=== design 1 ===
**Design 1: wiring by layer**

The bar under the picture is 100 um long.
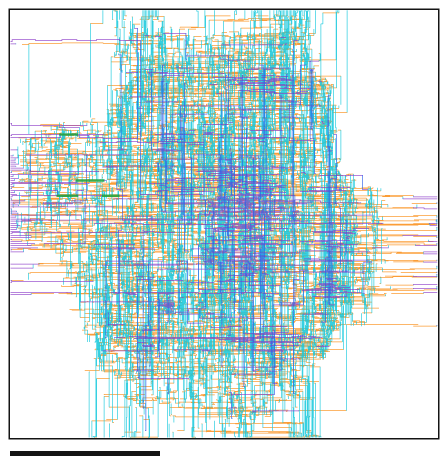

--- src/rtl/omega_ramp_ctrl_pkg.sv ---
// Shared defaults and state encoding for the omega ramp controller.
package omega_pkg;

   localparam int OMEGA_W_DEF = 64;
   localparam int DIV_W_DEF   = 16;

   typedef enum logic [1:0] {
      IDLE = 2'd0,
      RAMP = 2'd1,
      DONE = 2'd2
   } state_t;

endpackage

--- src/rtl/omega_ramp_ctrl_if.sv ---
// Target-omega command channel: target word, slew step and rate divider with valid/ready.
interface omega_ramp_ctrl_if
   import omega_pkg::*;
#(
   parameter int OMEGA_W = OMEGA_W_DEF,
   parameter int DIV_W   = DIV_W_DEF
);

   logic [OMEGA_W-1:0] tgt_omega;
   logic [OMEGA_W-1:0] tgt_step;
   logic [DIV_W-1:0]   tgt_div;
   logic               tgt_valid;
   logic               tgt_ready;

   modport master (
      output tgt_omega,
      output tgt_step,
      output tgt_div,
      output tgt_valid,
      input  tgt_ready
   );

   modport slave (
      input  tgt_omega,
      input  tgt_step,
      input  tgt_div,
      input  tgt_valid,
      output tgt_ready
   );

endinterface

--- src/rtl/omega_ramp_ctrl_tick_gen.sv ---
// Rate prescaler: counts enabled cycles 0..div and flags the last one as a tick.
module omega_tick_gen
   import omega_pkg::*;
#(
   parameter int DIV_W = DIV_W_DEF
) (
   input  logic             clk,
   input  logic             rst_n,
   input  logic             clr,
   input  logic             en,
   input  logic [DIV_W-1:0] div,
   output logic             tick
);

   logic [DIV_W-1:0] r_cnt;

   assign tick = en && (r_cnt == div);

   // Prescaler count: clear wins, otherwise advance on enable and wrap at the tick.
   always_ff @(posedge clk or negedge rst_n) begin
      if (!rst_n) begin
         r_cnt <= '0;
      end else if (clr) begin
         r_cnt <= '0;
      end else if (en) begin
         if (tick) begin
            r_cnt <= '0;
         end else begin
            r_cnt <= r_cnt + {{(DIV_W-1){1'b0}}, 1'b1};
         end
      end
   end

endmodule

--- src/rtl/omega_ramp_ctrl.sv ---
// Omega ramp controller: slews the NCO frequency word toward a commanded target in clamped steps.
module omega_ramp_ctrl
   import omega_pkg::*;
#(
   parameter int                 OMEGA_W   = OMEGA_W_DEF,
   parameter int                 DIV_W     = DIV_W_DEF,
   parameter logic [OMEGA_W-1:0] OMEGA_RST = '0
) (
   input  logic                clk,
   input  logic                rst_n,
   omega_ramp_ctrl_if.slave    s_tgt,
   input  logic                enable,
   output logic [OMEGA_W-1:0]  omega,
   output logic                busy,
   output logic                done
);

   state_t             r_state;
   state_t             w_state_nxt;
   logic [OMEGA_W-1:0] r_omega;
   logic [OMEGA_W-1:0] r_tgt;
   logic [OMEGA_W-1:0] r_step;
   logic [DIV_W-1:0]   r_div;

   logic               w_xfer;
   logic               w_imm;
   logic               w_tick;
   logic               w_load;
   logic               w_jump;
   logic               w_upd;
   logic [OMEGA_W:0]   w_diff;
   logic               w_up;
   logic [OMEGA_W:0]   w_mag;
   logic               w_close;
   logic [OMEGA_W-1:0] w_addend;
   logic [OMEGA_W-1:0] w_sum;

   assign s_tgt.tgt_ready = (r_state != DONE);
   assign w_xfer          = s_tgt.tgt_valid && s_tgt.tgt_ready;
   // A zero step or an already-matching target is applied in one edge with no ramp.
   assign w_imm           = (s_tgt.tgt_step == '0) || (s_tgt.tgt_omega == r_omega);

   omega_tick_gen #(
      .DIV_W (DIV_W)
   ) u_tick_gen (
      .clk   (clk),
      .rst_n (rst_n),
      .clr   (w_xfer),
      .en    (enable && (r_state == RAMP)),
      .div   (r_div),
      .tick  (w_tick)
   );

   // Direction and distance use one extra bit so the sign of target-omega is never lost.
   assign w_diff   = {1'b0, r_tgt} - {1'b0, r_omega};
   assign w_up     = ~w_diff[OMEGA_W];
   assign w_mag    = w_up ? w_diff : ({1'b0, r_omega} - {1'b0, r_tgt});
   assign w_close  = (w_mag <= {1'b0, r_step});
   // Single adder: subtract is omega + ~step + 1.
   assign w_addend = w_up ? r_step : ~r_step;
   assign w_sum    = r_omega + w_addend + {{(OMEGA_W-1){1'b0}}, ~w_up};

   assign omega = r_omega;
   assign busy  = (r_state == RAMP);
   assign done  = (r_state == DONE);

   // State register.
   always_ff @(posedge clk or negedge rst_n) begin
      if (!rst_n) begin
         r_state <= IDLE;
      end else begin
         r_state <= w_state_nxt;
      end
   end

   // Next state and datapath strobes; a transfer takes priority over a coincident tick.
   always_comb begin
      w_state_nxt = r_state;
      w_load      = 1'b0;
      w_jump      = 1'b0;
      w_upd       = 1'b0;
      case (r_state)
         IDLE, RAMP: begin
            if (w_xfer) begin
               w_load = 1'b1;
               if (w_imm) begin
                  w_jump      = 1'b1;
                  w_state_nxt = DONE;
               end else begin
                  w_state_nxt = RAMP;
               end
            end else if ((r_state == RAMP) && w_tick) begin
               w_upd = 1'b1;
               if (w_close) begin
                  w_state_nxt = DONE;
               end
            end
         end
         DONE: begin
            w_state_nxt = IDLE;
         end
         default: begin
            w_state_nxt = IDLE;
         end
      endcase
   end

   // Command registers captured on every accepted transfer.
   always_ff @(posedge clk or negedge rst_n) begin
      if (!rst_n) begin
         r_tgt  <= '0;
         r_step <= '0;
         r_div  <= '0;
      end else if (w_load) begin
         r_tgt  <= s_tgt.tgt_omega;
         r_step <= s_tgt.tgt_step;
         r_div  <= s_tgt.tgt_div;
      end
   end

   // Live omega: immediate jump, or one clamped step per tick so it never passes the target.
   always_ff @(posedge clk or negedge rst_n) begin
      if (!rst_n) begin
         r_omega <= OMEGA_RST;
      end else if (w_jump) begin
         r_omega <= s_tgt.tgt_omega;
      end else if (w_upd) begin
         r_omega <= w_close ? r_tgt : w_sum;
      end
   end

endmodule

--- src/flat_wrapper.sv ---
// flat-port wrapper written by rule: the top's interface ports become plain ports
module omega_ramp_ctrl_flat import omega_pkg::*;
#(
   parameter int                 OMEGA_W   = OMEGA_W_DEF,
   parameter int                 DIV_W     = DIV_W_DEF,
   parameter logic [OMEGA_W-1:0] OMEGA_RST = '0
)
  (clk, rst_n, enable, omega, busy, done, s_tgt_tgt_omega, s_tgt_tgt_step, s_tgt_tgt_div, s_tgt_tgt_valid, s_tgt_tgt_ready);
  omega_ramp_ctrl_if #(.OMEGA_W(OMEGA_W), .DIV_W(DIV_W)) s_tgt_i ();
  input  logic clk;
  input  logic rst_n;
  input  logic enable;
  output logic [OMEGA_W-1:0] omega;
  output logic busy;
  output logic done;
  input wire logic [$bits(s_tgt_i.tgt_omega)-1:0] s_tgt_tgt_omega;
  input wire logic [$bits(s_tgt_i.tgt_step)-1:0] s_tgt_tgt_step;
  input wire logic [$bits(s_tgt_i.tgt_div)-1:0] s_tgt_tgt_div;
  input wire logic [$bits(s_tgt_i.tgt_valid)-1:0] s_tgt_tgt_valid;
  output wire logic [$bits(s_tgt_i.tgt_ready)-1:0] s_tgt_tgt_ready;
  assign s_tgt_i.tgt_omega = s_tgt_tgt_omega;
  assign s_tgt_i.tgt_step = s_tgt_tgt_step;
  assign s_tgt_i.tgt_div = s_tgt_tgt_div;
  assign s_tgt_i.tgt_valid = s_tgt_tgt_valid;
  assign s_tgt_tgt_ready = s_tgt_i.tgt_ready;
  omega_ramp_ctrl #(.OMEGA_W(OMEGA_W), .DIV_W(DIV_W), .OMEGA_RST(OMEGA_RST)) u_core (.clk(clk), .rst_n(rst_n), .s_tgt(s_tgt_i), .enable(enable), .omega(omega), .busy(busy), .done(done));
endmodule
--- config.mk ---
export PLATFORM = sky130hd
export DESIGN_NAME = omega_ramp_ctrl_flat
export DESIGN_NICKNAME = d
export VERILOG_FILES = /design/src/rtl/omega_ramp_ctrl_pkg.sv /design/src/rtl/omega_ramp_ctrl_if.sv /design/src/rtl/omega_ramp_ctrl_tick_gen.sv /design/src/rtl/omega_ramp_ctrl.sv /design/src/flat_wrapper.sv
export SDC_FILE = /design/constraint.sdc
export NUM_CORES = 1
export LEC_CHECK = 0
export CORE_MARGIN = 1.5
export CORE_UTILIZATION = 30
export CTS_BUF_LIST = sky130_fd_sc_hd__clkbuf_4 sky130_fd_sc_hd__clkbuf_8
export CTS_CLUSTER_SIZE = 24
export DETAILED_ROUTE_END_ITERATION = 8
export GPL_ROUTABILITY_DRIVEN = 0
export SLEW_MARGIN = 20
export SYNTH_ARGS = -nofsm -noshare
export SYNTH_HDL_FRONTEND = slang
export SYNTH_SLANG_ARGS = --single-unit
--- constraint.sdc ---
create_clock -name clk -period 8.73 [get_ports clk]
set_clock_uncertainty 0.05 [all_clocks]
set_input_delay 1.746 -clock clk [delete_from_list [all_inputs] [get_ports clk]]
set_output_delay 1.746 -clock clk [all_outputs]
set_load 0.1 [all_outputs]
=== design 2 ===
===== src/rtl/cplx_result_pkg.sv =====
// Shared types and defaults for the complex-unit result queue.
//   cplx_result_t : payload carried through the delay pipe and queue
//   CPLX_LATENCY_DEF / CPLX_DEPTH_DEF : default pipe depth and queue size
package cplx_result_pkg;

  localparam int SIZE_DATA         = 32;
  localparam int EXECUTION_FLAGS   = 6;
  localparam int SIZE_PHYSICAL_LOG = 7;

  localparam int CPLX_LATENCY_DEF  = 3;
  localparam int CPLX_DEPTH_DEF    = 4;

  // Flags travel opaque; SYSCALL / mispredict bits are only named for readers.
  localparam logic [EXECUTION_FLAGS-1:0] FLAG_SYSCALL = 6'b000110;

  typedef struct packed {
    logic [2*SIZE_DATA-1:0]       result;
    logic [EXECUTION_FLAGS-1:0]   flags;
    logic [SIZE_PHYSICAL_LOG-1:0] tag;
  } cplx_result_t;

endpackage


===== src/rtl/cplx_result_fifo.sv =====
// Generic DEPTH-entry circular FIFO of cplx_result_t with flush.
//   clk, reset      : clock, synchronous active-high reset
//   flush           : clears pointers and count at the next edge
//   push, push_data : enqueue (ignored when full unless popping same cycle)
//   pop             : dequeue head (ignored when empty)
//   head, empty     : current head entry, queue empty
//   count           : occupancy, clog2(DEPTH)+1 bits
module cplx_result_fifo
  import cplx_result_pkg::*;
#(
  parameter int DEPTH = CPLX_DEPTH_DEF,
  parameter int CW    = $clog2(DEPTH) + 1
) (
  input  logic         clk,
  input  logic         reset,
  input  logic         flush,
  input  logic         push,
  input  cplx_result_t push_data,
  input  logic         pop,
  output cplx_result_t head,
  output logic         empty,
  output logic [CW-1:0] count
);

  localparam int PW = (DEPTH > 1) ? $clog2(DEPTH) : 1;

  cplx_result_t mem [DEPTH];
  logic [PW-1:0] wr_ptr, rd_ptr;
  logic          do_push, do_pop;

  assign empty   = (count == '0);
  assign do_pop  = pop && !empty;
  // At full a push is only safe when the head leaves in the same cycle.
  assign do_push = push && ((count != CW'(DEPTH)) || do_pop);
  assign head    = mem[rd_ptr];

  // DEPTH is a power of two, so pointers wrap naturally.
  always_ff @(posedge clk) begin
    if (reset || flush) begin
      wr_ptr <= '0;
      rd_ptr <= '0;
      count  <= '0;
    end else begin
      if (do_push) wr_ptr <= wr_ptr + 1'b1;
      if (do_pop)  rd_ptr <= rd_ptr + 1'b1;
      count <= count + CW'(do_push) - CW'(do_pop);
    end
  end

  // Storage is not reset; validity comes from count alone.
  always_ff @(posedge clk) begin
    if (do_push) mem[wr_ptr] <= push_data;
  end

endmodule


===== src/rtl/cplx_result_queue.sv =====
// Complex-ALU result delay pipe followed by an in-order writeback queue.
// Issue credit (ready_o) counts queued plus in-flight ops so a pipe exit
// always finds queue space; the pipe itself never stalls.
//   clk, reset                       : clock, synchronous active-high reset
//   valid_i, result_i, flags_i, tag_i: op from issue side
//   flush_i                          : discard all in-flight and queued ops
//   ready_o                          : issue credit
//   wb_valid_o, wb_ready_i           : writeback handshake
//   wb_result_o/wb_flags_o/wb_tag_o  : head payload (zero when not valid)
//   overflow_o                       : sticky, valid_i seen with ready_o low
// Optional macro CPLX_RESULT_BYPASS_EN: an exiting op skips the empty queue
// when writeback is ready, saving one cycle.
module cplx_result_queue
  import cplx_result_pkg::*;
#(
  parameter int LATENCY = CPLX_LATENCY_DEF,
  parameter int DEPTH   = CPLX_DEPTH_DEF
) (
  input  logic                         clk,
  input  logic                         reset,
  input  logic                         valid_i,
  input  logic [2*SIZE_DATA-1:0]       result_i,
  input  logic [EXECUTION_FLAGS-1:0]   flags_i,
  input  logic [SIZE_PHYSICAL_LOG-1:0] tag_i,
  input  logic                         flush_i,
  output logic                         ready_o,
  output logic                         wb_valid_o,
  input  logic                         wb_ready_i,
  output logic [2*SIZE_DATA-1:0]       wb_result_o,
  output logic [EXECUTION_FLAGS-1:0]   wb_flags_o,
  output logic [SIZE_PHYSICAL_LOG-1:0] wb_tag_o,
  output logic                         overflow_o
);

  localparam int CW = $clog2(DEPTH) + 1;
  localparam int OW = $clog2(DEPTH + LATENCY + 1);

  cplx_result_t        pipe_q [LATENCY];
  logic [LATENCY-1:0]  vld_pipe;
  logic [CW-1:0]       fifo_count;
  logic [OW-1:0]       pipe_cnt, occ;
  logic                accept, exit_vld, fifo_empty, push, pop;
  cplx_result_t        in_data, exit_data, fifo_head, wb_data;

  assign in_data   = '{result: result_i, flags: flags_i, tag: tag_i};
  assign exit_vld  = vld_pipe[LATENCY-1];
  assign exit_data = pipe_q[LATENCY-1];

  always_comb begin
    pipe_cnt = '0;
    for (int i = 0; i < LATENCY; i++) pipe_cnt = pipe_cnt + OW'(vld_pipe[i]);
  end

  assign occ     = OW'(fifo_count) + pipe_cnt;
  assign ready_o = (occ < OW'(DEPTH));
  assign accept  = valid_i && ready_o && !flush_i;

  // Valid shift register: cleared by reset or flush, otherwise always advances.
  always_ff @(posedge clk) begin
    if (reset || flush_i) begin
      vld_pipe <= '0;
    end else begin
      vld_pipe[0] <= accept;
      for (int i = 1; i < LATENCY; i++) vld_pipe[i] <= vld_pipe[i-1];
    end
  end

  // Payload rides alongside without reset.
  always_ff @(posedge clk) begin
    pipe_q[0] <= in_data;
    for (int i = 1; i < LATENCY; i++) pipe_q[i] <= pipe_q[i-1];
  end

  // A flush-cycle valid_i is discarded outright, so it does not count as overflow.
  always_ff @(posedge clk) begin
    if (reset)                                  overflow_o <= 1'b0;
    else if (valid_i && !ready_o && !flush_i)   overflow_o <= 1'b1;
  end

`ifdef CPLX_RESULT_BYPASS_EN
  logic bypass;
  assign bypass     = fifo_empty && exit_vld && wb_ready_i;
  assign push       = exit_vld && !bypass;
  assign wb_valid_o = !fifo_empty || bypass;
  assign wb_data    = fifo_empty ? exit_data : fifo_head;
`else
  assign push       = exit_vld;
  assign wb_valid_o = !fifo_empty;
  assign wb_data    = fifo_head;
`endif

  assign pop = !fifo_empty && wb_ready_i;

  assign wb_result_o = wb_valid_o ? wb_data.result : '0;
  assign wb_flags_o  = wb_valid_o ? wb_data.flags  : '0;
  assign wb_tag_o    = wb_valid_o ? wb_data.tag    : '0;

  cplx_result_fifo #(.DEPTH(DEPTH), .CW(CW)) u_fifo (
    .clk       (clk),
    .reset     (reset),
    .flush     (flush_i),
    .push      (push),
    .push_data (exit_data),
    .pop       (pop),
    .head      (fifo_head),
    .empty     (fifo_empty),
    .count     (fifo_count)
  );

endmodule


===== config.mk =====
export PLATFORM = sky130hd
export DESIGN_NAME = cplx_result_queue
export DESIGN_NICKNAME = d
export VERILOG_FILES = /design/src/rtl/cplx_result_pkg.sv /design/src/rtl/cplx_result_fifo.sv /design/src/rtl/cplx_result_queue.sv
export SDC_FILE = /design/constraint.sdc
export NUM_CORES = 1
export LEC_CHECK = 0
export CORE_AREA = 2 2 172 174
export CTS_BUF_LIST = sky130_fd_sc_hd__clkbuf_16
export CTS_CLUSTER_DIAMETER = 50
export CTS_CLUSTER_SIZE = 16
export DETAILED_ROUTE_END_ITERATION = 7
export DIE_AREA = 0 0 174 176
export GPL_ROUTABILITY_DRIVEN = 0
export PLACE_DENSITY = 0.82
export SLEW_MARGIN = 10
export SYNTH_ARGS = -nofsm -noshare
export SYNTH_HDL_FRONTEND = slang
export SYNTH_SLANG_ARGS = --single-unit

===== constraint.sdc =====
create_clock -name clk -period 5.3 [get_ports clk]
set_input_delay 0.53 -clock clk [delete_from_list [all_inputs] [get_ports clk]]
set_output_delay 0.53 -clock clk [all_outputs]
set_load 0.01 [all_outputs]

=== design 3 ===
## src/rtl/ora_misr_pkg.sv

```systemverilog
// Shared definitions for the LBIST output response analyser: FSM encoding
// and default MISR constants.
package ora_misr_pkg;

  typedef enum logic [1:0] {
    ST_IDLE     = 2'd0,
    ST_COMPRESS = 2'd1,
    ST_COMPARE  = 2'd2,
    ST_DONE     = 2'd3
  } ora_state_e;

  localparam int          DEF_BITS   = 4;
  localparam logic [31:0] DEF_SEED   = 32'h0;
  localparam logic [31:0] DEF_GOLDEN = 32'h4;

  // Default feedback taps per signature width.
  function automatic logic [31:0] default_poly(input int bits);
    case (bits)
      4:       return 32'h0000_0009;
      5:       return 32'h0000_0012;
      6:       return 32'h0000_0021;
      7:       return 32'h0000_0041;
      8:       return 32'h0000_008E;
      default: return 32'h1 | (32'h1 << (bits - 1));
    endcase
  endfunction

  function automatic int default_max_pat(input int bits);
    return (1 << bits) + 1;
  endfunction

endpackage

```

## src/rtl/ora_misr_if.sv

```systemverilog
// Control, response and status bundle between the LBIST controller side
// (master) and the response analyser (slave).
interface ora_misr_if #(
  parameter int BITS  = 4,
  parameter int CNT_W = BITS + 2
);
  logic             start;
  logic [BITS-1:0]  resp;
  logic             resp_valid;
  logic             end_in;
  logic [BITS-1:0]  signature;
  logic [CNT_W-1:0] pat_count;
  logic             busy;
  logic             done;
  logic             pass;
  logic             timeout;

  modport master (
    output start, resp, resp_valid, end_in,
    input  signature, pat_count, busy, done, pass, timeout
  );

  modport slave (
    input  start, resp, resp_valid, end_in,
    output signature, pat_count, busy, done, pass, timeout
  );
endinterface

```

## src/rtl/ora_misr_core.sv

```systemverilog
// Multiple-input signature register: shift right with XOR feedback into the MSB,
// folding in one response word per enabled cycle.
module misr_core #(
  parameter int              BITS = 4,
  parameter logic [BITS-1:0] POLY = BITS'(4'b1001),
  parameter logic [BITS-1:0] SEED = '0
) (
  input  logic            clk,
  input  logic            rst,
  input  logic            load,
  input  logic            en,
  input  logic [BITS-1:0] din,
  output logic [BITS-1:0] sig
);

  logic [BITS-1:0] sig_q;
  logic [BITS-1:0] sig_d;
  logic            fb;

  // load wins over en so a restart never mixes in the previous run's state.
  always_comb begin
    fb    = ^(sig_q & POLY);
    sig_d = sig_q;
    if (load) begin
      sig_d = SEED;
    end else if (en) begin
      sig_d = {fb, sig_q[BITS-1:1]} ^ din;
    end
  end

  always_ff @(posedge clk or negedge rst) begin
    if (!rst) begin
      sig_q <= SEED;
    end else begin
      sig_q <= sig_d;
    end
  end

  assign sig = sig_q;

endmodule

```

## src/rtl/ora_misr.sv

```systemverilog
// LBIST output response analyser: compresses CUT responses into a MISR,
// closes on the rpg END pulse (or a pattern-count timeout) and grades the result.
module ora_misr
  import ora_misr_pkg::*;
#(
  parameter int              BITS    = DEF_BITS,
  parameter logic [BITS-1:0] POLY    = BITS'(default_poly(BITS)),
  parameter logic [BITS-1:0] SEED    = BITS'(DEF_SEED),
  parameter logic [BITS-1:0] GOLDEN  = BITS'(DEF_GOLDEN),
  parameter int              MAX_PAT = default_max_pat(BITS),
  parameter int              CNT_W   = BITS + 2
) (
  input  logic           clk,
  input  logic           rst,
  ora_misr_if.slave      bus
);

  ora_state_e       state_q, state_d;
  logic [CNT_W-1:0] pat_count_q, pat_count_d;
  logic             armed_q, armed_d;
  logic             to_flag_q, to_flag_d;
  logic             busy_q, busy_d;
  logic             done_q, done_d;
  logic             pass_q, pass_d;
  logic             timeout_q, timeout_d;

  logic             sig_load;
  logic             sig_en;
  logic [BITS-1:0]  sig;
  logic [CNT_W-1:0] pat_inc;
  logic [CNT_W-1:0] pat_next;
  logic             max_hit;

  misr_core #(
    .BITS (BITS),
    .POLY (POLY),
    .SEED (SEED)
  ) u_core (
    .clk  (clk),
    .rst  (rst),
    .load (sig_load),
    .en   (sig_en),
    .din  (bus.resp),
    .sig  (sig)
  );

  assign pat_inc  = (pat_count_q == {CNT_W{1'b1}}) ? pat_count_q : pat_count_q + CNT_W'(1);
  assign pat_next = bus.resp_valid ? pat_inc : pat_count_q;
  assign max_hit  = (pat_next >= CNT_W'(MAX_PAT));

  // The first END of a run is the rpg seed cycle, so closing needs armed_q.
  always_comb begin
    state_d     = state_q;
    pat_count_d = pat_count_q;
    armed_d     = armed_q;
    to_flag_d   = to_flag_q;
    sig_load    = 1'b0;
    sig_en      = 1'b0;
    case (state_q)
      ST_IDLE, ST_DONE: begin
        if (bus.start) begin
          state_d     = ST_COMPRESS;
          sig_load    = 1'b1;
          pat_count_d = '0;
          armed_d     = 1'b0;
          to_flag_d   = 1'b0;
        end
      end
      ST_COMPRESS: begin
        sig_en      = bus.resp_valid;
        pat_count_d = pat_next;
        if (bus.resp_valid) begin
          armed_d = 1'b1;
        end
        if (bus.end_in && armed_q) begin
          state_d = ST_COMPARE;
        end else if (max_hit) begin
          to_flag_d = 1'b1;
          state_d   = ST_COMPARE;
        end
      end
      ST_COMPARE: begin
        state_d = ST_DONE;
      end
      default: begin
        state_d = ST_IDLE;
      end
    endcase
  end

  // Status outputs are registered and decoded from the next state.
  always_comb begin
    busy_d    = (state_d == ST_COMPRESS) || (state_d == ST_COMPARE);
    done_d    = (state_d == ST_DONE);
    timeout_d = (state_d == ST_DONE) ? to_flag_d : 1'b0;
    pass_d    = 1'b0;
    if (state_q == ST_COMPARE) begin
      pass_d = (sig == GOLDEN) && !to_flag_q;
    end else if ((state_q == ST_DONE) && (state_d == ST_DONE)) begin
      pass_d = pass_q;
    end
  end

  always_ff @(posedge clk or negedge rst) begin
    if (!rst) begin
      state_q     <= ST_IDLE;
      pat_count_q <= '0;
      armed_q     <= 1'b0;
      to_flag_q   <= 1'b0;
      busy_q      <= 1'b0;
      done_q      <= 1'b0;
      pass_q      <= 1'b0;
      timeout_q   <= 1'b0;
    end else begin
      state_q     <= state_d;
      pat_count_q <= pat_count_d;
      armed_q     <= armed_d;
      to_flag_q   <= to_flag_d;
      busy_q      <= busy_d;
      done_q      <= done_d;
      pass_q      <= pass_d;
      timeout_q   <= timeout_d;
    end
  end

  assign bus.signature = sig;
  assign bus.pat_count = pat_count_q;
  assign bus.busy      = busy_q;
  assign bus.done      = done_q;
  assign bus.pass      = pass_q;
  assign bus.timeout   = timeout_q;

endmodule

```

## src/flat_wrapper.sv

```systemverilog
// flat-port wrapper written by rule: the top's interface ports become plain ports
module ora_misr_flat import ora_misr_pkg::*;
#(
  parameter int              BITS    = DEF_BITS,
  parameter logic [BITS-1:0] POLY    = BITS'(default_poly(BITS)),
  parameter logic [BITS-1:0] SEED    = BITS'(DEF_SEED),
  parameter logic [BITS-1:0] GOLDEN  = BITS'(DEF_GOLDEN),
  parameter int              MAX_PAT = default_max_pat(BITS),
  parameter int              CNT_W   = BITS + 2
)
  (clk, rst, bus_start, bus_resp, bus_resp_valid, bus_end_in, bus_signature, bus_pat_count, bus_busy, bus_done, bus_pass, bus_timeout);
  ora_misr_if #(.BITS(BITS), .CNT_W(CNT_W)) bus_i ();
  input  logic clk;
  input  logic rst;
  input wire logic [$bits(bus_i.start)-1:0] bus_start;
  input wire logic [$bits(bus_i.resp)-1:0] bus_resp;
  input wire logic [$bits(bus_i.resp_valid)-1:0] bus_resp_valid;
  input wire logic [$bits(bus_i.end_in)-1:0] bus_end_in;
  output wire logic [$bits(bus_i.signature)-1:0] bus_signature;
  output wire logic [$bits(bus_i.pat_count)-1:0] bus_pat_count;
  output wire logic [$bits(bus_i.busy)-1:0] bus_busy;
  output wire logic [$bits(bus_i.done)-1:0] bus_done;
  output wire logic [$bits(bus_i.pass)-1:0] bus_pass;
  output wire logic [$bits(bus_i.timeout)-1:0] bus_timeout;
  assign bus_i.start = bus_start;
  assign bus_i.resp = bus_resp;
  assign bus_i.resp_valid = bus_resp_valid;
  assign bus_i.end_in = bus_end_in;
  assign bus_signature = bus_i.signature;
  assign bus_pat_count = bus_i.pat_count;
  assign bus_busy = bus_i.busy;
  assign bus_done = bus_i.done;
  assign bus_pass = bus_i.pass;
  assign bus_timeout = bus_i.timeout;
  ora_misr #(.BITS(BITS), .POLY(POLY), .SEED(SEED), .GOLDEN(GOLDEN), .MAX_PAT(MAX_PAT), .CNT_W(CNT_W)) u_core (.clk(clk), .rst(rst), .bus(bus_i));
endmodule
```

## config.mk

```make
export PLATFORM = sky130hd
export DESIGN_NAME = ora_misr_flat
export DESIGN_NICKNAME = d
export VERILOG_FILES = /design/src/rtl/ora_misr_pkg.sv /design/src/rtl/ora_misr_if.sv /design/src/rtl/ora_misr_core.sv /design/src/rtl/ora_misr.sv /design/src/flat_wrapper.sv
export SDC_FILE = /design/constraint.sdc
export NUM_CORES = 1
export LEC_CHECK = 0
export CORE_UTILIZATION = 41
export CTS_BUF_LIST = sky130_fd_sc_hd__clkbuf_4
export CTS_CLUSTER_DIAMETER = 50
export DETAILED_ROUTE_END_ITERATION = 12
export GPL_TIMING_DRIVEN = 0
export PLACE_DENSITY = 0.72
export SYNTH_ARGS = -nofsm -noshare
export SYNTH_HDL_FRONTEND = slang
export SYNTH_SLANG_ARGS = --single-unit
```

## constraint.sdc

```tcl
create_clock -name clk -period 2.7 [get_ports clk]
set_clock_uncertainty 0.1 [all_clocks]
set_input_delay 0.54 -clock clk [delete_from_list [all_inputs] [get_ports clk]]
set_output_delay 0.54 -clock clk [all_outputs]
set_load 0.05 [all_outputs]
```

**Design 3: clock nets**

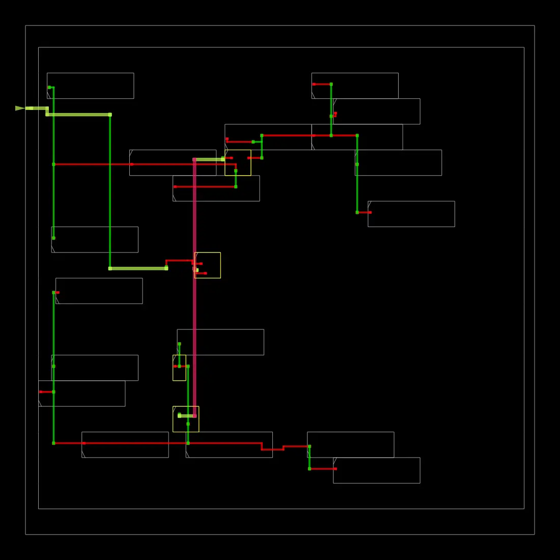
CTS Buf Count: 3
clk pwr: 0.133 mW
sequential cell count: 18
Sink Count: 18
clock latency on the worst-skew pair: 0.29 ns

==> deck_impl_summary.md, design 3 <==
Key Metrics from the Run

Setup path
  • Slowest-stage cell, CP: clkdlybuf4s50_1
  • CP Data Required Time: roughly 2.8 ns
  • Crit path depth: 9
  • Crit. End Element: register
  • Worst flop-to-flop path startpoint: u_core.bus.pat_count[1]$_DFFE_PN0P_
  • Worst-path cell chain: clkdlybuf4s50_1 > nand3_1 > o31ai_2 > o311a_1 > and3_4 > a41o_1 > ha_1 > nand2_1 > a41oi_1
  • Cells on worst reg2reg path: 9

Logic synthesis
  • MUX share of area: 1.81%
  • Top logic family: AND-OR/OR-AND gates
  • Avg Cell Area, Syn: around 9 sq um
  • Synthesized area: 1110 sq um
  • XORs/XNORs by Area: 3.95%
  • Post-Synth Adder-Cell Area: under 10%
  • Synth top cell by count: dfrtp_1
  • Top area contributor share: between 40% and 50%
  • Cell area leaders: dfrtp_1 (41%), ha_1 (5.6%), nand2_1 (4.4%)
  • Yosys stat cell total: about 120
  • Main flop type: dfrtp_1
  • Synth warnings: 0
  • Ys flops: 18

Pwr
  • Biggest consumer: combinational logic
  • Share of power burned in the clock network: under 10%
  • Sequential share of power: 31.0%
  • Peak supply drop: roughly 0.60 mV
  • Sw power: 0.665 mW

Outcome
  • Status: complete, no violations

Min path
  • Hold path depth: 2
  • Hold Path Class: register to register
  • Hold Path End: u_core.bus.pass$_DFFE_PN0P_

GRT
  • Met3 Use GR: 3.11%
  • Total global-route track usage: roughly 19%
  • M1 GR Usage: 25.8%

Cells and area
  • Final Cell Area: roughly 1400 sq um
  • Final Non-Filler Cells: 175
  • Max FFs per register: 6
  • CLK BUF: 3
  • Finished Core Util: 55.0%
  • Inverters: 6
  • Combinational gates: ~90

STA
  • Tmin final: between 2 and 2.5 ns
  • Worst slew margin: between 40% and 50%
  • Hold WS: between 0.4 and 0.5 ns
  • Fin Setup TNS: 0 ns
  • Final Hold Fails: 0

Routing
  • First-pass iteration count of the detailed router: 4
  • Met3 Wirelength: around 110 um

Placed design
  • Placed insts: 171
  • Dpl cell area: about 1400 sq um

Clocking
  • Htree depth: 1
  • Post-cts resize count: 0

Die
  • Die area: 2920 sq um
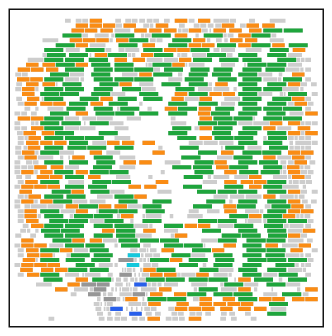
**Above:** design 2 (sequential cells colored by netlist name).
Other sequential cells in the stronger gray, the rest of the logic in the fainter gray.
netlist name	color	sequential cells
`vld_pipe`	blue	3
`pipe_q`	orange	231
`u_fifo.mem`	green	308
`u_fifo.wr_ptr`	cyan	2
not colored	8
Seq. cell area: 14100 sq um
seq pwr: 4.66 mW
Seq/total area: 69.8%
Finished Core Util: 70.9%

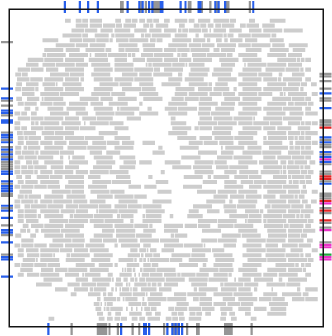
**Above:** design 2 (pin map).
Pins as bars across the die edge, other pins in gray.
port	color	pins	direction	edge
`wb_valid_o`	green	1	output	east
`result_i`	blue	64	input	27 west, 19 north, 10 south, 8 east
`wb_tag_o`	magenta	7	output	east
`wb_flags_o`	red	6	output	east
port bufs: 161
Die W: 174 um
Die Height: 176 um

==> deck_impl_summary.md, design 2 <==
Key Metrics from the Run

Logic synthesis
  • Mapped Cells: between 700 and 800
  • Aoi share: less than 1%
  • EDFF count, synth: roughly 310
  • Yosys stat cell total: about 790
  • Synth warnings: 0
  • Distinct cells, synth: 30
  • Synth area leader: edfxtp_1
  • Async SR Flop Fraction: 0%

Routing
  • Via count: 7358
  • Met1 WL: approximately 12000 um

GRT
  • Vias in the first global route: 7732
  • Met3 Use GR: under 10%

Pwr
  • Clk pwr: about 3 mW
  • Internal power: roughly 6.3 mW
  • Share of power burned in the clock network: between 30 and 40%

Setup path
  • Worst-path cell chain: buf_12 > mux4_2 > and2_1 > clkdlybuf4s50_1
  • Crit. End Element: output pin
  • Reg2reg end: u_fifo.mem[3][17]$_DFFE_PP_
  • CP bufs+invs: 2

Clocking
  • Max clock buf depth: 3

Die
  • Core Util at FP: about three fifths
  • Tap cells: 384

STA
  • Fin crit share: 69.1%
  • Setup ws final: approximately 1.6 ns
  • Final Hold Fails: 0

Cells and area
  • Final Non-Filler Cells: approximately 1400
  • Dominant logic cell type in the layout: edfxtp_1
  • Antenna cell count: 0
  • Buffering overhead: 8.28%

Placed design
  • Placed insts: roughly 1300

Outcome
  • Status: complete, no violations
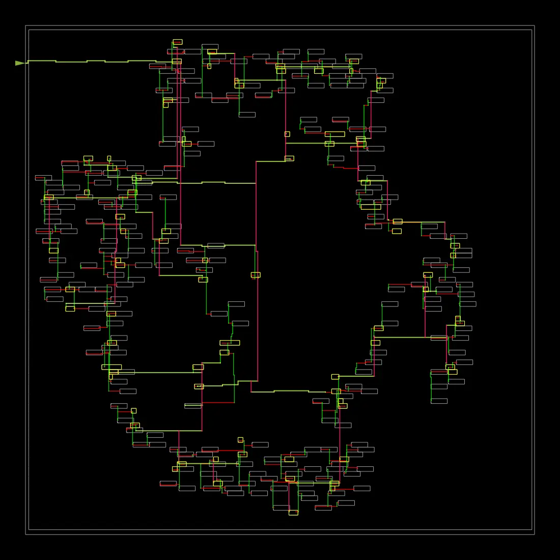
**Above:** design 1 (clock nets).
clk pwr: 1.29 mW
CTS Buf Count: 46
CLK BUF: 69

## Picture notes: 'wiring by layer' of design 1
layer	color	wire length
met5	green	51.5 um
met3	purple	8560 um
met4	blue	5530 um
met2	cyan	43.9 mm
met1	orange	40.8 mm
via count: 24195
total length of routed wires: 98800 um
total global-route track usage: 23.6%

==> deck_impl_summary.md, design 1 <==
Key Metrics from the Run

Outcome
  • Status: complete, no violations

Routing
  • Via density per instance: roughly 5.6
  • ANT nets after route: 0
  • First-pass iteration count of the detailed router: 6

Cells and area
  • Clk tree area frac: under 10%
  • Inverters: approximately 240
  • Sequential cell count: approximately 230
  • Nets: 3624
  • Final Non-Filler Cells: ~4300
  • Antenna cell count: 2
  • Seq/total area: 20.2%
  • Buffering overhead: under 10%
  • Finished Core Util: a little over a third

Logic synthesis
  • Mapped Cells: roughly 3100
  • XORs/XNORs by Area: roughly a tenth
  • Syn Nets: between 3000 and 4000
  • Synth top cell by count: a21oi_1
  • Top cells by count: a21oi_1 (358), o21ai_0 (342), nand2_1 (295)
  • Yosys Chip Area: around 24000 sq um
  • Aoi share: approximately 28%
  • Top logic family: AND-OR/OR-AND gates
  • MUX share of area: 1.81%
  • Sequential fraction of the synthesis area: 23.7%
  • Post-Synth Adder-Cell Area: roughly 14%
  • Yosys stat cell total: ~3100
  • Distinct cells, synth: between 80 and 90
  • Synth area leader: dfrtp_1

Clocking
  • CTS tree: built
  • Root Buffer: clkbuf_8
  • Htree depth: 2
  • Max clock buf depth: 3
  • Hold buffers post-CTS: 0

Setup path
  • Slowest-stage cell, CP: dfrtp_1
  • Critical Path Sink: u_core.omega[49]$_DFFE_PN0P_
  • Crit path depth: 29
  • Crit path DAT: between 8 and 9 ns
  • CP Data Required Time: approximately 9.2 ns
  • R2R Setup Slk: between 0.8 and 0.9 ns
  • CP max FO: 42
  • CP bufs+invs: 5
  • Worst flop-to-flop path startpoint: u_core.omega[11]$_DFFE_PN0P_
  • Reg2reg end: u_core.omega[49]$_DFFE_PN0P_
  • Crit. End Element: register

GRT
  • Met2 Use GR: around 38%
  • Largest net degree at the start of global routing: about 130
  • First-pass GRT wire length: around 150000 um

Min path
  • Critical hold path startpoint: u_core.r_div[7]$_DFFE_PN0P_
  • Hold Path End: u_core.r_div[7]$_DFFE_PN0P_

Pwr
  • Share of power burned in the clock network: just over 30%
  • PD cells: approximately 150 nW/um^2
  • Internal power: ~2.5 mW
  • Sequential share of power: 27.5%
  • Leakage: 12.3 nW
  • Seq pwr: around 1.2 mW
  • Logic pwr share: between 40% and 50%
  • P_comb: about 1.8 mW
  • Switching Share: 40.0%

Placed design
  • Port bufs: about 210
  • DP Worst Slack: between 1 and 1.5 ns
  • Dpl cell area: 26900 sq um

Die
  • Die Height: 285 um
  • Core Util at FP: between 30% and 40%
  • Tap cells: approximately 1100
  • Die area: roughly 80000 sq um

STA
  • Final Hold Fails: 0
  • Final setup fails: 0
  • RSZ-0062 raised after global routing: no
  • Hold WS: around 0.48 ns
  • Fmax: ~130 MHz

=== design 4 ===
**Design 4: pin map**

Pins as bars across the die edge, other pins in gray.
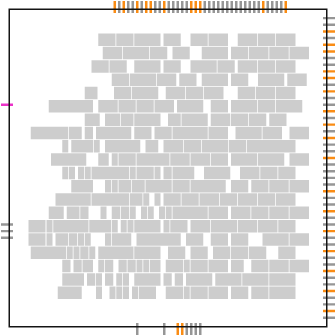

## src/rtl/memory_sequencer.sv

```systemverilog
`default_nettype none
// ============================================================================
// Module      : memory_sequencer
// Description : Arbitrates the single memory port between instruction fetch
//               and load/store, with fixed wait states and a data-run limit.
// Revision    : 1.0
// ============================================================================
module memory_sequencer #(
   parameter int WAIT_STATES  = 0,
   parameter int MAX_DATA_RUN = 4
) (
   input  logic        clock_i,
   input  logic        reset_i,
   input  logic [29:0] pc_i,
   input  logic        data_req_i,
   input  logic        data_write_i,
   input  logic [29:0] data_address_i,
   output logic        data_ack_o,
   output logic        block_fetch_o,
   output logic [29:0] mem_address_o,
   output logic        mem_write_o
);

   typedef enum logic [1:0] {
      S_HOLD  = 2'd0,
      S_FETCH = 2'd1,
      S_DATA  = 2'd2
   } state_t;

   localparam logic [3:0] c_WAIT    = 4'(WAIT_STATES);
   localparam logic [4:0] c_MAX_RUN = 5'(MAX_DATA_RUN);

   state_t     state_q, state_d;
   logic [3:0] wait_count_q, wait_count_d;
   logic [3:0] data_run_q, data_run_d;
   logic       w_final;
   logic [4:0] w_run_inc;

   assign w_final   = (wait_count_q == c_WAIT);
   assign w_run_inc = {1'b0, data_run_q} + 5'd1;

   always_ff @(posedge clock_i) begin
      if (reset_i) begin
         state_q      <= S_HOLD;
         wait_count_q <= 4'd0;
         data_run_q   <= 4'd0;
      end else begin
         state_q      <= state_d;
         wait_count_q <= wait_count_d;
         data_run_q   <= data_run_d;
      end
   end

   always_comb begin
      state_d       = state_q;
      wait_count_d  = wait_count_q;
      data_run_d    = data_run_q;
      data_ack_o    = 1'b0;
      block_fetch_o = 1'b1;
      mem_write_o   = 1'b0;
      mem_address_o = pc_i;

      case (state_q)
         S_HOLD: begin
            state_d      = S_FETCH;
            wait_count_d = 4'd0;
         end
         S_FETCH: begin
            if (w_final) begin
               block_fetch_o = 1'b0;
               wait_count_d  = 4'd0;
               data_run_d    = 4'd0;
               state_d       = data_req_i ? S_DATA : S_FETCH;
            end else begin
               wait_count_d = wait_count_q + 4'd1;
            end
         end
         S_DATA: begin
            mem_address_o = data_address_i;
            mem_write_o   = data_write_i;
            if (w_final) begin
               data_ack_o   = 1'b1;
               wait_count_d = 4'd0;
               data_run_d   = w_run_inc[4] ? 4'hF : w_run_inc[3:0];
               // Once the run limit is reached a fetch is forced even if data is still pending.
               state_d      = (data_req_i && (w_run_inc < c_MAX_RUN)) ? S_DATA : S_FETCH;
            end else begin
               wait_count_d = wait_count_q + 4'd1;
            end
         end
         default: begin
            state_d      = S_HOLD;
            wait_count_d = 4'd0;
            data_run_d   = 4'd0;
         end
      endcase

      // While reset is asserted the port looks idle, so an interrupted access never acks.
      if (reset_i) begin
         data_ack_o    = 1'b0;
         block_fetch_o = 1'b1;
         mem_write_o   = 1'b0;
         mem_address_o = pc_i;
      end
   end

endmodule
`default_nettype wire

```

## config.mk

```make
export PLATFORM = sky130hd
export DESIGN_NAME = memory_sequencer
export DESIGN_NICKNAME = d
export VERILOG_FILES = /design/src/rtl/memory_sequencer.sv
export SDC_FILE = /design/constraint.sdc
export NUM_CORES = 1
export LEC_CHECK = 0
export ABC_AREA = 1
export CAP_MARGIN = 20
export CORE_MARGIN = 3
export CORE_UTILIZATION = 32
export DETAILED_ROUTE_END_ITERATION = 6
export PLACE_DENSITY = 0.82
export SETUP_SLACK_MARGIN = 0.15
export SYNTH_ARGS = -nofsm -noshare
export SYNTH_HDL_FRONTEND = slang
export SYNTH_SLANG_ARGS = --single-unit
```

## constraint.sdc

```tcl
create_clock -name clock_i -period 2.2 [get_ports clock_i]
set_clock_uncertainty 0.15 [all_clocks]
set_input_delay 0.44 -clock clock_i [delete_from_list [all_inputs] [get_ports clock_i]]
set_output_delay 0.44 -clock clock_i [all_outputs]
set_load 0.01 [all_outputs]
```

=== design 5 ===
$ cat src/rtl/apb_rr_master.sv
// Round-robin APB master: arbitrates NUM_REQ requesters onto one APB slave.
// Optional ACCESS-phase watchdog is enabled by defining APB_TIMEOUT_EN.
module apb_rr_master #(
   parameter int NUM_REQ        = 2,
   parameter int A_WIDTH        = 8,
   parameter int D_WIDTH        = 8,
   parameter int TIMEOUT_CYCLES = 16
) (
   input  logic                       p_clk,
   input  logic                       p_rstn,
   input  logic [NUM_REQ-1:0]         req,
   input  logic [NUM_REQ-1:0]         req_write,
   input  logic [NUM_REQ*A_WIDTH-1:0] req_addr,
   input  logic [NUM_REQ*D_WIDTH-1:0] req_wdata,
   output logic [NUM_REQ-1:0]         gnt,
   output logic [NUM_REQ-1:0]         done,
   output logic [D_WIDTH-1:0]         rsp_rdata,
   output logic                       rsp_err,
   output logic                       p_sel,
   output logic                       p_enable,
   output logic                       p_write,
   output logic [A_WIDTH-1:0]         p_addr,
   output logic [D_WIDTH-1:0]         wr_data,
   input  logic [D_WIDTH-1:0]         rd_data,
   input  logic                       p_ready,
   input  logic                       p_slverr
);

   localparam int          IDX_W = $clog2(NUM_REQ);
   localparam int unsigned NR    = NUM_REQ;

   typedef enum logic [1:0] {
      IDLE   = 2'd0,
      SETUP  = 2'd1,
      ACCESS = 2'd2
   } state_t;

   state_t               state, state_n;
   logic [IDX_W-1:0]     last, last_n;
   logic [NUM_REQ-1:0]   gnt_n, done_n, cand;
   logic [D_WIDTH-1:0]   rsp_rdata_n, wr_data_n;
   logic [A_WIDTH-1:0]   p_addr_n;
   logic                 rsp_err_n, p_sel_n, p_enable_n, p_write_n;
   logic                 win_vld, complete, timeout;
   logic [IDX_W-1:0]     win_idx;

   // First set bit of mask, searching from ptr+1 and wrapping.
   function automatic logic [IDX_W:0] rr_pick(input logic [NUM_REQ-1:0] mask,
                                              input logic [IDX_W-1:0]   ptr);
      logic             found;
      logic [IDX_W-1:0] idx;
      logic [IDX_W-1:0] win;
      found = 1'b0;
      win   = '0;
      for (int unsigned i = 1; i <= NR; i++) begin
         idx = IDX_W'((32'(ptr) + i) % NR);
         if (!found && mask[idx]) begin
            found = 1'b1;
            win   = idx;
         end
      end
      return {found, win};
   endfunction

`ifdef APB_TIMEOUT_EN
   localparam int CNT_W = $clog2(TIMEOUT_CYCLES + 1);
   logic [CNT_W-1:0] wait_cnt, wait_cnt_n;

   assign timeout = (state == ACCESS) && !p_ready &&
                    (wait_cnt == CNT_W'(TIMEOUT_CYCLES - 1));

   always_comb begin
      wait_cnt_n = wait_cnt;
      if (state == SETUP)
         wait_cnt_n = '0;
      else if (state == ACCESS && !p_ready)
         wait_cnt_n = wait_cnt + 1'b1;
   end

   always_ff @(posedge p_clk) begin
      if (!p_rstn) wait_cnt <= '0;
      else         wait_cnt <= wait_cnt_n;
   end
`else
   // Watchdog compiled out; TIMEOUT_CYCLES is kept so overrides stay legal.
   assign timeout = (TIMEOUT_CYCLES < 0);
`endif

   assign complete = (state == ACCESS) && (p_ready || timeout);
   assign cand     = (state == ACCESS) ? (req & ~gnt) : (req & ~done);
   assign {win_vld, win_idx} = rr_pick(cand, last);

   always_comb begin
      state_n     = state;
      last_n      = last;
      gnt_n       = gnt;
      done_n      = '0;
      rsp_rdata_n = '0;
      rsp_err_n   = 1'b0;
      p_sel_n     = p_sel;
      p_enable_n  = p_enable;
      p_write_n   = p_write;
      p_addr_n    = p_addr;
      wr_data_n   = wr_data;

      case (state)
         IDLE: begin
            if (win_vld) begin
               state_n    = SETUP;
               last_n     = win_idx;
               gnt_n      = NUM_REQ'(1) << win_idx;
               p_sel_n    = 1'b1;
               p_enable_n = 1'b0;
               p_write_n  = req_write[win_idx];
               p_addr_n   = req_addr[win_idx*A_WIDTH +: A_WIDTH];
               wr_data_n  = req_wdata[win_idx*D_WIDTH +: D_WIDTH];
            end
         end
         SETUP: begin
            state_n    = ACCESS;
            p_enable_n = 1'b1;
         end
         ACCESS: begin
            if (complete) begin
               done_n      = gnt;
               // A real p_ready wins over a coincident watchdog expiry.
               rsp_rdata_n = (p_write || !p_ready) ? '0 : rd_data;
               rsp_err_n   = p_ready ? p_slverr : 1'b1;
               p_enable_n  = 1'b0;
               if (win_vld) begin
                  state_n   = SETUP;
                  last_n    = win_idx;
                  gnt_n     = NUM_REQ'(1) << win_idx;
                  p_write_n = req_write[win_idx];
                  p_addr_n  = req_addr[win_idx*A_WIDTH +: A_WIDTH];
                  wr_data_n = req_wdata[win_idx*D_WIDTH +: D_WIDTH];
               end else begin
                  state_n = IDLE;
                  gnt_n   = '0;
                  p_sel_n = 1'b0;
               end
            end
         end
         default: begin
            state_n    = IDLE;
            gnt_n      = '0;
            p_sel_n    = 1'b0;
            p_enable_n = 1'b0;
         end
      endcase
   end

   always_ff @(posedge p_clk) begin
      if (!p_rstn) begin
         state     <= IDLE;
         last      <= IDX_W'(NUM_REQ - 1);
         gnt       <= '0;
         done      <= '0;
         rsp_rdata <= '0;
         rsp_err   <= 1'b0;
         p_sel     <= 1'b0;
         p_enable  <= 1'b0;
         p_write   <= 1'b0;
         p_addr    <= '0;
         wr_data   <= '0;
      end else begin
         state     <= state_n;
         last      <= last_n;
         gnt       <= gnt_n;
         done      <= done_n;
         rsp_rdata <= rsp_rdata_n;
         rsp_err   <= rsp_err_n;
         p_sel     <= p_sel_n;
         p_enable  <= p_enable_n;
         p_write   <= p_write_n;
         p_addr    <= p_addr_n;
         wr_data   <= wr_data_n;
      end
   end

endmodule
$ cat config.mk
export PLATFORM = sky130hd
export DESIGN_NAME = apb_rr_master
export DESIGN_NICKNAME = d
export VERILOG_FILES = /design/src/rtl/apb_rr_master.sv
export SDC_FILE = /design/constraint.sdc
export NUM_CORES = 1
export LEC_CHECK = 0
export CAP_MARGIN = 25
export CORE_ASPECT_RATIO = 0.9
export CORE_MARGIN = 2
export CORE_UTILIZATION = 38
export DETAILED_ROUTE_END_ITERATION = 16
export PLACE_DENSITY = 0.8
export SLEW_MARGIN = 20
export SYNTH_ARGS = -nofsm -noshare
export SYNTH_HDL_FRONTEND = slang
export SYNTH_SLANG_ARGS = --single-unit
$ cat constraint.sdc
create_clock -name p_clk -period 2.2 [get_ports p_clk]
set_input_delay 0.44 -clock p_clk [delete_from_list [all_inputs] [get_ports p_clk]]
set_output_delay 0.44 -clock p_clk [all_outputs]
set_load 0.01 [all_outputs]
=== design 6 ===
`src/rtl/imem_seq_ctrl.sv`:
```
`default_nettype none
// ============================================================================
// Module   : imem_seq_ctrl
// Brief    : PE instruction-memory sequencer; loads the program, then replays
//            it once per accepted data beat with back-to-back queued passes.
// Revision : 1.0
// ============================================================================
module imem_seq_ctrl #(
    parameter int INST_WIDTH    = 64,
    parameter int IM_ADDR_WIDTH = 4,
    parameter int PEND_WIDTH    = 4
) (
    input  logic                     clk,
    input  logic                     rst,
    input  logic                     inst_in_valid,
    input  logic [INST_WIDTH-1:0]    inst_in,
    input  logic                     load_done,
    input  logic                     prog_clear,
    input  logic                     data_valid,
    output logic                     im_wr_en,
    output logic [IM_ADDR_WIDTH-1:0] im_wr_addr,
    output logic [INST_WIDTH-1:0]    im_wr_data,
    output logic                     im_rd_en,
    output logic [IM_ADDR_WIDTH-1:0] im_rd_addr,
    output logic                     inst_valid,
    output logic                     inst_last,
    output logic [IM_ADDR_WIDTH:0]   prog_len,
    output logic                     busy,
    output logic                     err_ovf
);

    typedef enum logic [1:0] {
        ST_IDLE  = 2'd0,
        ST_LOAD  = 2'd1,
        ST_READY = 2'd2,
        ST_RUN   = 2'd3
    } state_t;

    localparam logic [IM_ADDR_WIDTH:0]   c_depth    = {1'b1, {IM_ADDR_WIDTH{1'b0}}};
    localparam logic [IM_ADDR_WIDTH:0]   c_ptr_one  = {{IM_ADDR_WIDTH{1'b0}}, 1'b1};
    localparam logic [IM_ADDR_WIDTH-1:0] c_pc_one   = {{(IM_ADDR_WIDTH-1){1'b0}}, 1'b1};
    localparam logic [PEND_WIDTH-1:0]    c_pend_one = {{(PEND_WIDTH-1){1'b0}}, 1'b1};
    localparam logic [PEND_WIDTH-1:0]    c_pend_max = {PEND_WIDTH{1'b1}};

    state_t                   state_q,      state_d;
    logic [IM_ADDR_WIDTH:0]   wr_ptr_q,     wr_ptr_d;
    logic [IM_ADDR_WIDTH-1:0] pc_q,         pc_d;
    logic [PEND_WIDTH-1:0]    pending_q,    pending_d;
    logic [IM_ADDR_WIDTH:0]   prog_len_q,   prog_len_d;
    logic                     im_wr_en_q,   im_wr_en_d;
    logic [IM_ADDR_WIDTH-1:0] im_wr_addr_q, im_wr_addr_d;
    logic [INST_WIDTH-1:0]    im_wr_data_q, im_wr_data_d;
    logic                     im_rd_en_q,   im_rd_en_d;
    logic                     inst_valid_q, inst_valid_d;
    logic                     inst_last_q,  inst_last_d;
    logic                     err_ovf_q,    err_ovf_d;

    logic w_loading;
    logic w_wr_req;
    logic w_dv_acc;
    logic w_last;
    logic w_start;

    assign w_loading = (state_q == ST_IDLE) || (state_q == ST_LOAD);
    assign w_wr_req  = w_loading && inst_in_valid && (inst_in != '0);
    assign w_dv_acc  = data_valid && ((state_q == ST_READY) || (state_q == ST_RUN));
    assign w_last    = (state_q == ST_RUN) && ({1'b0, pc_q} == (prog_len_q - c_ptr_one));
    // A beat arriving in the same cycle as a start counts toward that start,
    // which is what gives the 1-cycle first-read latency and gapless passes.
    assign w_start   = ((state_q == ST_READY) || w_last) && ((pending_q != '0) || w_dv_acc);

    always_comb begin
        state_d      = state_q;
        wr_ptr_d     = wr_ptr_q;
        pc_d         = pc_q;
        pending_d    = pending_q;
        prog_len_d   = prog_len_q;
        im_wr_en_d   = 1'b0;
        im_wr_addr_d = im_wr_addr_q;
        im_wr_data_d = im_wr_data_q;
        im_rd_en_d   = 1'b0;
        err_ovf_d    = err_ovf_q;
        inst_valid_d = im_rd_en_q;
        inst_last_d  = w_last;

        if (w_wr_req) begin
            if (wr_ptr_q == c_depth) begin
                err_ovf_d = 1'b1;
            end else begin
                im_wr_en_d   = 1'b1;
                im_wr_addr_d = wr_ptr_q[IM_ADDR_WIDTH-1:0];
                im_wr_data_d = inst_in;
                wr_ptr_d     = wr_ptr_q + c_ptr_one;
                if (state_q == ST_IDLE) begin
                    state_d = ST_LOAD;
                end
            end
        end

        if ((state_q == ST_LOAD) && load_done) begin
            prog_len_d = wr_ptr_d;
            state_d    = ST_READY;
        end

        if (w_dv_acc && !w_start) begin
            if (pending_q == c_pend_max) begin
                err_ovf_d = 1'b1;
            end else begin
                pending_d = pending_q + c_pend_one;
            end
        end else if (w_start && !w_dv_acc) begin
            pending_d = pending_q - c_pend_one;
        end

        if (w_start) begin
            state_d    = ST_RUN;
            pc_d       = '0;
            im_rd_en_d = 1'b1;
        end else if (state_q == ST_RUN) begin
            if (w_last) begin
                state_d = ST_READY;
                pc_d    = '0;
            end else begin
                pc_d       = pc_q + c_pc_one;
                im_rd_en_d = 1'b1;
            end
        end

        // The read already issued this cycle still completes via inst_valid_d.
        if (prog_clear) begin
            state_d    = ST_IDLE;
            wr_ptr_d   = '0;
            pc_d       = '0;
            pending_d  = '0;
            prog_len_d = '0;
            im_wr_en_d = 1'b0;
            im_rd_en_d = 1'b0;
            err_ovf_d  = 1'b0;
        end
    end

    always_ff @(posedge clk or negedge rst) begin
        if (!rst) begin
            state_q      <= ST_IDLE;
            wr_ptr_q     <= '0;
            pc_q         <= '0;
            pending_q    <= '0;
            prog_len_q   <= '0;
            im_wr_en_q   <= 1'b0;
            im_wr_addr_q <= '0;
            im_wr_data_q <= '0;
            im_rd_en_q   <= 1'b0;
            inst_valid_q <= 1'b0;
            inst_last_q  <= 1'b0;
            err_ovf_q    <= 1'b0;
        end else begin
            state_q      <= state_d;
            wr_ptr_q     <= wr_ptr_d;
            pc_q         <= pc_d;
            pending_q    <= pending_d;
            prog_len_q   <= prog_len_d;
            im_wr_en_q   <= im_wr_en_d;
            im_wr_addr_q <= im_wr_addr_d;
            im_wr_data_q <= im_wr_data_d;
            im_rd_en_q   <= im_rd_en_d;
            inst_valid_q <= inst_valid_d;
            inst_last_q  <= inst_last_d;
            err_ovf_q    <= err_ovf_d;
        end
    end

    assign im_wr_en   = im_wr_en_q;
    assign im_wr_addr = im_wr_addr_q;
    assign im_wr_data = im_wr_data_q;
    assign im_rd_en   = im_rd_en_q;
    assign im_rd_addr = pc_q;
    assign inst_valid = inst_valid_q;
    assign inst_last  = inst_last_q;
    assign prog_len   = prog_len_q;
    assign busy       = (state_q == ST_RUN) || (pending_q != '0);
    assign err_ovf    = err_ovf_q;

endmodule
`default_nettype wire

```
`config.mk`:
```
export PLATFORM = sky130hd
export DESIGN_NAME = imem_seq_ctrl
export DESIGN_NICKNAME = d
export VERILOG_FILES = /design/src/rtl/imem_seq_ctrl.sv
export SDC_FILE = /design/constraint.sdc
export NUM_CORES = 1
export LEC_CHECK = 0
export CORE_UTILIZATION = 48
export CTS_CLUSTER_SIZE = 14
export DETAILED_ROUTE_END_ITERATION = 10
export PLACE_DENSITY = 0.83
export SETUP_SLACK_MARGIN = 0.15
export SLEW_MARGIN = 5
export SYNTH_ARGS = -nofsm -noshare
export SYNTH_HDL_FRONTEND = slang
export SYNTH_SLANG_ARGS = --single-unit
```
`constraint.sdc`:
```
create_clock -name clk -period 7.79 [get_ports clk]
set_input_delay 1.558 -clock clk [delete_from_list [all_inputs] [get_ports clk]]
set_output_delay 1.558 -clock clk [all_outputs]
set_load 0.02 [all_outputs]
```
**Design 6: clock nets**

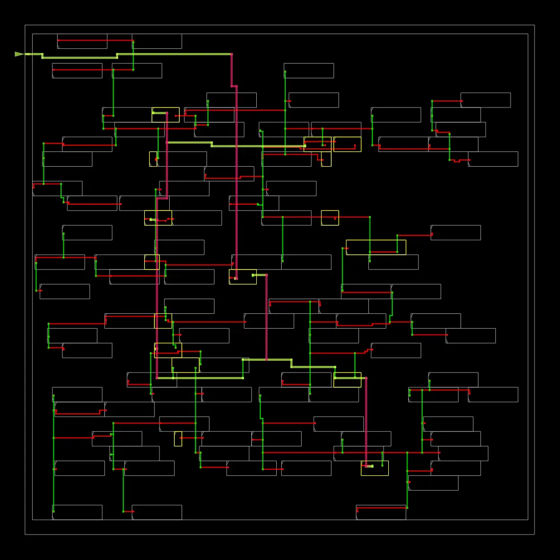
CTS Buf Count: 9
clock latency on the worst-skew pair: 0.36 ns
clk pwr: 0.320 mW
Sink Count: 93
Final Skew: 0.0116 ns

==> deck_impl_summary.md, design 6 <==
Key Metrics from the Run

Setup path
  • CP max FO: 38
  • Worst path max stage delay: a little over 0.6 ns
  • Slowest-stage cell, CP: nand2_2
  • Startpoint class of the critical path: input pin

Min path
  • Hold path depth: 0

Die
  • # IOs: ~150

Cells and area
  • Buffers excl. clock: 154
  • Sequential cell count: 93
  • Seq. cell area: 2330 sq um

Placed design
  • Final GP Congestion: approximately 0.82

Pwr
  • Peak supply drop: roughly 0.12 mV

Outcome
  • Status: complete, no violations

Clocking
  • Max clock buf depth: 2

Routing
  • Met3 Wirelength: approximately 870 um
  • DR WL/cell: 17.4 um

Logic synthesis
  • Basic Gates by Area: a little over a tenth

GRT
  • Total global-route track usage: approximately a quarter
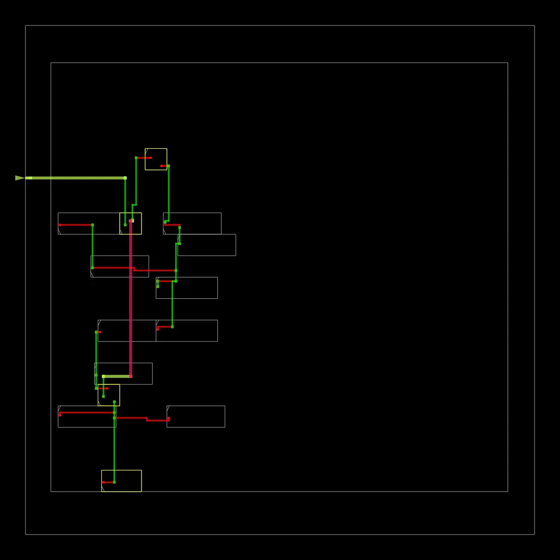
**Above:** design 4 (clock nets).
clock latency on the worst-skew pair: 0.27 ns
CLK BUF: 4
sequential cell count: 10
clk pwr: 0.166 mW
Sink Count: 10

About 'pin map' of design 4:
port	color	pins	direction	edge
`clock_i`	magenta	1	input	west
`data_address_i`	orange	30	input	17 east, 11 north, 2 south
all pins by edge	46 east, 39 north, 8 south, 4 west
Die Height: 64.6 um
port bufs: 96

==> deck_impl_summary.md, design 4 <==
Key Metrics from the Run

STA
  • Hold WS: approximately 0.29 ns
  • Fin crit share: 101%
  • RSZ-0062 raised after global routing: yes
  • Fin Setup TNS: -0.0216 ns
  • Fmax: 452 MHz
  • Setup ws final: -0.0121 ns
  • Final setup fails: 4

Logic synthesis
  • Post-Synth Adder-Cell Area: between 7 and 8%
  • Top area contributor share: between 30 and 40%
  • Synthesized area: 1100 sq um
  • Synth top cell by count: mux2_4
  • Basic Gates by Area: between 15 and 20%
  • Cell area leaders: mux2_4 (40%), dfxtp_1 (18%), ha_1 (8.0%)
  • XORs/XNORs by Area: under 10%
  • Distinct cells, synth: 21
  • Synth warnings: 0
  • EDFF count, synth: 0
  • Aoi share: about 6.3%
  • Synth area leader: mux2_4
  • Main flop type: dfxtp_1
  • Async SR Flop Fraction: 0%

Routing
  • Total length of routed wires: approximately 5400 um
  • Top layer in use: met4
  • Detailed Route Iter0 Violations: ~44
  • ANT nets after route: 0
  • DRC viols: 0
  • Met3 Wirelength: 450 um
  • DR WL/cell: ~19 um

Clocking
  • CTS Buf Count: 3
  • Htree depth: 1
  • Clock-pin slew on the worst setup and hold paths: around 0.07 ns
  • CTS tree: built

Pwr
  • Sw power: 0.211 mW
  • Switching Share: 27.4%
  • Share of power burned in the clock network: between 20% and 30%
  • Peak supply drop: approximately 0.31 mV
  • Leakage: 1.16 nW
  • Seq pwr: 0.190 mW

Setup path
  • Crit Path Category: input pin to output pin
  • Worst flop-to-flop path startpoint: data_run_q[0]$_SDFFE_PP0P_
  • Critical Path Sink: mem_address_o[23]
  • Worst path max stage delay: about 0.3 ns
  • CP Data Required Time: between 1.5 and 2 ns
  • Crit path DAT: between 1.5 and 2 ns
  • Crit path depth: 7

Outcome
  • Failing checks: setup timing
  • Status: finished with violations

GRT
  • Vias in the first global route: around 1300
  • Total global-route track usage: about a quarter
  • Met2 Use GR: 48.3%
  • Initial antenna violation count: 0

Min path
  • Hold Path End: wait_count_q[0]$_SDFF_PP0_

Cells and area
  • Regs by FF count: data_run_q (4), wait_count_q (4), state_q (2)
  • Inverters: 13
  • Clk tree area frac: between 1 and 1.5%
  • Total of fill cells in the finished design: around 180

Job
  • Max-cap violations: 0

Placed design
  • DP Worst Slack: -0.492 ns
  • DP HPWL: 3360 um
  • Final GP Congestion: around 0.8
  • Dpl cell area: approximately 2200 sq um

Die
  • Core Util at FP: between 30% and 40%
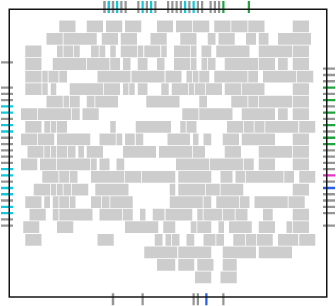
**Above:** design 5 (pin map).
Pins as bars across the die edge, other pins in gray.
port	color	pins	direction	edge
`p_slverr`	magenta	1	input	east
`gnt`	blue	2	output	1 south, 1 east
`req_wdata`	cyan	16	input	10 west, 6 north
`rd_data`	green	8	input	6 east, 2 north
all pins by edge	25 east, 25 north, 24 west, 6 south
Die W: 68.5 um
Die Height: 62.0 um

==> deck_impl_summary.md, design 5 <==
Key Metrics from the Run

Routing
  • Detailed Route Iter0 Violations: just over 60
  • Met3 Wirelength: approximately 350 um
  • ANT nets after route: 0
  • DRC viols: 0
  • Top layer in use: met4
  • Met1 WL: 1590 um

Clocking
  • Post CTS Setup Buffer Count: 0
  • Root Buffer: clkbuf_8
  • Hold buffers post-CTS: 0

STA
  • Fin Setup TNS: 0 ns
  • Final Skew: about 0.0047 ns
  • Hold WS: 0.496 ns
  • Fmax: about 580 MHz
  • Pins Over Slew Limit: 0
  • Fin crit share: about 78%

Outcome
  • Status: complete, no violations

Logic synthesis
  • Distinct cells, synth: 30
  • Yosys stat cell total: 154
  • Main flop type: dfxtp_1
  • Ys flops: 34
  • Async SR Flop Fraction: 0%
  • EDFF count, synth: 0

Pwr
  • P_comb: 0.433 mW
  • Pwr Total: about 1.7 mW
  • Share of power burned in the clock network: about a third

GRT
  • Layer with the highest usage: met2
  • Largest net degree at the start of global routing: 36
  • Initial antenna violation count: 0
  • M1 GR Usage: between 20 and 25%

Cells and area
  • Buffers excl. clock: about 85
  • Regs by FF count: p_addr (8), rsp_rdata (8), wr_data (8)
  • Total of fill cells in the finished design: 321
  • Inverters: 4
  • Nets: between 200 and 300

Min path
  • Hold path depth: 2
  • Critical hold path startpoint: gnt[0]$_SDFFE_PN0P_

Placed design
  • Dpl cell area: between 2000 and 2500 sq um

Setup path
  • CP max FO: 35
  • Crit Path Category: register to register
  • Worst path max stage delay: 0.43 ns
  • Top delay family on crit path: multiplexers
  • Startpoint class of the critical path: register

==> screenshots <==
Sequential cells colored by netlist name.
Other sequential cells in the stronger gray, the rest of the logic in the fainter gray.
panel A
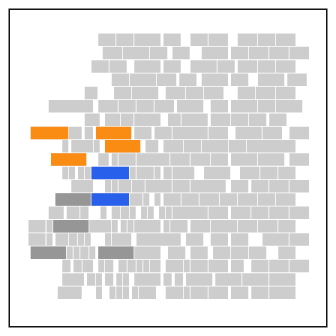
panel B
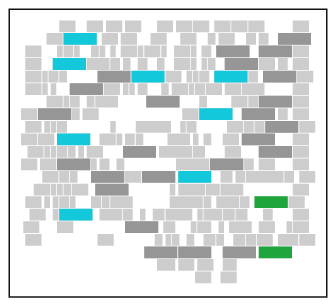
panel C
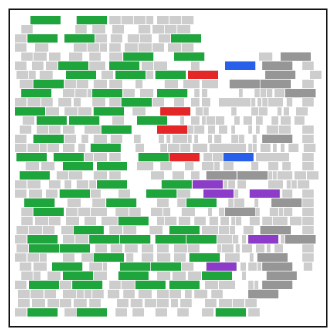
design 6: panel C
design 4: panel A
design 5: panel B
The one with the most sequential cells is panel C.
The one with the most cells is panel C.


=== design 7 ===
**Design 7: wiring by layer**

The bar under the picture is 20 um long.
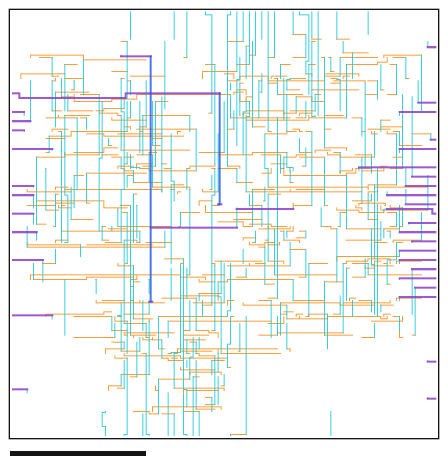

--- src/rtl/mm_job_sequencer.sv ---
// mm_job_sequencer: collects four weight elements and four operand elements,
// issues them to a 4-lane multiplier, waits CALC_LAT cycles, then holds the
// captured result until the consumer takes it.
//
// Optional feature: define SEQ_JOB_CNT_EN to build the completed-job counter;
// without it job_cnt is tied to zero.
//
// Handshakes: an element moves when in_valid && in_ready on a rising edge;
// a result moves when res_valid && res_ready on a rising edge. The producer
// and consumer may hold valid/ready high; nothing moves in other states.
module mm_job_sequencer #(
  parameter int DW       = 2,
  parameter int RW       = 4,
  parameter int CALC_LAT = 6
) (
  input  logic          clk,
  input  logic          rst,
  input  logic          in_valid,
  input  logic [DW-1:0] in_data,
  output logic          in_ready,
  input  logic          reload_w,
  output logic          mm_start,
  output logic          mm_conf,
  output logic [DW-1:0] mm_data0,
  output logic [DW-1:0] mm_data1,
  output logic [DW-1:0] mm_data2,
  output logic [DW-1:0] mm_data3,
  input  logic [RW-1:0] mm_res0,
  input  logic [RW-1:0] mm_res1,
  input  logic [RW-1:0] mm_res2,
  input  logic [RW-1:0] mm_res3,
  output logic          res_valid,
  input  logic          res_ready,
  output logic [4*RW-1:0] res_data,
  output logic          busy,
  output logic [7:0]    job_cnt,
  output logic [2:0]    fsm_state
);

  typedef enum logic [2:0] {
    S_FILL_W  = 3'd0,
    S_ISSUE_W = 3'd1,
    S_FILL_X  = 3'd2,
    S_ISSUE_X = 3'd3,
    S_WAIT    = 3'd4,
    S_OUT     = 3'd5
  } state_t;

  localparam logic [3:0] WAIT_LAST = 4'(CALC_LAT - 1);

  state_t     state;
  state_t     state_nxt;
  logic [1:0] elem_cnt;
  logic [3:0] wait_cnt;
  logic       accept;
  logic       last_elem;
  logic       wait_done;
  logic       handshake;

  assign accept    = in_valid && in_ready;
  assign last_elem = accept && (elem_cnt == 2'd3);
  assign wait_done = (state == S_WAIT) && (wait_cnt == WAIT_LAST);
  assign handshake = res_valid && res_ready;
  assign fsm_state = state;

  // Next-state decode; outputs below are registered from this value so they
  // line up with the state register and stay low throughout reset.
  always_comb begin
    state_nxt = state;
    case (state)
      S_FILL_W:  if (last_elem) state_nxt = S_ISSUE_W;
      S_ISSUE_W: state_nxt = S_FILL_X;
      S_FILL_X:  if (last_elem) state_nxt = S_ISSUE_X;
      S_ISSUE_X: state_nxt = S_WAIT;
      S_WAIT:    if (wait_done) state_nxt = S_OUT;
      S_OUT:     if (handshake) state_nxt = reload_w ? S_FILL_W : S_FILL_X;
      default:   state_nxt = S_FILL_W;
    endcase
  end

  // State register, registered outputs, element lanes, wait timer and result capture.
  always_ff @(posedge clk) begin
    if (!rst) begin
      state     <= S_FILL_W;
      elem_cnt  <= 2'd0;
      wait_cnt  <= 4'd0;
      mm_data0  <= '0;
      mm_data1  <= '0;
      mm_data2  <= '0;
      mm_data3  <= '0;
      res_data  <= '0;
      in_ready  <= 1'b0;
      mm_start  <= 1'b0;
      mm_conf   <= 1'b0;
      res_valid <= 1'b0;
      busy      <= 1'b0;
    end else begin
      state     <= state_nxt;
      in_ready  <= (state_nxt == S_FILL_W) || (state_nxt == S_FILL_X);
      mm_start  <= (state_nxt == S_ISSUE_W) || (state_nxt == S_ISSUE_X);
      mm_conf   <= (state_nxt == S_ISSUE_W);
      res_valid <= (state_nxt == S_OUT);
      busy      <= (state_nxt == S_ISSUE_W) || (state_nxt == S_ISSUE_X) ||
                   (state_nxt == S_WAIT) || (state_nxt == S_OUT);

      // in_ready is only high in the fill states, so lanes cannot change elsewhere.
      if (accept) begin
        elem_cnt <= elem_cnt + 2'd1;
        case (elem_cnt)
          2'd0:    mm_data0 <= in_data;
          2'd1:    mm_data1 <= in_data;
          2'd2:    mm_data2 <= in_data;
          default: mm_data3 <= in_data;
        endcase
      end

      wait_cnt <= ((state == S_WAIT) && !wait_done) ? wait_cnt + 4'd1 : 4'd0;
      if (wait_done) res_data <= {mm_res0, mm_res1, mm_res2, mm_res3};
    end
  end

`ifdef SEQ_JOB_CNT_EN
  // Completed-job counter, wraps naturally at 8 bits.
  always_ff @(posedge clk) begin
    if (!rst) job_cnt <= 8'h00;
    else if (handshake) job_cnt <= job_cnt + 8'h01;
  end
`else
  assign job_cnt = 8'h00;
`endif

endmodule
--- config.mk ---
export PLATFORM = sky130hd
export DESIGN_NAME = mm_job_sequencer
export DESIGN_NICKNAME = d
export VERILOG_FILES = /design/src/rtl/mm_job_sequencer.sv
export SDC_FILE = /design/constraint.sdc
export NUM_CORES = 1
export LEC_CHECK = 0
export ABC_CLOCK_PERIOD_IN_PS = 1700
export CAP_MARGIN = 10
export CORE_UTILIZATION = 42
export CTS_CLUSTER_SIZE = 20
export DETAILED_ROUTE_END_ITERATION = 10
export PLACE_DENSITY = 0.85
export SYNTH_ARGS = -nofsm -noshare
export SYNTH_HDL_FRONTEND = slang
export SYNTH_SLANG_ARGS = --single-unit
--- constraint.sdc ---
create_clock -name clk -period 1.7 [get_ports clk]
set_input_delay 0.34 -clock clk [delete_from_list [all_inputs] [get_ports clk]]
set_output_delay 0.34 -clock clk [all_outputs]
set_load 0.05 [all_outputs]
=== design 8 ===
[config.mk]
export PLATFORM = sky130hd
export DESIGN_NAME = vec_decode_issue
export DESIGN_NICKNAME = d
export VERILOG_FILES = /design/src/rtl/vec_pkg.sv /design/src/rtl/vec_scoreboard.sv /design/src/rtl/vec_decode_issue.sv
export SDC_FILE = /design/constraint.sdc
export NUM_CORES = 1
export LEC_CHECK = 0
export ABC_AREA = 1
export CAP_MARGIN = 15
export CORE_UTILIZATION = 40
export DETAILED_ROUTE_END_ITERATION = 6
export GPL_TIMING_DRIVEN = 0
export MAX_ROUTING_LAYER = met4
export PLACE_DENSITY_LB_ADDON = 0.2
export SYNTH_ARGS = -nofsm -noshare
export SYNTH_HDL_FRONTEND = slang
export SYNTH_SLANG_ARGS = --single-unit
[constraint.sdc]
create_clock -name clk -period 6.9 [get_ports clk]
set_input_delay 1.725 -clock clk [delete_from_list [all_inputs] [get_ports clk]]
set_output_delay 1.725 -clock clk [all_outputs]
set_load 0.02 [all_outputs]
[src/rtl/vec_pkg.sv]
// Shared OP-V encodings and micro-op types for the vector decode and execute stages.
package vec_pkg;

   localparam logic [6:0] OPV_OPCODE  = 7'b1010111;

   localparam logic [2:0] FUNCT3_OPIVV = 3'b000;
   localparam logic [2:0] FUNCT3_OPIVX = 3'b100;
   localparam logic [2:0] FUNCT3_OPIVI = 3'b011;

   localparam logic [5:0] FUNCT6_VADD = 6'b000000;
   localparam logic [5:0] FUNCT6_VSUB = 6'b000010;
   localparam logic [5:0] FUNCT6_VAND = 6'b001001;
   localparam logic [5:0] FUNCT6_VOR  = 6'b001010;
   localparam logic [5:0] FUNCT6_VXOR = 6'b001011;

   typedef enum logic [2:0] {
      UOP_NOP = 3'd0,
      UOP_ADD = 3'd1,
      UOP_SUB = 3'd2,
      UOP_AND = 3'd3,
      UOP_OR  = 3'd4,
      UOP_XOR = 3'd5
   } uop_op_e;

   typedef enum logic [1:0] {
      SRC_VV = 2'd0,
      SRC_VX = 2'd1,
      SRC_VI = 2'd2
   } uop_src_e;

   // Immediate is kept outside the struct so its width can follow XLEN.
   typedef struct packed {
      uop_op_e    op;
      uop_src_e   src;
      logic [4:0] vd;
      logic [4:0] vs1;
      logic [4:0] vs2;
      logic       vm;
      logic       illegal;
   } uop_t;

endpackage

[src/rtl/vec_scoreboard.sv]
// Vector-register busy bits: one set port, one clear port, three combinational read ports.
module vec_scoreboard #(
   parameter int NVREG = 32,
   parameter int IDX_W = $clog2(NVREG)
) (
   input  logic             clk,
   input  logic             rstn,
   input  logic             set_en,
   input  logic [IDX_W-1:0] set_idx,
   input  logic             clr_en,
   input  logic [IDX_W-1:0] clr_idx,
   input  logic [IDX_W-1:0] rd_idx_a,
   input  logic [IDX_W-1:0] rd_idx_b,
   input  logic [IDX_W-1:0] rd_idx_c,
   output logic             rd_busy_a,
   output logic             rd_busy_b,
   output logic             rd_busy_c,
   output logic [NVREG-1:0] busy
);

   logic [NVREG-1:0] busy_q;
   logic [NVREG-1:0] set_mask;
   logic [NVREG-1:0] clr_mask;

   assign set_mask = set_en ? (NVREG'(1) << set_idx) : '0;
   assign clr_mask = clr_en ? (NVREG'(1) << clr_idx) : '0;

   // Set is applied after clear so a same-cycle set on the same register wins.
   always_ff @(posedge clk) begin
      if (!rstn) begin
         busy_q <= '0;
      end else begin
         busy_q <= (busy_q & ~clr_mask) | set_mask;
      end
   end

   assign rd_busy_a = busy_q[rd_idx_a];
   assign rd_busy_b = busy_q[rd_idx_b];
   assign rd_busy_c = busy_q[rd_idx_c];
   assign busy      = busy_q;

endmodule

[src/rtl/vec_decode_issue.sv]
// Vector front stage: decodes OP-V instructions into a registered micro-op and
// holds issue on RAW/WAW hazards against the busy scoreboard.
module vec_decode_issue
   import vec_pkg::*;
#(
   parameter int XLEN  = 32,
   parameter int NVREG = 32,
   parameter int CNT_W = 16
) (
   input  logic             clk,
   input  logic             rstn,
   input  logic             start,
   input  logic             in_valid,
   output logic             in_ready,
   input  logic [31:0]      vector_instruction,
   output logic             uop_valid,
   input  logic             uop_ready,
   output logic [2:0]       uop_op,
   output logic [1:0]       uop_src,
   output logic [4:0]       uop_vd,
   output logic [4:0]       uop_vs1,
   output logic [4:0]       uop_vs2,
   output logic             uop_vm,
   output logic [XLEN-1:0]  uop_imm,
   output logic             uop_illegal,
   input  logic             wb_valid,
   input  logic [4:0]       wb_vd,
   output logic [NVREG-1:0] busy,
   output logic [CNT_W-1:0] stall_cnt
);

   logic [6:0] f_opcode;
   logic [4:0] f_vd;
   logic [2:0] f_funct3;
   logic [4:0] f_vs1;
   logic [4:0] f_vs2;
   logic       f_vm;
   logic [5:0] f_funct6;

   assign f_opcode = vector_instruction[6:0];
   assign f_vd     = vector_instruction[11:7];
   assign f_funct3 = vector_instruction[14:12];
   assign f_vs1    = vector_instruction[19:15];
   assign f_vs2    = vector_instruction[24:20];
   assign f_vm     = vector_instruction[25];
   assign f_funct6 = vector_instruction[31:26];

   uop_op_e         d_op;
   uop_src_e        d_src;
   logic            op_ok;
   logic            src_ok;
   logic            legal;
   logic [XLEN-1:0] d_imm;

   always_comb begin
      d_op  = UOP_NOP;
      op_ok = 1'b1;
      case (f_funct6)
         FUNCT6_VADD: d_op = UOP_ADD;
         FUNCT6_VSUB: d_op = UOP_SUB;
         FUNCT6_VAND: d_op = UOP_AND;
         FUNCT6_VOR:  d_op = UOP_OR;
         FUNCT6_VXOR: d_op = UOP_XOR;
         default:     op_ok = 1'b0;
      endcase
   end

   // Unknown funct3 still decodes as VV so the illegal micro-op carries sane fields.
   always_comb begin
      d_src  = SRC_VV;
      src_ok = 1'b1;
      case (f_funct3)
         FUNCT3_OPIVV: d_src = SRC_VV;
         FUNCT3_OPIVX: d_src = SRC_VX;
         FUNCT3_OPIVI: d_src = SRC_VI;
         default:      src_ok = 1'b0;
      endcase
   end

   assign legal = (f_opcode == OPV_OPCODE) && op_ok && src_ok &&
                  !((d_op == UOP_SUB) && (d_src == SRC_VI));

   assign d_imm = (d_src == SRC_VI) ? {{(XLEN-5){f_vs1[4]}}, f_vs1} : '0;

   logic busy_vd;
   logic busy_vs1;
   logic busy_vs2;
   logic hazard;
   logic accept;

   vec_scoreboard #(
      .NVREG (NVREG),
      .IDX_W (5)
   ) u_scoreboard (
      .clk       (clk),
      .rstn      (rstn),
      .set_en    (accept & legal),
      .set_idx   (f_vd),
      .clr_en    (wb_valid),
      .clr_idx   (wb_vd),
      .rd_idx_a  (f_vd),
      .rd_idx_b  (f_vs2),
      .rd_idx_c  (f_vs1),
      .rd_busy_a (busy_vd),
      .rd_busy_b (busy_vs2),
      .rd_busy_c (busy_vs1),
      .busy      (busy)
   );

   uop_t            uop_q;
   logic [XLEN-1:0] imm_q;
   logic            valid_q;

   assign hazard   = busy_vd | busy_vs2 | ((d_src == SRC_VV) & busy_vs1);
   assign in_ready = start & (~valid_q | uop_ready) & ~(legal & hazard);
   assign accept   = in_valid & in_ready;

   always_ff @(posedge clk) begin
      if (!rstn) begin
         valid_q <= 1'b0;
         uop_q   <= '0;
         imm_q   <= '0;
      end else if (accept) begin
         valid_q       <= 1'b1;
         uop_q.op      <= legal ? d_op : UOP_NOP;
         uop_q.src     <= d_src;
         uop_q.vd      <= f_vd;
         uop_q.vs1     <= f_vs1;
         uop_q.vs2     <= f_vs2;
         uop_q.vm      <= f_vm;
         uop_q.illegal <= ~legal;
         imm_q         <= d_imm;
      end else if (uop_ready) begin
         valid_q <= 1'b0;
      end
   end

   always_ff @(posedge clk) begin
      if (!rstn) begin
         stall_cnt <= '0;
      end else if (in_valid && start && !in_ready && (stall_cnt != '1)) begin
         stall_cnt <= stall_cnt + 1'b1;
      end
   end

   assign uop_valid   = valid_q;
   assign uop_op      = uop_q.op;
   assign uop_src     = uop_q.src;
   assign uop_vd      = uop_q.vd;
   assign uop_vs1     = uop_q.vs1;
   assign uop_vs2     = uop_q.vs2;
   assign uop_vm      = uop_q.vm;
   assign uop_illegal = uop_q.illegal;
   assign uop_imm     = imm_q;

endmodule

=== design 9 ===
$ cat src/rtl/addsub_acc_pkg.sv
// -----------------------------------------------------------------------------
// addsub_acc_pkg
// Shared types and constants for the add/sub frame accumulator.
//   acc_state_e : frame FSM states (ACCUM collects beats, DONE presents total)
//   ACC_MAX/MIN : saturation limits for the default accumulator width
//   EXT_W       : width of a reconstructed {carry,sum} beat for the default
//                 datapath width
// -----------------------------------------------------------------------------
package addsub_acc_pkg;

  localparam int WIDTH_DEF = 16;
  localparam int ACC_W_DEF = 24;
  localparam int EXT_W     = WIDTH_DEF + 1;

  localparam logic [ACC_W_DEF-1:0] ACC_MAX = {1'b0, {(ACC_W_DEF-1){1'b1}}};
  localparam logic [ACC_W_DEF-1:0] ACC_MIN = {1'b1, {(ACC_W_DEF-1){1'b0}}};

  typedef enum logic {
    ACCUM = 1'b0,
    DONE  = 1'b1
  } acc_state_e;

endpackage

$ cat src/rtl/addsub_acc_satadd.sv
// -----------------------------------------------------------------------------
// addsub_acc_satadd
// Combinational signed saturating adder of ACC_W bits.
// Ports:
//   a_i, b_i : two's complement operands
//   sum_o    : a_i + b_i, clipped to the most positive / most negative value
//   clip_o   : 1 when the true sum did not fit and sum_o was clipped
// -----------------------------------------------------------------------------
module addsub_acc_satadd
  import addsub_acc_pkg::*;
#(
  parameter int ACC_W = ACC_W_DEF
) (
  input  logic [ACC_W-1:0] a_i,
  input  logic [ACC_W-1:0] b_i,
  output logic [ACC_W-1:0] sum_o,
  output logic             clip_o
);

  localparam logic [ACC_W-1:0] LIM_MAX = {1'b0, {(ACC_W-1){1'b1}}};
  localparam logic [ACC_W-1:0] LIM_MIN = {1'b1, {(ACC_W-1){1'b0}}};

  logic [ACC_W-1:0] raw_sum;

  assign raw_sum = a_i + b_i;

  // Overflow only possible when both operands share a sign and the wrapped
  // result flips it; the operand sign then tells which limit to clip to.
  assign clip_o = (a_i[ACC_W-1] == b_i[ACC_W-1]) && (raw_sum[ACC_W-1] != a_i[ACC_W-1]);
  assign sum_o  = clip_o ? (a_i[ACC_W-1] ? LIM_MIN : LIM_MAX) : raw_sum;

endmodule

$ cat src/rtl/addsub_frame_accumulator.sv
// -----------------------------------------------------------------------------
// addsub_frame_accumulator
// Consumes {carry,sum} results of the 16-bit adder/subtractor, rebuilds the
// exact signed beat value, accumulates up to BLOCK_LEN beats (or fewer when
// flushed) with sticky saturation, and hands the frame total downstream.
// Ports:
//   clk, rst_n                 : clock, asynchronous active-low reset
//   in_valid/in_ready          : beat handshake
//   in_sum, in_carry, in_sub   : beat payload (in_sub=1 -> signed difference)
//   flush                      : close the current non-empty frame early
//   out_valid/out_ready        : frame result handshake
//   out_acc, out_count, out_sat: frame total, beat count, saturation seen
//   out_min, out_max           : smallest / largest beat of the frame, only
//                                when ADDSUB_ACC_MINMAX_EN is defined
// -----------------------------------------------------------------------------
module addsub_frame_accumulator
  import addsub_acc_pkg::*;
#(
  parameter int WIDTH     = WIDTH_DEF,
  parameter int ACC_W     = ACC_W_DEF,
  parameter int BLOCK_LEN = 16,
  parameter int CNT_W     = 8
) (
  input  logic             clk,
  input  logic             rst_n,
  input  logic             in_valid,
  output logic             in_ready,
  input  logic [WIDTH-1:0] in_sum,
  input  logic             in_carry,
  input  logic             in_sub,
  input  logic             flush,
  output logic             out_valid,
  input  logic             out_ready,
  output logic [ACC_W-1:0] out_acc,
  output logic [CNT_W-1:0] out_count,
`ifdef ADDSUB_ACC_MINMAX_EN
  output logic [ACC_W-1:0] out_min,
  output logic [ACC_W-1:0] out_max,
`endif
  output logic             out_sat
);

  localparam logic [CNT_W-1:0] BLOCK_LEN_C = CNT_W'(BLOCK_LEN);

  acc_state_e       state_q, state_d;
  logic [ACC_W-1:0] acc_q, acc_d;
  logic [CNT_W-1:0] cnt_q, cnt_d;
  logic             sat_q, sat_d;
  logic [ACC_W-1:0] out_acc_q, out_acc_d;
  logic [CNT_W-1:0] out_cnt_q, out_cnt_d;
  logic             out_sat_q, out_sat_d;
`ifdef ADDSUB_ACC_MINMAX_EN
  logic [ACC_W-1:0] min_q, min_d, max_q, max_d;
  logic [ACC_W-1:0] out_min_q, out_min_d, out_max_q, out_max_d;
`endif

  logic [ACC_W-1:0] beat_v;
  logic [ACC_W-1:0] add_sum;
  logic             add_clip;
  logic             accept;
  logic [CNT_W-1:0] cnt_inc;

  // Subtraction results are signed (carry doubles as sign); addition results
  // are a plain 17-bit unsigned magnitude.
  assign beat_v = in_sub ? {{(ACC_W-WIDTH-1){in_carry}}, in_carry, in_sum}
                         : {{(ACC_W-WIDTH-1){1'b0}},     in_carry, in_sum};

  assign accept  = in_valid && (state_q == ACCUM);
  assign cnt_inc = cnt_q + 1'b1;

  addsub_acc_satadd #(.ACC_W(ACC_W)) u_satadd (
    .a_i   (acc_q),
    .b_i   (beat_v),
    .sum_o (add_sum),
    .clip_o(add_clip)
  );

  always_comb begin
    state_d   = state_q;
    acc_d     = acc_q;
    cnt_d     = cnt_q;
    sat_d     = sat_q;
    out_acc_d = out_acc_q;
    out_cnt_d = out_cnt_q;
    out_sat_d = out_sat_q;
`ifdef ADDSUB_ACC_MINMAX_EN
    min_d     = min_q;
    max_d     = max_q;
    out_min_d = out_min_q;
    out_max_d = out_max_q;
`endif
    case (state_q)
      ACCUM: begin
        if (accept) begin
          cnt_d = cnt_inc;
          // Once clipped the total is pinned at the limit for the frame.
          if (!sat_q) begin
            acc_d = add_sum;
            sat_d = add_clip;
          end
`ifdef ADDSUB_ACC_MINMAX_EN
          if (cnt_q == '0 || $signed(beat_v) < $signed(min_q)) min_d = beat_v;
          if (cnt_q == '0 || $signed(beat_v) > $signed(max_q)) max_d = beat_v;
`endif
        end
        // A flush with an accepted beat closes the frame including that beat;
        // a flush on an empty frame is dropped.
        if ((accept && cnt_inc == BLOCK_LEN_C) || (flush && (accept || cnt_q != '0))) begin
          state_d   = DONE;
          out_acc_d = acc_d;
          out_cnt_d = cnt_d;
          out_sat_d = sat_d;
`ifdef ADDSUB_ACC_MINMAX_EN
          out_min_d = min_d;
          out_max_d = max_d;
`endif
        end
      end
      DONE: begin
        if (out_ready) begin
          state_d = ACCUM;
          acc_d   = '0;
          cnt_d   = '0;
          sat_d   = 1'b0;
        end
      end
      default: state_d = ACCUM;
    endcase
  end

  always_ff @(posedge clk or negedge rst_n) begin
    if (!rst_n) begin
      state_q   <= ACCUM;
      acc_q     <= '0;
      cnt_q     <= '0;
      sat_q     <= 1'b0;
      out_acc_q <= '0;
      out_cnt_q <= '0;
      out_sat_q <= 1'b0;
`ifdef ADDSUB_ACC_MINMAX_EN
      min_q     <= '0;
      max_q     <= '0;
      out_min_q <= '0;
      out_max_q <= '0;
`endif
    end else begin
      state_q   <= state_d;
      acc_q     <= acc_d;
      cnt_q     <= cnt_d;
      sat_q     <= sat_d;
      out_acc_q <= out_acc_d;
      out_cnt_q <= out_cnt_d;
      out_sat_q <= out_sat_d;
`ifdef ADDSUB_ACC_MINMAX_EN
      min_q     <= min_d;
      max_q     <= max_d;
      out_min_q <= out_min_d;
      out_max_q <= out_max_d;
`endif
    end
  end

  // Handshake flags decode the state register only, so in_ready never
  // combinationally follows in_valid and DONE->ACCUM costs one idle cycle.
  assign in_ready  = (state_q == ACCUM);
  assign out_valid = (state_q == DONE);
  assign out_acc   = out_acc_q;
  assign out_count = out_cnt_q;
  assign out_sat   = out_sat_q;
`ifdef ADDSUB_ACC_MINMAX_EN
  assign out_min   = out_min_q;
  assign out_max   = out_max_q;
`endif

endmodule

$ cat config.mk
export PLATFORM = sky130hd
export DESIGN_NAME = addsub_frame_accumulator
export DESIGN_NICKNAME = d
export VERILOG_FILES = /design/src/rtl/addsub_acc_pkg.sv /design/src/rtl/addsub_acc_satadd.sv /design/src/rtl/addsub_frame_accumulator.sv
export SDC_FILE = /design/constraint.sdc
export NUM_CORES = 1
export LEC_CHECK = 0
export ABC_AREA = 0
export CORE_MARGIN = 10
export CORE_UTILIZATION = 35
export CTS_CLUSTER_SIZE = 10
export DETAILED_ROUTE_END_ITERATION = 12
export PLACE_DENSITY_LB_ADDON = 0.3
export SETUP_SLACK_MARGIN = 0.3
export SLEW_MARGIN = 10
export SYNTH_ARGS = -nofsm -noshare
export SYNTH_HDL_FRONTEND = slang
export SYNTH_SLANG_ARGS = --single-unit
$ cat constraint.sdc
create_clock -name clk -period 6.5 [get_ports clk]
set_clock_uncertainty 0.1 [all_clocks]
set_input_delay 0.975 -clock clk [delete_from_list [all_inputs] [get_ports clk]]
set_output_delay 0.975 -clock clk [all_outputs]
set_load 0.02 [all_outputs]
=== design 10 ===
### config.mk
export PLATFORM = sky130hd
export DESIGN_NAME = lsu_mmio
export DESIGN_NICKNAME = d
export VERILOG_FILES = /design/src/rtl/lsu_pkg.sv /design/src/rtl/lsu_lane.sv /design/src/rtl/lsu_mmio.sv
export SDC_FILE = /design/constraint.sdc
export NUM_CORES = 1
export LEC_CHECK = 0
export CAP_MARGIN = 25
export CORE_MARGIN = 2
export CORE_UTILIZATION = 41
export CTS_BUF_LIST = sky130_fd_sc_hd__clkbuf_8
export DETAILED_ROUTE_END_ITERATION = 10
export PLACE_DENSITY = 0.89
export SLEW_MARGIN = 20
export SYNTH_ARGS = -nofsm -noshare
export SYNTH_HDL_FRONTEND = slang
export SYNTH_SLANG_ARGS = --single-unit
### constraint.sdc
create_clock -name clk_i -period 3.2 [get_ports clk_i]
set_clock_uncertainty 0.2 [all_clocks]
set_input_delay 0.32 -clock clk_i [delete_from_list [all_inputs] [get_ports clk_i]]
set_output_delay 0.32 -clock clk_i [all_outputs]
set_load 0.03 [all_outputs]
### src/rtl/lsu_pkg.sv
// Shared encodings and constants for the load/store MMIO unit.
// Access sizes, FSM states and the fixed region map live here.
package lsu_pkg;

  localparam logic [1:0] HB_BYTE = 2'b00;
  localparam logic [1:0] HB_HALF = 2'b01;
  localparam logic [1:0] HB_WORD = 2'b10;

  typedef enum logic [1:0] {
    ST_IDLE   = 2'd0,
    ST_ACCESS = 2'd1,
    ST_RESP   = 2'd2
  } state_t;

  localparam int DEFAULT_OFFSET_BITS = 8;

  localparam int REGION_ROM   = 0;
  localparam int REGION_RAM   = 1;
  localparam int REGION_UART  = 2;
  localparam int REGION_RAMIO = 3;

endpackage

### src/rtl/lsu_lane.sv
// Byte-lane steering: store replication, byte enables, load shift and extend.
// Purely combinational; an illegal size yields all-zero outputs.
module lsu_lane
  import lsu_pkg::*;
(
  input  logic [1:0]  hb_i,
  input  logic [1:0]  addr_lo_i,
  input  logic [31:0] wdata_i,
  input  logic        sext_i,
  input  logic [31:0] rdata_i,
  output logic [31:0] wdata_o,
  output logic [3:0]  be_o,
  output logic [31:0] rdata_o
);

  logic [31:0] shifted;

  assign shifted = rdata_i >> {addr_lo_i, 3'b000};

  always_comb begin
    wdata_o = '0;
    be_o    = '0;
    rdata_o = '0;
    unique case (hb_i)
      HB_BYTE: begin
        wdata_o = {4{wdata_i[7:0]}};
        be_o    = 4'b0001 << addr_lo_i;
        rdata_o = {{24{sext_i & shifted[7]}}, shifted[7:0]};
      end
      HB_HALF: begin
        wdata_o = {2{wdata_i[15:0]}};
        be_o    = 4'b0011 << addr_lo_i;
        rdata_o = {{16{sext_i & shifted[15]}}, shifted[15:0]};
      end
      HB_WORD: begin
        wdata_o = wdata_i;
        be_o    = 4'b1111;
        rdata_o = shifted;
      end
      default: begin
        wdata_o = '0;
        be_o    = '0;
        rdata_o = '0;
      end
    endcase
  end

endmodule

### src/rtl/lsu_mmio.sv
// Load/store unit bridging the core data port to the chip-selected MMIO bus.
// Decodes the region, holds the access until ack or timeout, returns an aligned result.
module lsu_mmio
  import lsu_pkg::*;
#(
  parameter int N_SLAVES    = 4,
  parameter int OFFSET_BITS = DEFAULT_OFFSET_BITS,
  parameter int TIMEOUT     = 15
) (
  input  logic                     clk_i,
  input  logic                     rst_i,
  input  logic                     core_req_i,
  input  logic                     core_we_i,
  input  logic [31:0]              core_addr_i,
  input  logic [31:0]              core_wdata_i,
  input  logic [1:0]               core_hb_i,
  input  logic                     core_sext_i,
  output logic                     core_busy_o,
  output logic                     core_done_o,
  output logic [31:0]              core_rdata_o,
  output logic                     core_err_o,
  output logic [31:0]              bus_addr_o,
  output logic [31:0]              bus_wdata_o,
  output logic [3:0]               bus_be_o,
  output logic                     bus_we_o,
  output logic [N_SLAVES-1:0]      bus_cs_o,
  input  logic [32*N_SLAVES-1:0]   bus_rdata_i,
  input  logic [N_SLAVES-1:0]      bus_ack_i
);

  localparam int CW = (TIMEOUT > 1) ? $clog2(TIMEOUT) : 1;

  state_t              state_q;
  logic [CW-1:0]       cnt_q;
  logic [3:0]          sel_q;
  logic [1:0]          addr_lo_q;
  logic [1:0]          hb_q;
  logic                sext_q;
  logic                we_q;
  logic [31:0]         bus_addr_q;
  logic [31:0]         bus_wdata_q;
  logic [3:0]          bus_be_q;
  logic                bus_we_q;
  logic [N_SLAVES-1:0] bus_cs_q;
  logic                done_q;
  logic [31:0]         rdata_q;
  logic                err_q;

  logic [3:0]          region;
  logic                dec_err;
  logic [N_SLAVES-1:0] cs_dec;
  logic [31:0]         sel_rdata;
  logic                sel_ack;
  logic                idle;
  logic [31:0]         lane_wdata;
  logic [3:0]          lane_be;
  logic [31:0]         lane_rdata;
  logic                unused_addr_hi;

  assign idle           = (state_q == ST_IDLE);
  assign region         = core_addr_i[OFFSET_BITS +: 4];
  assign unused_addr_hi = ^core_addr_i[31:OFFSET_BITS+4];

  assign dec_err = ((core_hb_i == HB_HALF) && core_addr_i[0])
                || ((core_hb_i == HB_WORD) && (core_addr_i[1:0] != 2'b00))
                || (core_hb_i == 2'b11)
                || ({1'b0, region} >= 5'(N_SLAVES));

  for (genvar gi = 0; gi < N_SLAVES; gi++) begin : g_cs
    assign cs_dec[gi] = (region == 4'(gi));
  end

  // Only the latched region may complete the access; other acks are ignored.
  always_comb begin
    sel_rdata = '0;
    sel_ack   = 1'b0;
    for (int k = 0; k < N_SLAVES; k++) begin
      if (sel_q == 4'(k)) begin
        sel_rdata = bus_rdata_i[32*k +: 32];
        sel_ack   = bus_ack_i[k];
      end
    end
  end

  // One lane instance: fed by the core inputs at decode, by latched fields afterwards.
  lsu_lane u_lane (
    .hb_i      (idle ? core_hb_i : hb_q),
    .addr_lo_i (idle ? core_addr_i[1:0] : addr_lo_q),
    .wdata_i   (core_wdata_i),
    .sext_i    (sext_q),
    .rdata_i   (sel_rdata),
    .wdata_o   (lane_wdata),
    .be_o      (lane_be),
    .rdata_o   (lane_rdata)
  );

  always_ff @(posedge clk_i) begin
    if (rst_i) begin
      state_q     <= ST_IDLE;
      cnt_q       <= '0;
      sel_q       <= '0;
      addr_lo_q   <= '0;
      hb_q        <= '0;
      sext_q      <= 1'b0;
      we_q        <= 1'b0;
      bus_addr_q  <= '0;
      bus_wdata_q <= '0;
      bus_be_q    <= '0;
      bus_we_q    <= 1'b0;
      bus_cs_q    <= '0;
      done_q      <= 1'b0;
      rdata_q     <= '0;
      err_q       <= 1'b0;
    end else begin
      done_q <= 1'b0;
      case (state_q)
        ST_IDLE: begin
          if (core_req_i) begin
            sel_q     <= region;
            addr_lo_q <= core_addr_i[1:0];
            hb_q      <= core_hb_i;
            sext_q    <= core_sext_i;
            we_q      <= core_we_i;
            cnt_q     <= '0;
            if (dec_err) begin
              state_q <= ST_RESP;
              done_q  <= 1'b1;
              err_q   <= 1'b1;
              rdata_q <= '0;
            end else begin
              state_q     <= ST_ACCESS;
              bus_addr_q  <= 32'(core_addr_i[OFFSET_BITS-1:0]);
              bus_wdata_q <= lane_wdata;
              bus_be_q    <= lane_be;
              bus_we_q    <= core_we_i;
              bus_cs_q    <= cs_dec;
            end
          end
        end
        ST_ACCESS: begin
          // Ack is tested first so it wins over a same-cycle timeout.
          if (sel_ack) begin
            state_q  <= ST_RESP;
            done_q   <= 1'b1;
            err_q    <= 1'b0;
            rdata_q  <= we_q ? 32'd0 : lane_rdata;
            bus_cs_q <= '0;
            bus_we_q <= 1'b0;
          end else if (cnt_q == CW'(TIMEOUT - 1)) begin
            state_q  <= ST_RESP;
            done_q   <= 1'b1;
            err_q    <= 1'b1;
            rdata_q  <= '0;
            bus_cs_q <= '0;
            bus_we_q <= 1'b0;
          end else begin
            cnt_q <= cnt_q + 1'b1;
          end
        end
        ST_RESP: state_q <= ST_IDLE;
        default: state_q <= ST_IDLE;
      endcase
    end
  end

  assign core_busy_o  = (state_q == ST_ACCESS) || (state_q == ST_RESP);
  assign core_done_o  = done_q;
  assign core_rdata_o = rdata_q;
  assign core_err_o   = err_q;
  assign bus_addr_o   = bus_addr_q;
  assign bus_wdata_o  = bus_wdata_q;
  assign bus_be_o     = bus_be_q;
  assign bus_we_o     = bus_we_q;
  assign bus_cs_o     = bus_cs_q;

endmodule

**Design 8: clock nets**

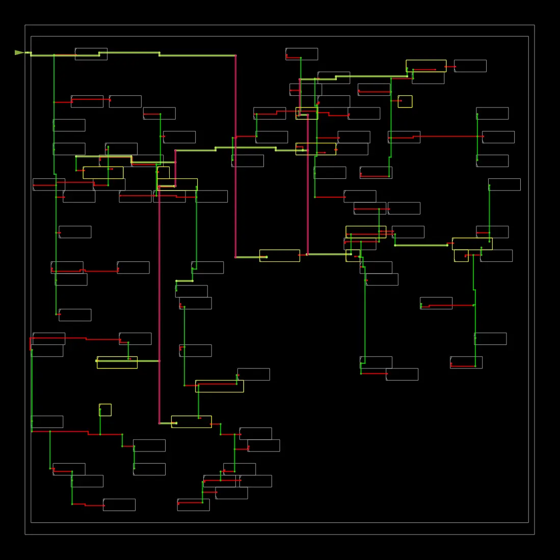
clk pwr: 0.493 mW
CLK BUF: 10
clock latency on the worst-skew pair: 0.35 ns
CTS Buf Count: 9

==> deck_impl_summary.md, design 8 <==
Key Metrics from the Run

Outcome
  • Status: complete, no violations

Pwr
  • Leakage: roughly 2.9 nW
  • Seq pwr: 0.450 mW
  • Logic pwr share: between 15 and 20%
  • Sequential share of power: between 40% and 50%
  • Pwr Total: between 1 and 1.5 mW
  • Biggest consumer: clock
  • Share of power burned in the clock network: between 40% and 50%

Setup path
  • Crit. End Element: output pin
  • Startpoint class of the critical path: input pin
  • Cells on worst reg2reg path: 14
  • CP bufs+invs: 5
  • CP Data Required Time: about 5.2 ns
  • CP dominant cell by count: nand2_1
  • Worst path max stage delay: roughly 0.61 ns

Clocking
  • Hold buffers post-CTS: 0
  • Sink Count: roughly 76

STA
  • Fin Setup TNS: 0 ns
  • Final Hold Fails: 0
  • Fmax: 159 MHz
  • Worst slew margin: 35.6%
  • Final Skew: approximately 0.0093 ns

Logic synthesis
  • Aoi share: approximately 9%
  • Distinct cells, synth: 28
  • Async SR Flop Fraction: 0%
  • Post-Synth Adder-Cell Area: less than 1%
  • EDFF count, synth: 0
  • Top logic family: simple AND/OR/NAND/NOR gates
  • Synth top cell by count: nand2_1
  • Main flop type: dfxtp_1

Cells and area
  • Layout cells sized above 1: under 10%
  • Inverters: between 90 and 100
  • Sequential cell count: between 70 and 80
  • Area growth syn-to-layout: 36.0%
  • Seq/total area: 21.2%
  • Finished Core Util: between 50% and 60%
  • Antenna cell count: 0
  • Seq. cell area: between 1500 and 2000 sq um

GRT
  • Layer with the highest usage: met2
  • Vias in the first global route: 5307
  • First-pass GRT wire length: around 28000 um
  • Total congestion overflow: 0

Routing
  • Met1 WL: 7940 um
  • Metal2 WL: 8570 um
  • Detailed Route Iter0 Violations: about 680
  • Met3 Wirelength: between 1000 and 1500 um

Min path
  • Hold Path Class: register to register
  • Hold Path End: uop_vs1[2]$_SDFFE_PN0P_

Placed design
  • DP Worst Slack: between 0.6 and 0.7 ns
  • Port bufs: ~140

Die
  • Core Util at FP: between 40% and 50%
  • Core Area: around 13000 sq um

Job
  • Max-cap violations: 0
  • Tool warnings: 26
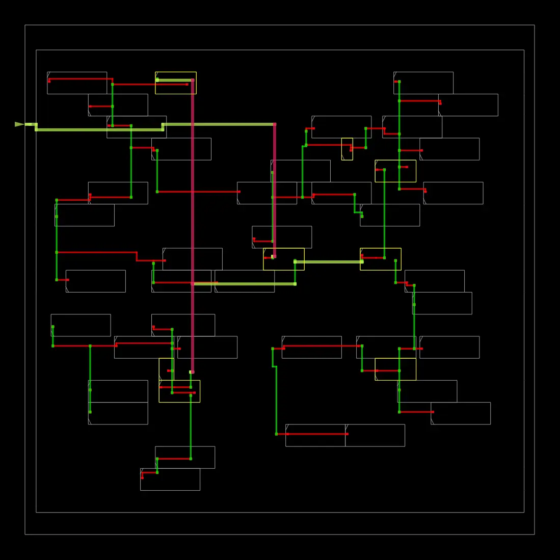
**Above:** design 7 (clock nets).
sequential cell count: 38
clk pwr: 0.622 mW
CLK BUF: 7

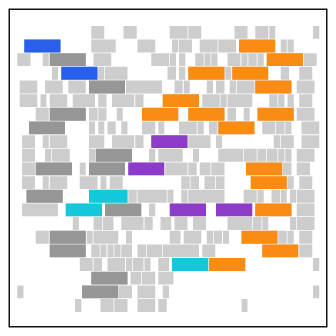
**Above:** design 7 (sequential cells colored by netlist name).
Other sequential cells in the stronger gray, the rest of the logic in the fainter gray.
netlist name	color	sequential cells
`mm_data1`	blue	2
`res_data`	orange	16
`fsm_state`	cyan	3
`wait_cnt`	purple	4
Finished Core Util: 63.0%
Seq. cell area: 762 sq um
seq pwr: 0.906 mW

## Picture notes: 'wiring by layer' of design 7
layer	color	wire length
met3	purple	189 um
met4	blue	52.4 um
met1	orange	1360 um
met2	cyan	1500 um
total length of routed wires: 3100 um
DR WL/cell: 11.0 um

==> deck_impl_summary.md, design 7 <==
Key Metrics from the Run

Outcome
  • Status: complete, no violations

Clocking
  • Root Buffer: clkbuf_8
  • Hold buffers post-CTS: 0

Setup path
  • Worst setup startpoint: wait_cnt[0]$_SDFF_PN0_
  • Crit path depth: 6
  • Cells on worst reg2reg path: 6
  • Slowest-stage cell, CP: dfxtp_1

GRT
  • Vias in the first global route: 1173
  • M1 GR Usage: roughly a fifth
  • Total congestion overflow: 0
  • Total global-route track usage: 16.7%

Cells and area
  • Max FFs per register: 16
  • Layout cells sized above 1: between 20% and 30%
  • Buffering overhead: 25.0%
  • Area growth syn-to-layout: 39.2%
  • Antenna cell count: 0
  • Buffers excl. clock: 60
  • Top Layout Cells: nand2_1 (37), dfxtp_1 (37), buf_4 (35)

Pwr
  • Switching Share: 23.5%
  • Sw power: about 0.40 mW

STA
  • Fmax: roughly 640 MHz
  • Hold WS: between 0.4 and 0.5 ns
  • Setup ws final: 0.127 ns

Routing
  • First-pass iteration count of the detailed router: 4
  • Via count: 1329
  • Met3 Wirelength: between 150 and 200 um

Job
  • Max-cap violations: 0

Logic synthesis
  • Main flop type: dfxtp_1
  • Avg Cell Area, Syn: roughly 8.8 sq um
  • Post-Synth Adder-Cell Area: between 4 and 5%

Die
  • Die Height: around 63 um
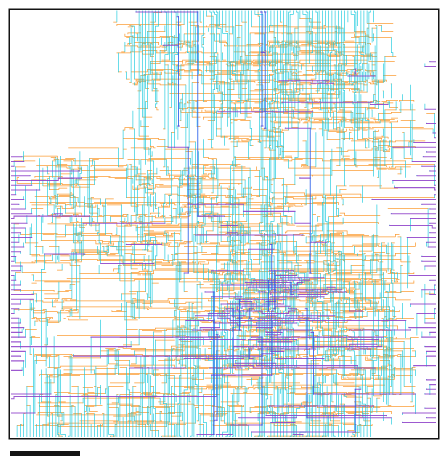
**Above:** design 10 (wiring by layer).
The bar under the picture is 20 um long.
layer	color	wire length
met4	blue	470 um
met2	cyan	9660 um
met1	orange	8540 um
met3	purple	1930 um
via count: 6263
DR WL/cell: 18.5 um
total length of routed wires: 20600 um
total global-route track usage: 27.1%

==> deck_impl_summary.md, design 10 <==
Key Metrics from the Run

Outcome
  • Status: complete, no violations

Cells and area
  • Top class by area: combinational gates
  • Final Non-Filler Cells: around 1100
  • Area growth syn-to-layout: 51.9%
  • Dominant logic cell type in the layout: clkdlybuf4s50_1

Logic synthesis
  • Basic Gates by Area: slightly below 20%
  • Post-Synth Adder-Cell Area: less than 1%
  • Avg Cell Area, Syn: 8.52 sq um
  • Top area contributor share: about a third
  • Synthesized area: 5770 sq um
  • Yosys stat cell total: 677
  • Aoi share: ~23%

Placed design
  • Dpl cell area: about 8600 sq um

Setup path
  • CP Data Required Time: 3.28 ns
  • Crit Path Category: register to register
  • Crit path depth: 9
  • CP bufs+invs: 3
  • CP max FO: 16
  • Reg2reg end: core_rdata_o[18]$_SDFFE_PP0P_

Clocking
  • Sink Count: roughly 99
  • Hold buffers post-CTS: 0

Pwr
  • Leakage: 3.03 nW
  • Pwr Total: about 3.2 mW
  • P_comb: between 1 and 1.5 mW

Routing
  • Met1 WL: around 8500 um
  • Met3 Wirelength: between 1500 and 2000 um
  • Metal2 WL: just under 10000 um

GRT
  • Met3 Use GR: a little over 7%
  • Initial antenna violation count: 0

STA
  • Worst slew margin: about two fifths
  • Hold WS: 0.258 ns
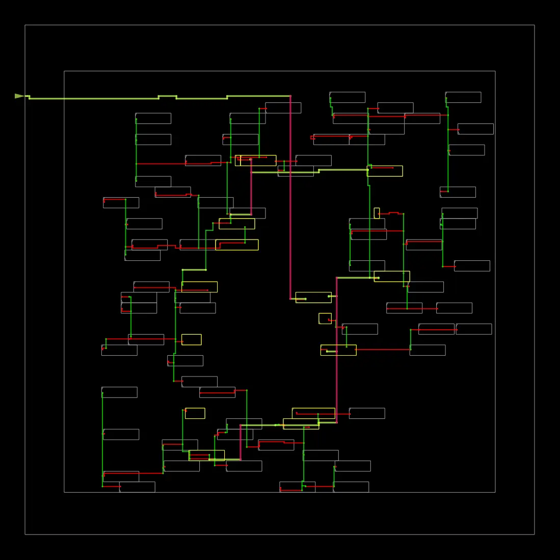
**Above:** design 9 (clock nets).
CLK BUF: 13
clock latency on the worst-skew pair: 0.34 ns
Sink Count: 67

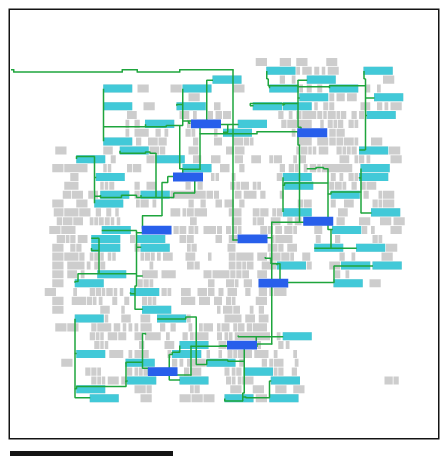
**Above:** design 9 (routed clock nets over the placement).
The bar under the picture is 50 um long.
[flip-flops] cyan | count: 67
[cells driving clock nets] blue | count: 9
[clock wires] green | length: 1070 um
routed clock nets	10
flops lie	all over the die
clk pwr: 0.544 mW
share of power burned in the clock network: 20.3%

==> deck_impl_summary.md, design 9 <==
Key Metrics from the Run

Outcome
  • Status: complete, no violations

STA
  • Final Hold Fails: 0
  • RSZ-0062 raised after global routing: no
  • Final setup fails: 0

Cells and area
  • Area growth syn-to-layout: 23.2%
  • Buffers excl. clock: 60
  • Buffering overhead: a little over a tenth

Logic synthesis
  • Aoi share: a little over a quarter
  • Basic Gates by Area: a little under a fifth
  • MUX share of area: less than 1%
  • Yosys stat cell total: 526
  • Mapped Cells: ~530
  • Avg Cell Area, Syn: a little over 8 sq um
  • Async SR Flop Fraction: 100%

Clocking
  • CTS tree: built

Routing
  • ANT nets after route: 0
  • DRC viols: 0
  • Met1 WL: between 5000 and 6000 um

Die
  • Tap cells: 168
  • Core Area: 12100 sq um

Pwr
  • Internal power: between 1 and 1.5 mW
  • Switching Share: between 40% and 50%
  • Biggest consumer: combinational logic

Placed design
  • Placed insts: approximately 720
  • DP Worst Slack: approximately 2.1 ns

GRT
  • Met3 Use GR: under 10%

Setup path
  • CP bufs+invs: 1

=== design 11 ===
[src/rtl/gate_test_sequencer_pkg.sv]
// Shared types and constants for the gate test sequencer.
package gate_test_sequencer_pkg;

    localparam int unsigned LFSR_W   = 12;
    localparam int unsigned MISR_W   = 16;
    localparam int unsigned RESP_W   = 10;
    localparam int unsigned CNT_W    = 16;
    localparam int unsigned SETTLE_W = 4;

    // Feedback taps as bit masks: LFSR uses L[11],L[5],L[3],L[0]; MISR uses M[15],M[14],M[12],M[3].
    localparam logic [LFSR_W-1:0] LFSR_TAPS    = 12'h829;
    localparam logic [MISR_W-1:0] MISR_TAPS    = 16'hD008;
    localparam logic [LFSR_W-1:0] DEFAULT_SEED = 12'h001;

    typedef enum logic [1:0] {
        ST_IDLE    = 2'd0,
        ST_SETTLE  = 2'd1,
        ST_CAPTURE = 2'd2,
        ST_DONE    = 2'd3
    } state_e;

endpackage

[src/rtl/gate_test_sequencer_if.sv]
// Control, stimulus and result signals of the gate test sequencer.
interface gate_test_sequencer_if;
    import gate_test_sequencer_pkg::*;

    logic              start_i;
    logic              abort_i;
    logic [CNT_W-1:0]  num_patterns_i;
    logic [MISR_W-1:0] expected_i;
    logic [LFSR_W-1:0] pattern_o;
    logic [RESP_W-1:0] response_i;
    logic              capture_o;
    logic              busy_o;
    logic              done_o;
    logic [MISR_W-1:0] signature_o;
    logic              pass_o;

    modport master (
        output start_i, abort_i, num_patterns_i, expected_i, response_i,
        input  pattern_o, capture_o, busy_o, done_o, signature_o, pass_o
    );

    modport slave (
        input  start_i, abort_i, num_patterns_i, expected_i, response_i,
        output pattern_o, capture_o, busy_o, done_o, signature_o, pass_o
    );

endinterface

[src/rtl/gt_lfsr_misr.sv]
// Pattern LFSR plus response-compacting MISR, stepped together once per capture.
module gt_lfsr_misr
    import gate_test_sequencer_pkg::*;
#(
    parameter int unsigned         L_WIDTH = LFSR_W,
    parameter logic [L_WIDTH-1:0]  L_TAPS  = LFSR_TAPS,
    parameter logic [L_WIDTH-1:0]  L_SEED  = DEFAULT_SEED,
    parameter int unsigned         M_WIDTH = MISR_W,
    parameter logic [M_WIDTH-1:0]  M_TAPS  = MISR_TAPS,
    parameter int unsigned         D_WIDTH = RESP_W
) (
    input  logic               clk,
    input  logic               rst_n,
    input  logic               lfsr_load_i,
    input  logic               misr_clear_i,
    input  logic               step_i,
    input  logic [D_WIDTH-1:0] data_i,
    output logic [L_WIDTH-1:0] lfsr_o,
    output logic [M_WIDTH-1:0] misr_next_c
);

    logic [L_WIDTH-1:0] lfsr_q, lfsr_d;
    logic [M_WIDTH-1:0] misr_q, misr_d;

    // Next-state: load/clear take priority over stepping.
    always_comb begin
        lfsr_d = lfsr_q;
        misr_d = misr_q;
        if (lfsr_load_i) begin
            lfsr_d = L_SEED;
        end else if (step_i) begin
            lfsr_d = {lfsr_q[L_WIDTH-2:0], ^(lfsr_q & L_TAPS)};
        end
        if (misr_clear_i) begin
            misr_d = '0;
        end else if (step_i) begin
            misr_d = {misr_q[M_WIDTH-2:0], ^(misr_q & M_TAPS)} ^ M_WIDTH'(data_i);
        end
    end

    // State registers; LFSR resets to the seed so pattern_o is defined in reset.
    always_ff @(posedge clk or negedge rst_n) begin
        if (!rst_n) begin
            lfsr_q <= L_SEED;
            misr_q <= '0;
        end else begin
            lfsr_q <= lfsr_d;
            misr_q <= misr_d;
        end
    end

    assign lfsr_o      = lfsr_q;
    assign misr_next_c = misr_d;

endmodule

[src/rtl/gate_test_sequencer.sv]
// Applies LFSR patterns to a gate model, compacts responses in a MISR, reports signature and pass.
module gate_test_sequencer
    import gate_test_sequencer_pkg::*;
#(
    parameter int unsigned        SETTLE_CYCLES = 2,
    parameter logic [LFSR_W-1:0]  LFSR_SEED     = DEFAULT_SEED
) (
    input  logic                  clk,
    input  logic                  rst_n,
    gate_test_sequencer_if.slave  bus
);

    localparam logic [SETTLE_W-1:0] SETTLE_LOAD = SETTLE_W'(SETTLE_CYCLES);

    state_e              state_q, state_d;
    logic [SETTLE_W-1:0] settle_cnt_q, settle_cnt_d;
    logic [CNT_W-1:0]    count_q, count_d;
    logic [MISR_W-1:0]   expected_q, expected_d;
    logic [MISR_W-1:0]   signature_q, signature_d;
    logic                pass_q, pass_d;
    logic                busy_q, busy_d;
    logic                capture_q, capture_d;
    logic                done_q, done_d;

    logic                lfsr_load, misr_clear, step;
    logic [LFSR_W-1:0]   lfsr_val;
    logic [MISR_W-1:0]   misr_next_c;

    gt_lfsr_misr #(
        .L_WIDTH (LFSR_W),
        .L_TAPS  (LFSR_TAPS),
        .L_SEED  (LFSR_SEED),
        .M_WIDTH (MISR_W),
        .M_TAPS  (MISR_TAPS),
        .D_WIDTH (RESP_W)
    ) u_lfsr_misr (
        .clk          (clk),
        .rst_n        (rst_n),
        .lfsr_load_i  (lfsr_load),
        .misr_clear_i (misr_clear),
        .step_i       (step),
        .data_i       (bus.response_i),
        .lfsr_o       (lfsr_val),
        .misr_next_c  (misr_next_c)
    );

    // Next-state and registered-output logic; outputs follow the state being entered.
    always_comb begin
        state_d      = state_q;
        settle_cnt_d = settle_cnt_q;
        count_d      = count_q;
        expected_d   = expected_q;
        signature_d  = signature_q;
        pass_d       = pass_q;
        lfsr_load    = 1'b0;
        misr_clear   = 1'b0;
        step         = 1'b0;

        unique case (state_q)
            ST_IDLE: begin
                if (bus.start_i) begin
                    expected_d = bus.expected_i;
                    misr_clear = 1'b1;
                    if (bus.num_patterns_i != '0) begin
                        state_d      = ST_SETTLE;
                        lfsr_load    = 1'b1;
                        count_d      = bus.num_patterns_i;
                        settle_cnt_d = SETTLE_LOAD;
                    end else begin
                        state_d = ST_DONE;
                    end
                end
            end
            ST_SETTLE: begin
                if (bus.abort_i) begin
                    state_d = ST_IDLE;
                end else if (settle_cnt_q == SETTLE_W'(1)) begin
                    state_d = ST_CAPTURE;
                end else begin
                    settle_cnt_d = settle_cnt_q - SETTLE_W'(1);
                end
            end
            ST_CAPTURE: begin
                if (bus.abort_i) begin
                    state_d = ST_IDLE;
                end else begin
                    step    = 1'b1;
                    count_d = count_q - CNT_W'(1);
                    if (count_q == CNT_W'(1)) begin
                        state_d = ST_DONE;
                    end else begin
                        state_d      = ST_SETTLE;
                        settle_cnt_d = SETTLE_LOAD;
                    end
                end
            end
            ST_DONE: begin
                state_d = ST_IDLE;
            end
            default: begin
                state_d = ST_IDLE;
            end
        endcase

        // Result is published on entry to DONE so it is visible alongside done_o.
        if (state_d == ST_DONE) begin
            signature_d = misr_next_c;
            pass_d      = (misr_next_c == expected_d);
        end

        busy_d    = (state_d == ST_SETTLE) || (state_d == ST_CAPTURE);
        capture_d = (state_d == ST_CAPTURE);
        done_d    = (state_d == ST_DONE);
    end

    // Control and result registers.
    always_ff @(posedge clk or negedge rst_n) begin
        if (!rst_n) begin
            state_q      <= ST_IDLE;
            settle_cnt_q <= '0;
            count_q      <= '0;
            expected_q   <= '0;
            signature_q  <= '0;
            pass_q       <= 1'b0;
            busy_q       <= 1'b0;
            capture_q    <= 1'b0;
            done_q       <= 1'b0;
        end else begin
            state_q      <= state_d;
            settle_cnt_q <= settle_cnt_d;
            count_q      <= count_d;
            expected_q   <= expected_d;
            signature_q  <= signature_d;
            pass_q       <= pass_d;
            busy_q       <= busy_d;
            capture_q    <= capture_d;
            done_q       <= done_d;
        end
    end

    assign bus.pattern_o   = lfsr_val;
    assign bus.capture_o   = capture_q;
    assign bus.busy_o      = busy_q;
    assign bus.done_o      = done_q;
    assign bus.signature_o = signature_q;
    assign bus.pass_o      = pass_q;

endmodule
[src/flat_wrapper.sv]
// flat-port wrapper written by rule: the top's interface ports become plain ports
module gate_test_sequencer_flat import gate_test_sequencer_pkg::*;
#(
    parameter int unsigned        SETTLE_CYCLES = 2,
    parameter logic [LFSR_W-1:0]  LFSR_SEED     = DEFAULT_SEED
)
  (clk, rst_n, bus_start_i, bus_abort_i, bus_num_patterns_i, bus_expected_i, bus_response_i, bus_pattern_o, bus_capture_o, bus_busy_o, bus_done_o, bus_signature_o, bus_pass_o);
  gate_test_sequencer_if bus_i ();
  input  logic clk;
  input  logic rst_n;
  input wire logic [$bits(bus_i.start_i)-1:0] bus_start_i;
  input wire logic [$bits(bus_i.abort_i)-1:0] bus_abort_i;
  input wire logic [$bits(bus_i.num_patterns_i)-1:0] bus_num_patterns_i;
  input wire logic [$bits(bus_i.expected_i)-1:0] bus_expected_i;
  input wire logic [$bits(bus_i.response_i)-1:0] bus_response_i;
  output wire logic [$bits(bus_i.pattern_o)-1:0] bus_pattern_o;
  output wire logic [$bits(bus_i.capture_o)-1:0] bus_capture_o;
  output wire logic [$bits(bus_i.busy_o)-1:0] bus_busy_o;
  output wire logic [$bits(bus_i.done_o)-1:0] bus_done_o;
  output wire logic [$bits(bus_i.signature_o)-1:0] bus_signature_o;
  output wire logic [$bits(bus_i.pass_o)-1:0] bus_pass_o;
  assign bus_i.start_i = bus_start_i;
  assign bus_i.abort_i = bus_abort_i;
  assign bus_i.num_patterns_i = bus_num_patterns_i;
  assign bus_i.expected_i = bus_expected_i;
  assign bus_i.response_i = bus_response_i;
  assign bus_pattern_o = bus_i.pattern_o;
  assign bus_capture_o = bus_i.capture_o;
  assign bus_busy_o = bus_i.busy_o;
  assign bus_done_o = bus_i.done_o;
  assign bus_signature_o = bus_i.signature_o;
  assign bus_pass_o = bus_i.pass_o;
  gate_test_sequencer #(.SETTLE_CYCLES(SETTLE_CYCLES), .LFSR_SEED(LFSR_SEED)) u_core (.clk(clk), .rst_n(rst_n), .bus(bus_i));
endmodule
[config.mk]
export PLATFORM = sky130hd
export DESIGN_NAME = gate_test_sequencer_flat
export DESIGN_NICKNAME = d
export VERILOG_FILES = /design/src/rtl/gate_test_sequencer_pkg.sv /design/src/rtl/gate_test_sequencer_if.sv /design/src/rtl/gt_lfsr_misr.sv /design/src/rtl/gate_test_sequencer.sv /design/src/flat_wrapper.sv
export SDC_FILE = /design/constraint.sdc
export NUM_CORES = 1
export LEC_CHECK = 0
export CAP_MARGIN = 15
export CORE_MARGIN = 2
export CORE_UTILIZATION = 57
export CTS_BUF_LIST = sky130_fd_sc_hd__clkbuf_4 sky130_fd_sc_hd__clkbuf_8 sky130_fd_sc_hd__clkbuf_16
export DETAILED_ROUTE_END_ITERATION = 8
export PLACE_DENSITY_LB_ADDON = 0.08
export SYNTH_ARGS = -nofsm -noshare
export SYNTH_HDL_FRONTEND = slang
export SYNTH_SLANG_ARGS = --single-unit
[constraint.sdc]
create_clock -name clk -period 8.63 [get_ports clk]
set_input_delay 0.863 -clock clk [delete_from_list [all_inputs] [get_ports clk]]
set_output_delay 0.863 -clock clk [all_outputs]
set_load 0.01 [all_outputs]
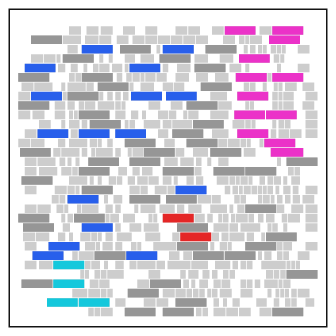
**Above:** design 11 (sequential cells colored by netlist name).
Other sequential cells in the stronger gray, the rest of the logic in the fainter gray.
netlist name	color	sequential cells
`u_core.bus.signature_o`	blue	16
`u_core.state_q`	red	2
`u_core.u_lfsr_misr.lfsr_o`	magenta	12
`u_core.settle_cnt_q`	cyan	4
not colored	52
Seq. cell area: 2150 sq um
Finished Core Util: 73.5%
seq pwr: 0.602 mW

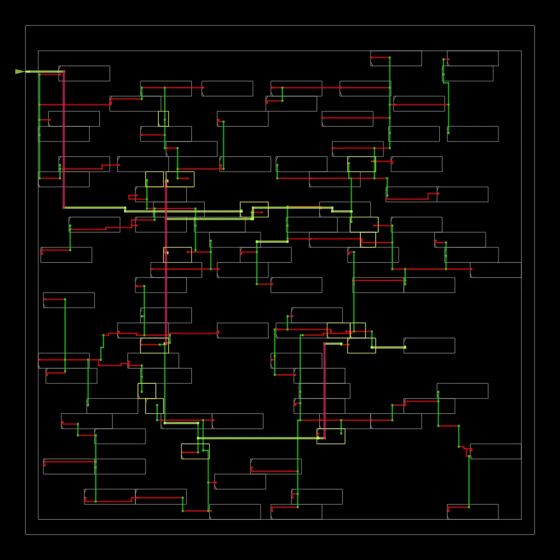
**Above:** design 11 (clock nets).
CLK BUF: 9
clock latency on the worst-skew pair: 0.36 ns
clk pwr: 0.263 mW
Final Skew: 0.0140 ns
Sink Count: 86

==> deck_impl_summary.md <==
Key Metrics from the Run

Outcome
  • Status: complete, no violations

Setup path
  • Crit path DAT: ~4.1 ns
  • Startpoint class of the critical path: register
  • Worst-path cell chain: or4_4 > nor4_2 > nand4_1 > o21a_1 > o22ai_1 > ha_1 > o2111a_1 > nand4_1 > o32ai_2
  • CP Data Required Time: roughly 8.9 ns
  • Top delay family on crit path: simple AND/OR/NAND/NOR gates
  • Worst flop-to-flop path startpoint: u_core.count_q[7]$_DFFE_PN0P_

Cells and area
  • Sequential cell count: around 86
  • Total of fill cells in the finished design: approximately 540
  • Dominant logic cell type in the layout: dfrtp_1
  • Combinational gates: roughly 320
  • Final Non-Filler Cells: 612
  • Layout cells sized above 1: between 10% and 20%
  • Logic area: between 2000 and 2500 sq um

Min path
  • Hold Path Class: input pin to async pin

Clocking
  • Post-cts resize count: 0

Pwr
  • P_comb: 0.444 mW
  • Sw power: ~0.46 mW

Placed design
  • DP HPWL: 7000 um
  • Final GP Congestion: 0.859
  • Port bufs: approximately 77

STA
  • Hold WS: slightly below 0.5 ns
  • Final setup fails: 0
  • Fmax: between 200 and 300 MHz
  • Fin crit share: approximately 44%

Logic synthesis
  • Mapped Cells: 437
  • Yosys Chip Area: approximately 4400 sq um
  • Synthesized area: 4370 sq um
  • Post-Synth Adder-Cell Area: around 1.7%

Routing
  • Via density per instance: approximately 5.8
  • Top layer in use: met4

Die
  • Core Util at FP: ~60%
  • Die area: around 8400 sq um
  • Die Height: around 92 um

GRT
  • Met3 Use GR: around 4.3%
  • Largest net degree at the start of global routing: between 80 and 90
  • First-pass GRT wire length: approximately 17000 um
  • Vias in the first global route: approximately 3400
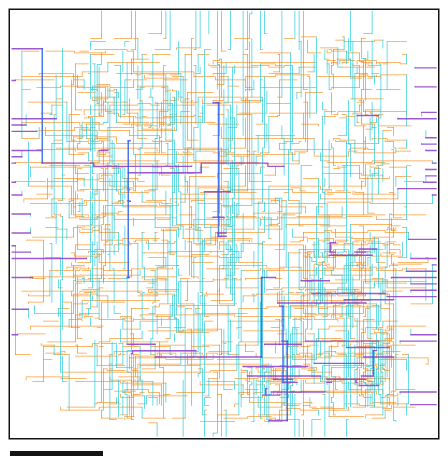
**Above:** design 11 (wiring by layer).
The bar under the picture is 20 um long.
layer	color	wire length
met3	purple	526 um
met1	orange	4560 um
met4	blue	137 um
met2	cyan	4860 um
total length of routed wires: 10100 um
DR WL/cell: 16.5 um
total global-route track usage: 25.4%
via count: 3543



==> notes/layouts.md <==
Pictures saved along the way, in no particular order.

Clock nets.
(a)
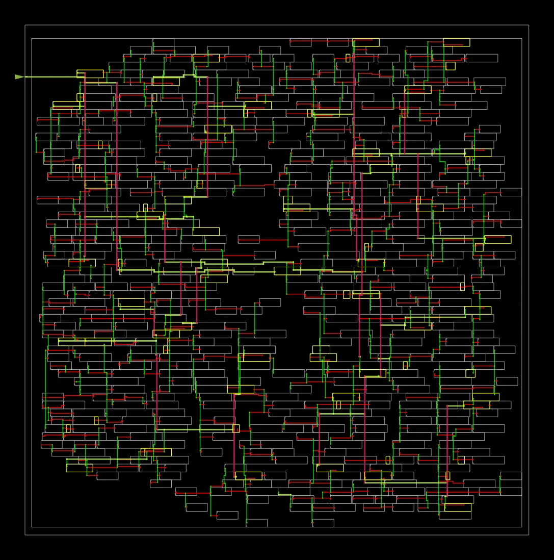
(b)
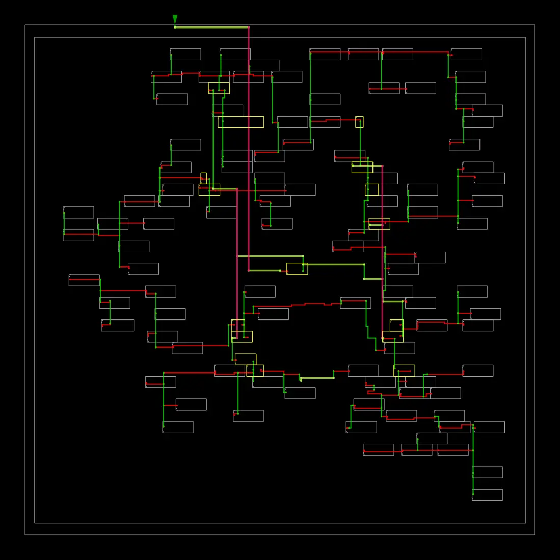
(c)
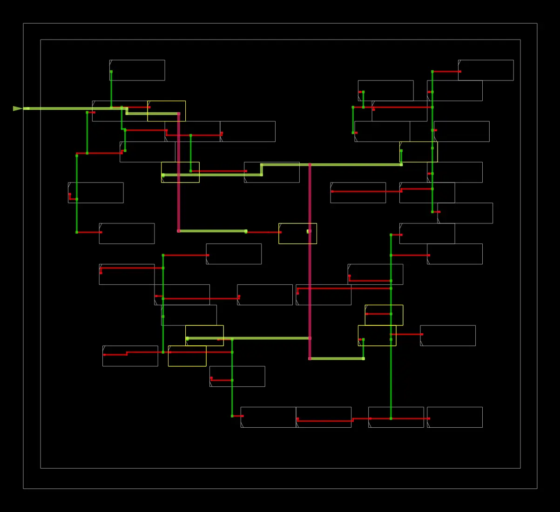
- design 5 = (c)
- design 2 = (a)
- design 10 = (b)
- most sequential cells: (a)


==> notes/layouts.md <==
Pictures saved along the way, in no particular order.

Wiring by layer.
shot_01.png
The bar under the picture is 20 um long.
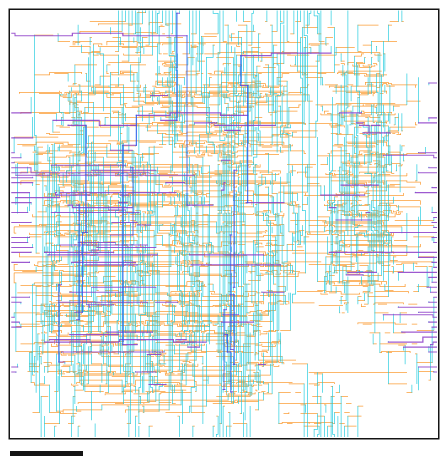
shot_02.png
The bar under the picture is 50 um long.
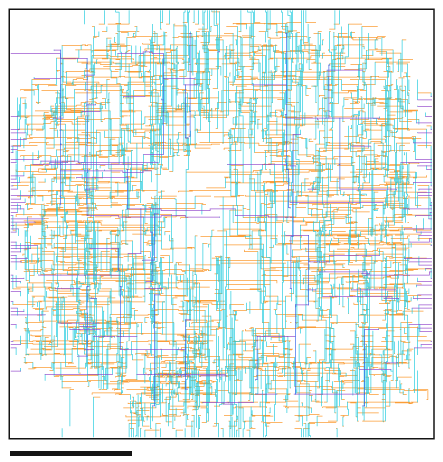
shot_03.png
The bar under the picture is 50 um long.
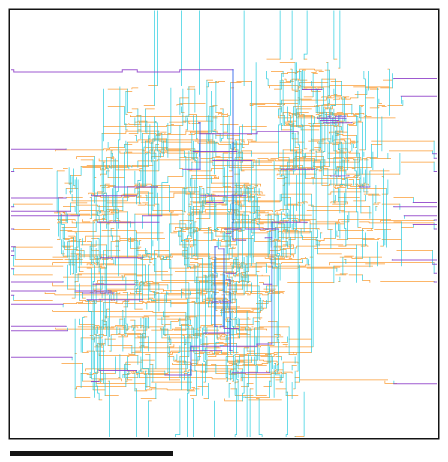
shot_04.png
The bar under the picture is 20 um long.
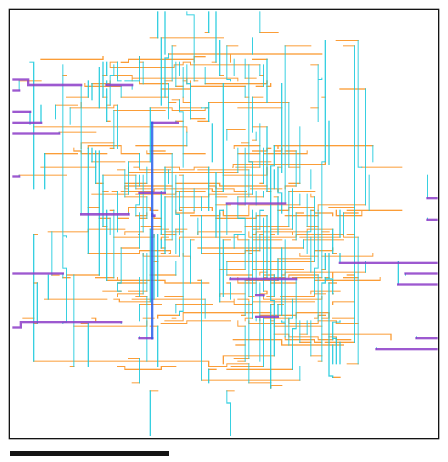
shot_05.png
The bar under the picture is 20 um long.
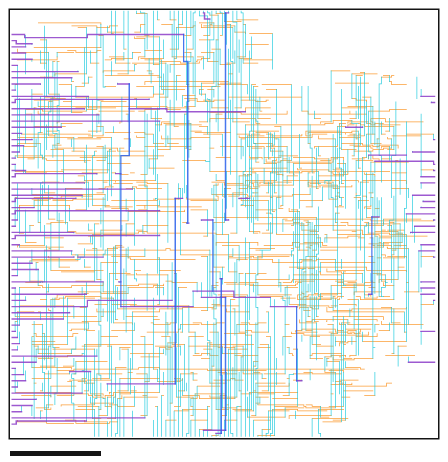
shot_06.png
The bar under the picture is 20 um long.
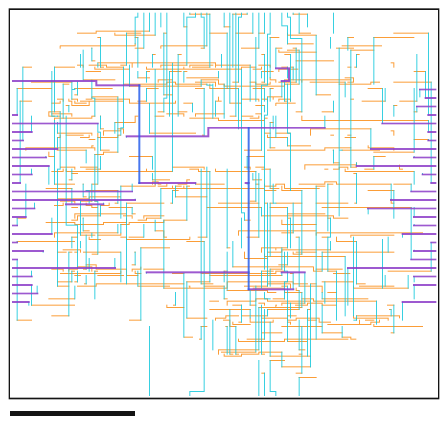
shot_03.png -> design 9
shot_01.png -> design 8
shot_02.png -> design 2
shot_06.png -> design 5
shot_05.png -> design 6
shot_04.png -> design 3

Power and IR drop assume default switching activity.
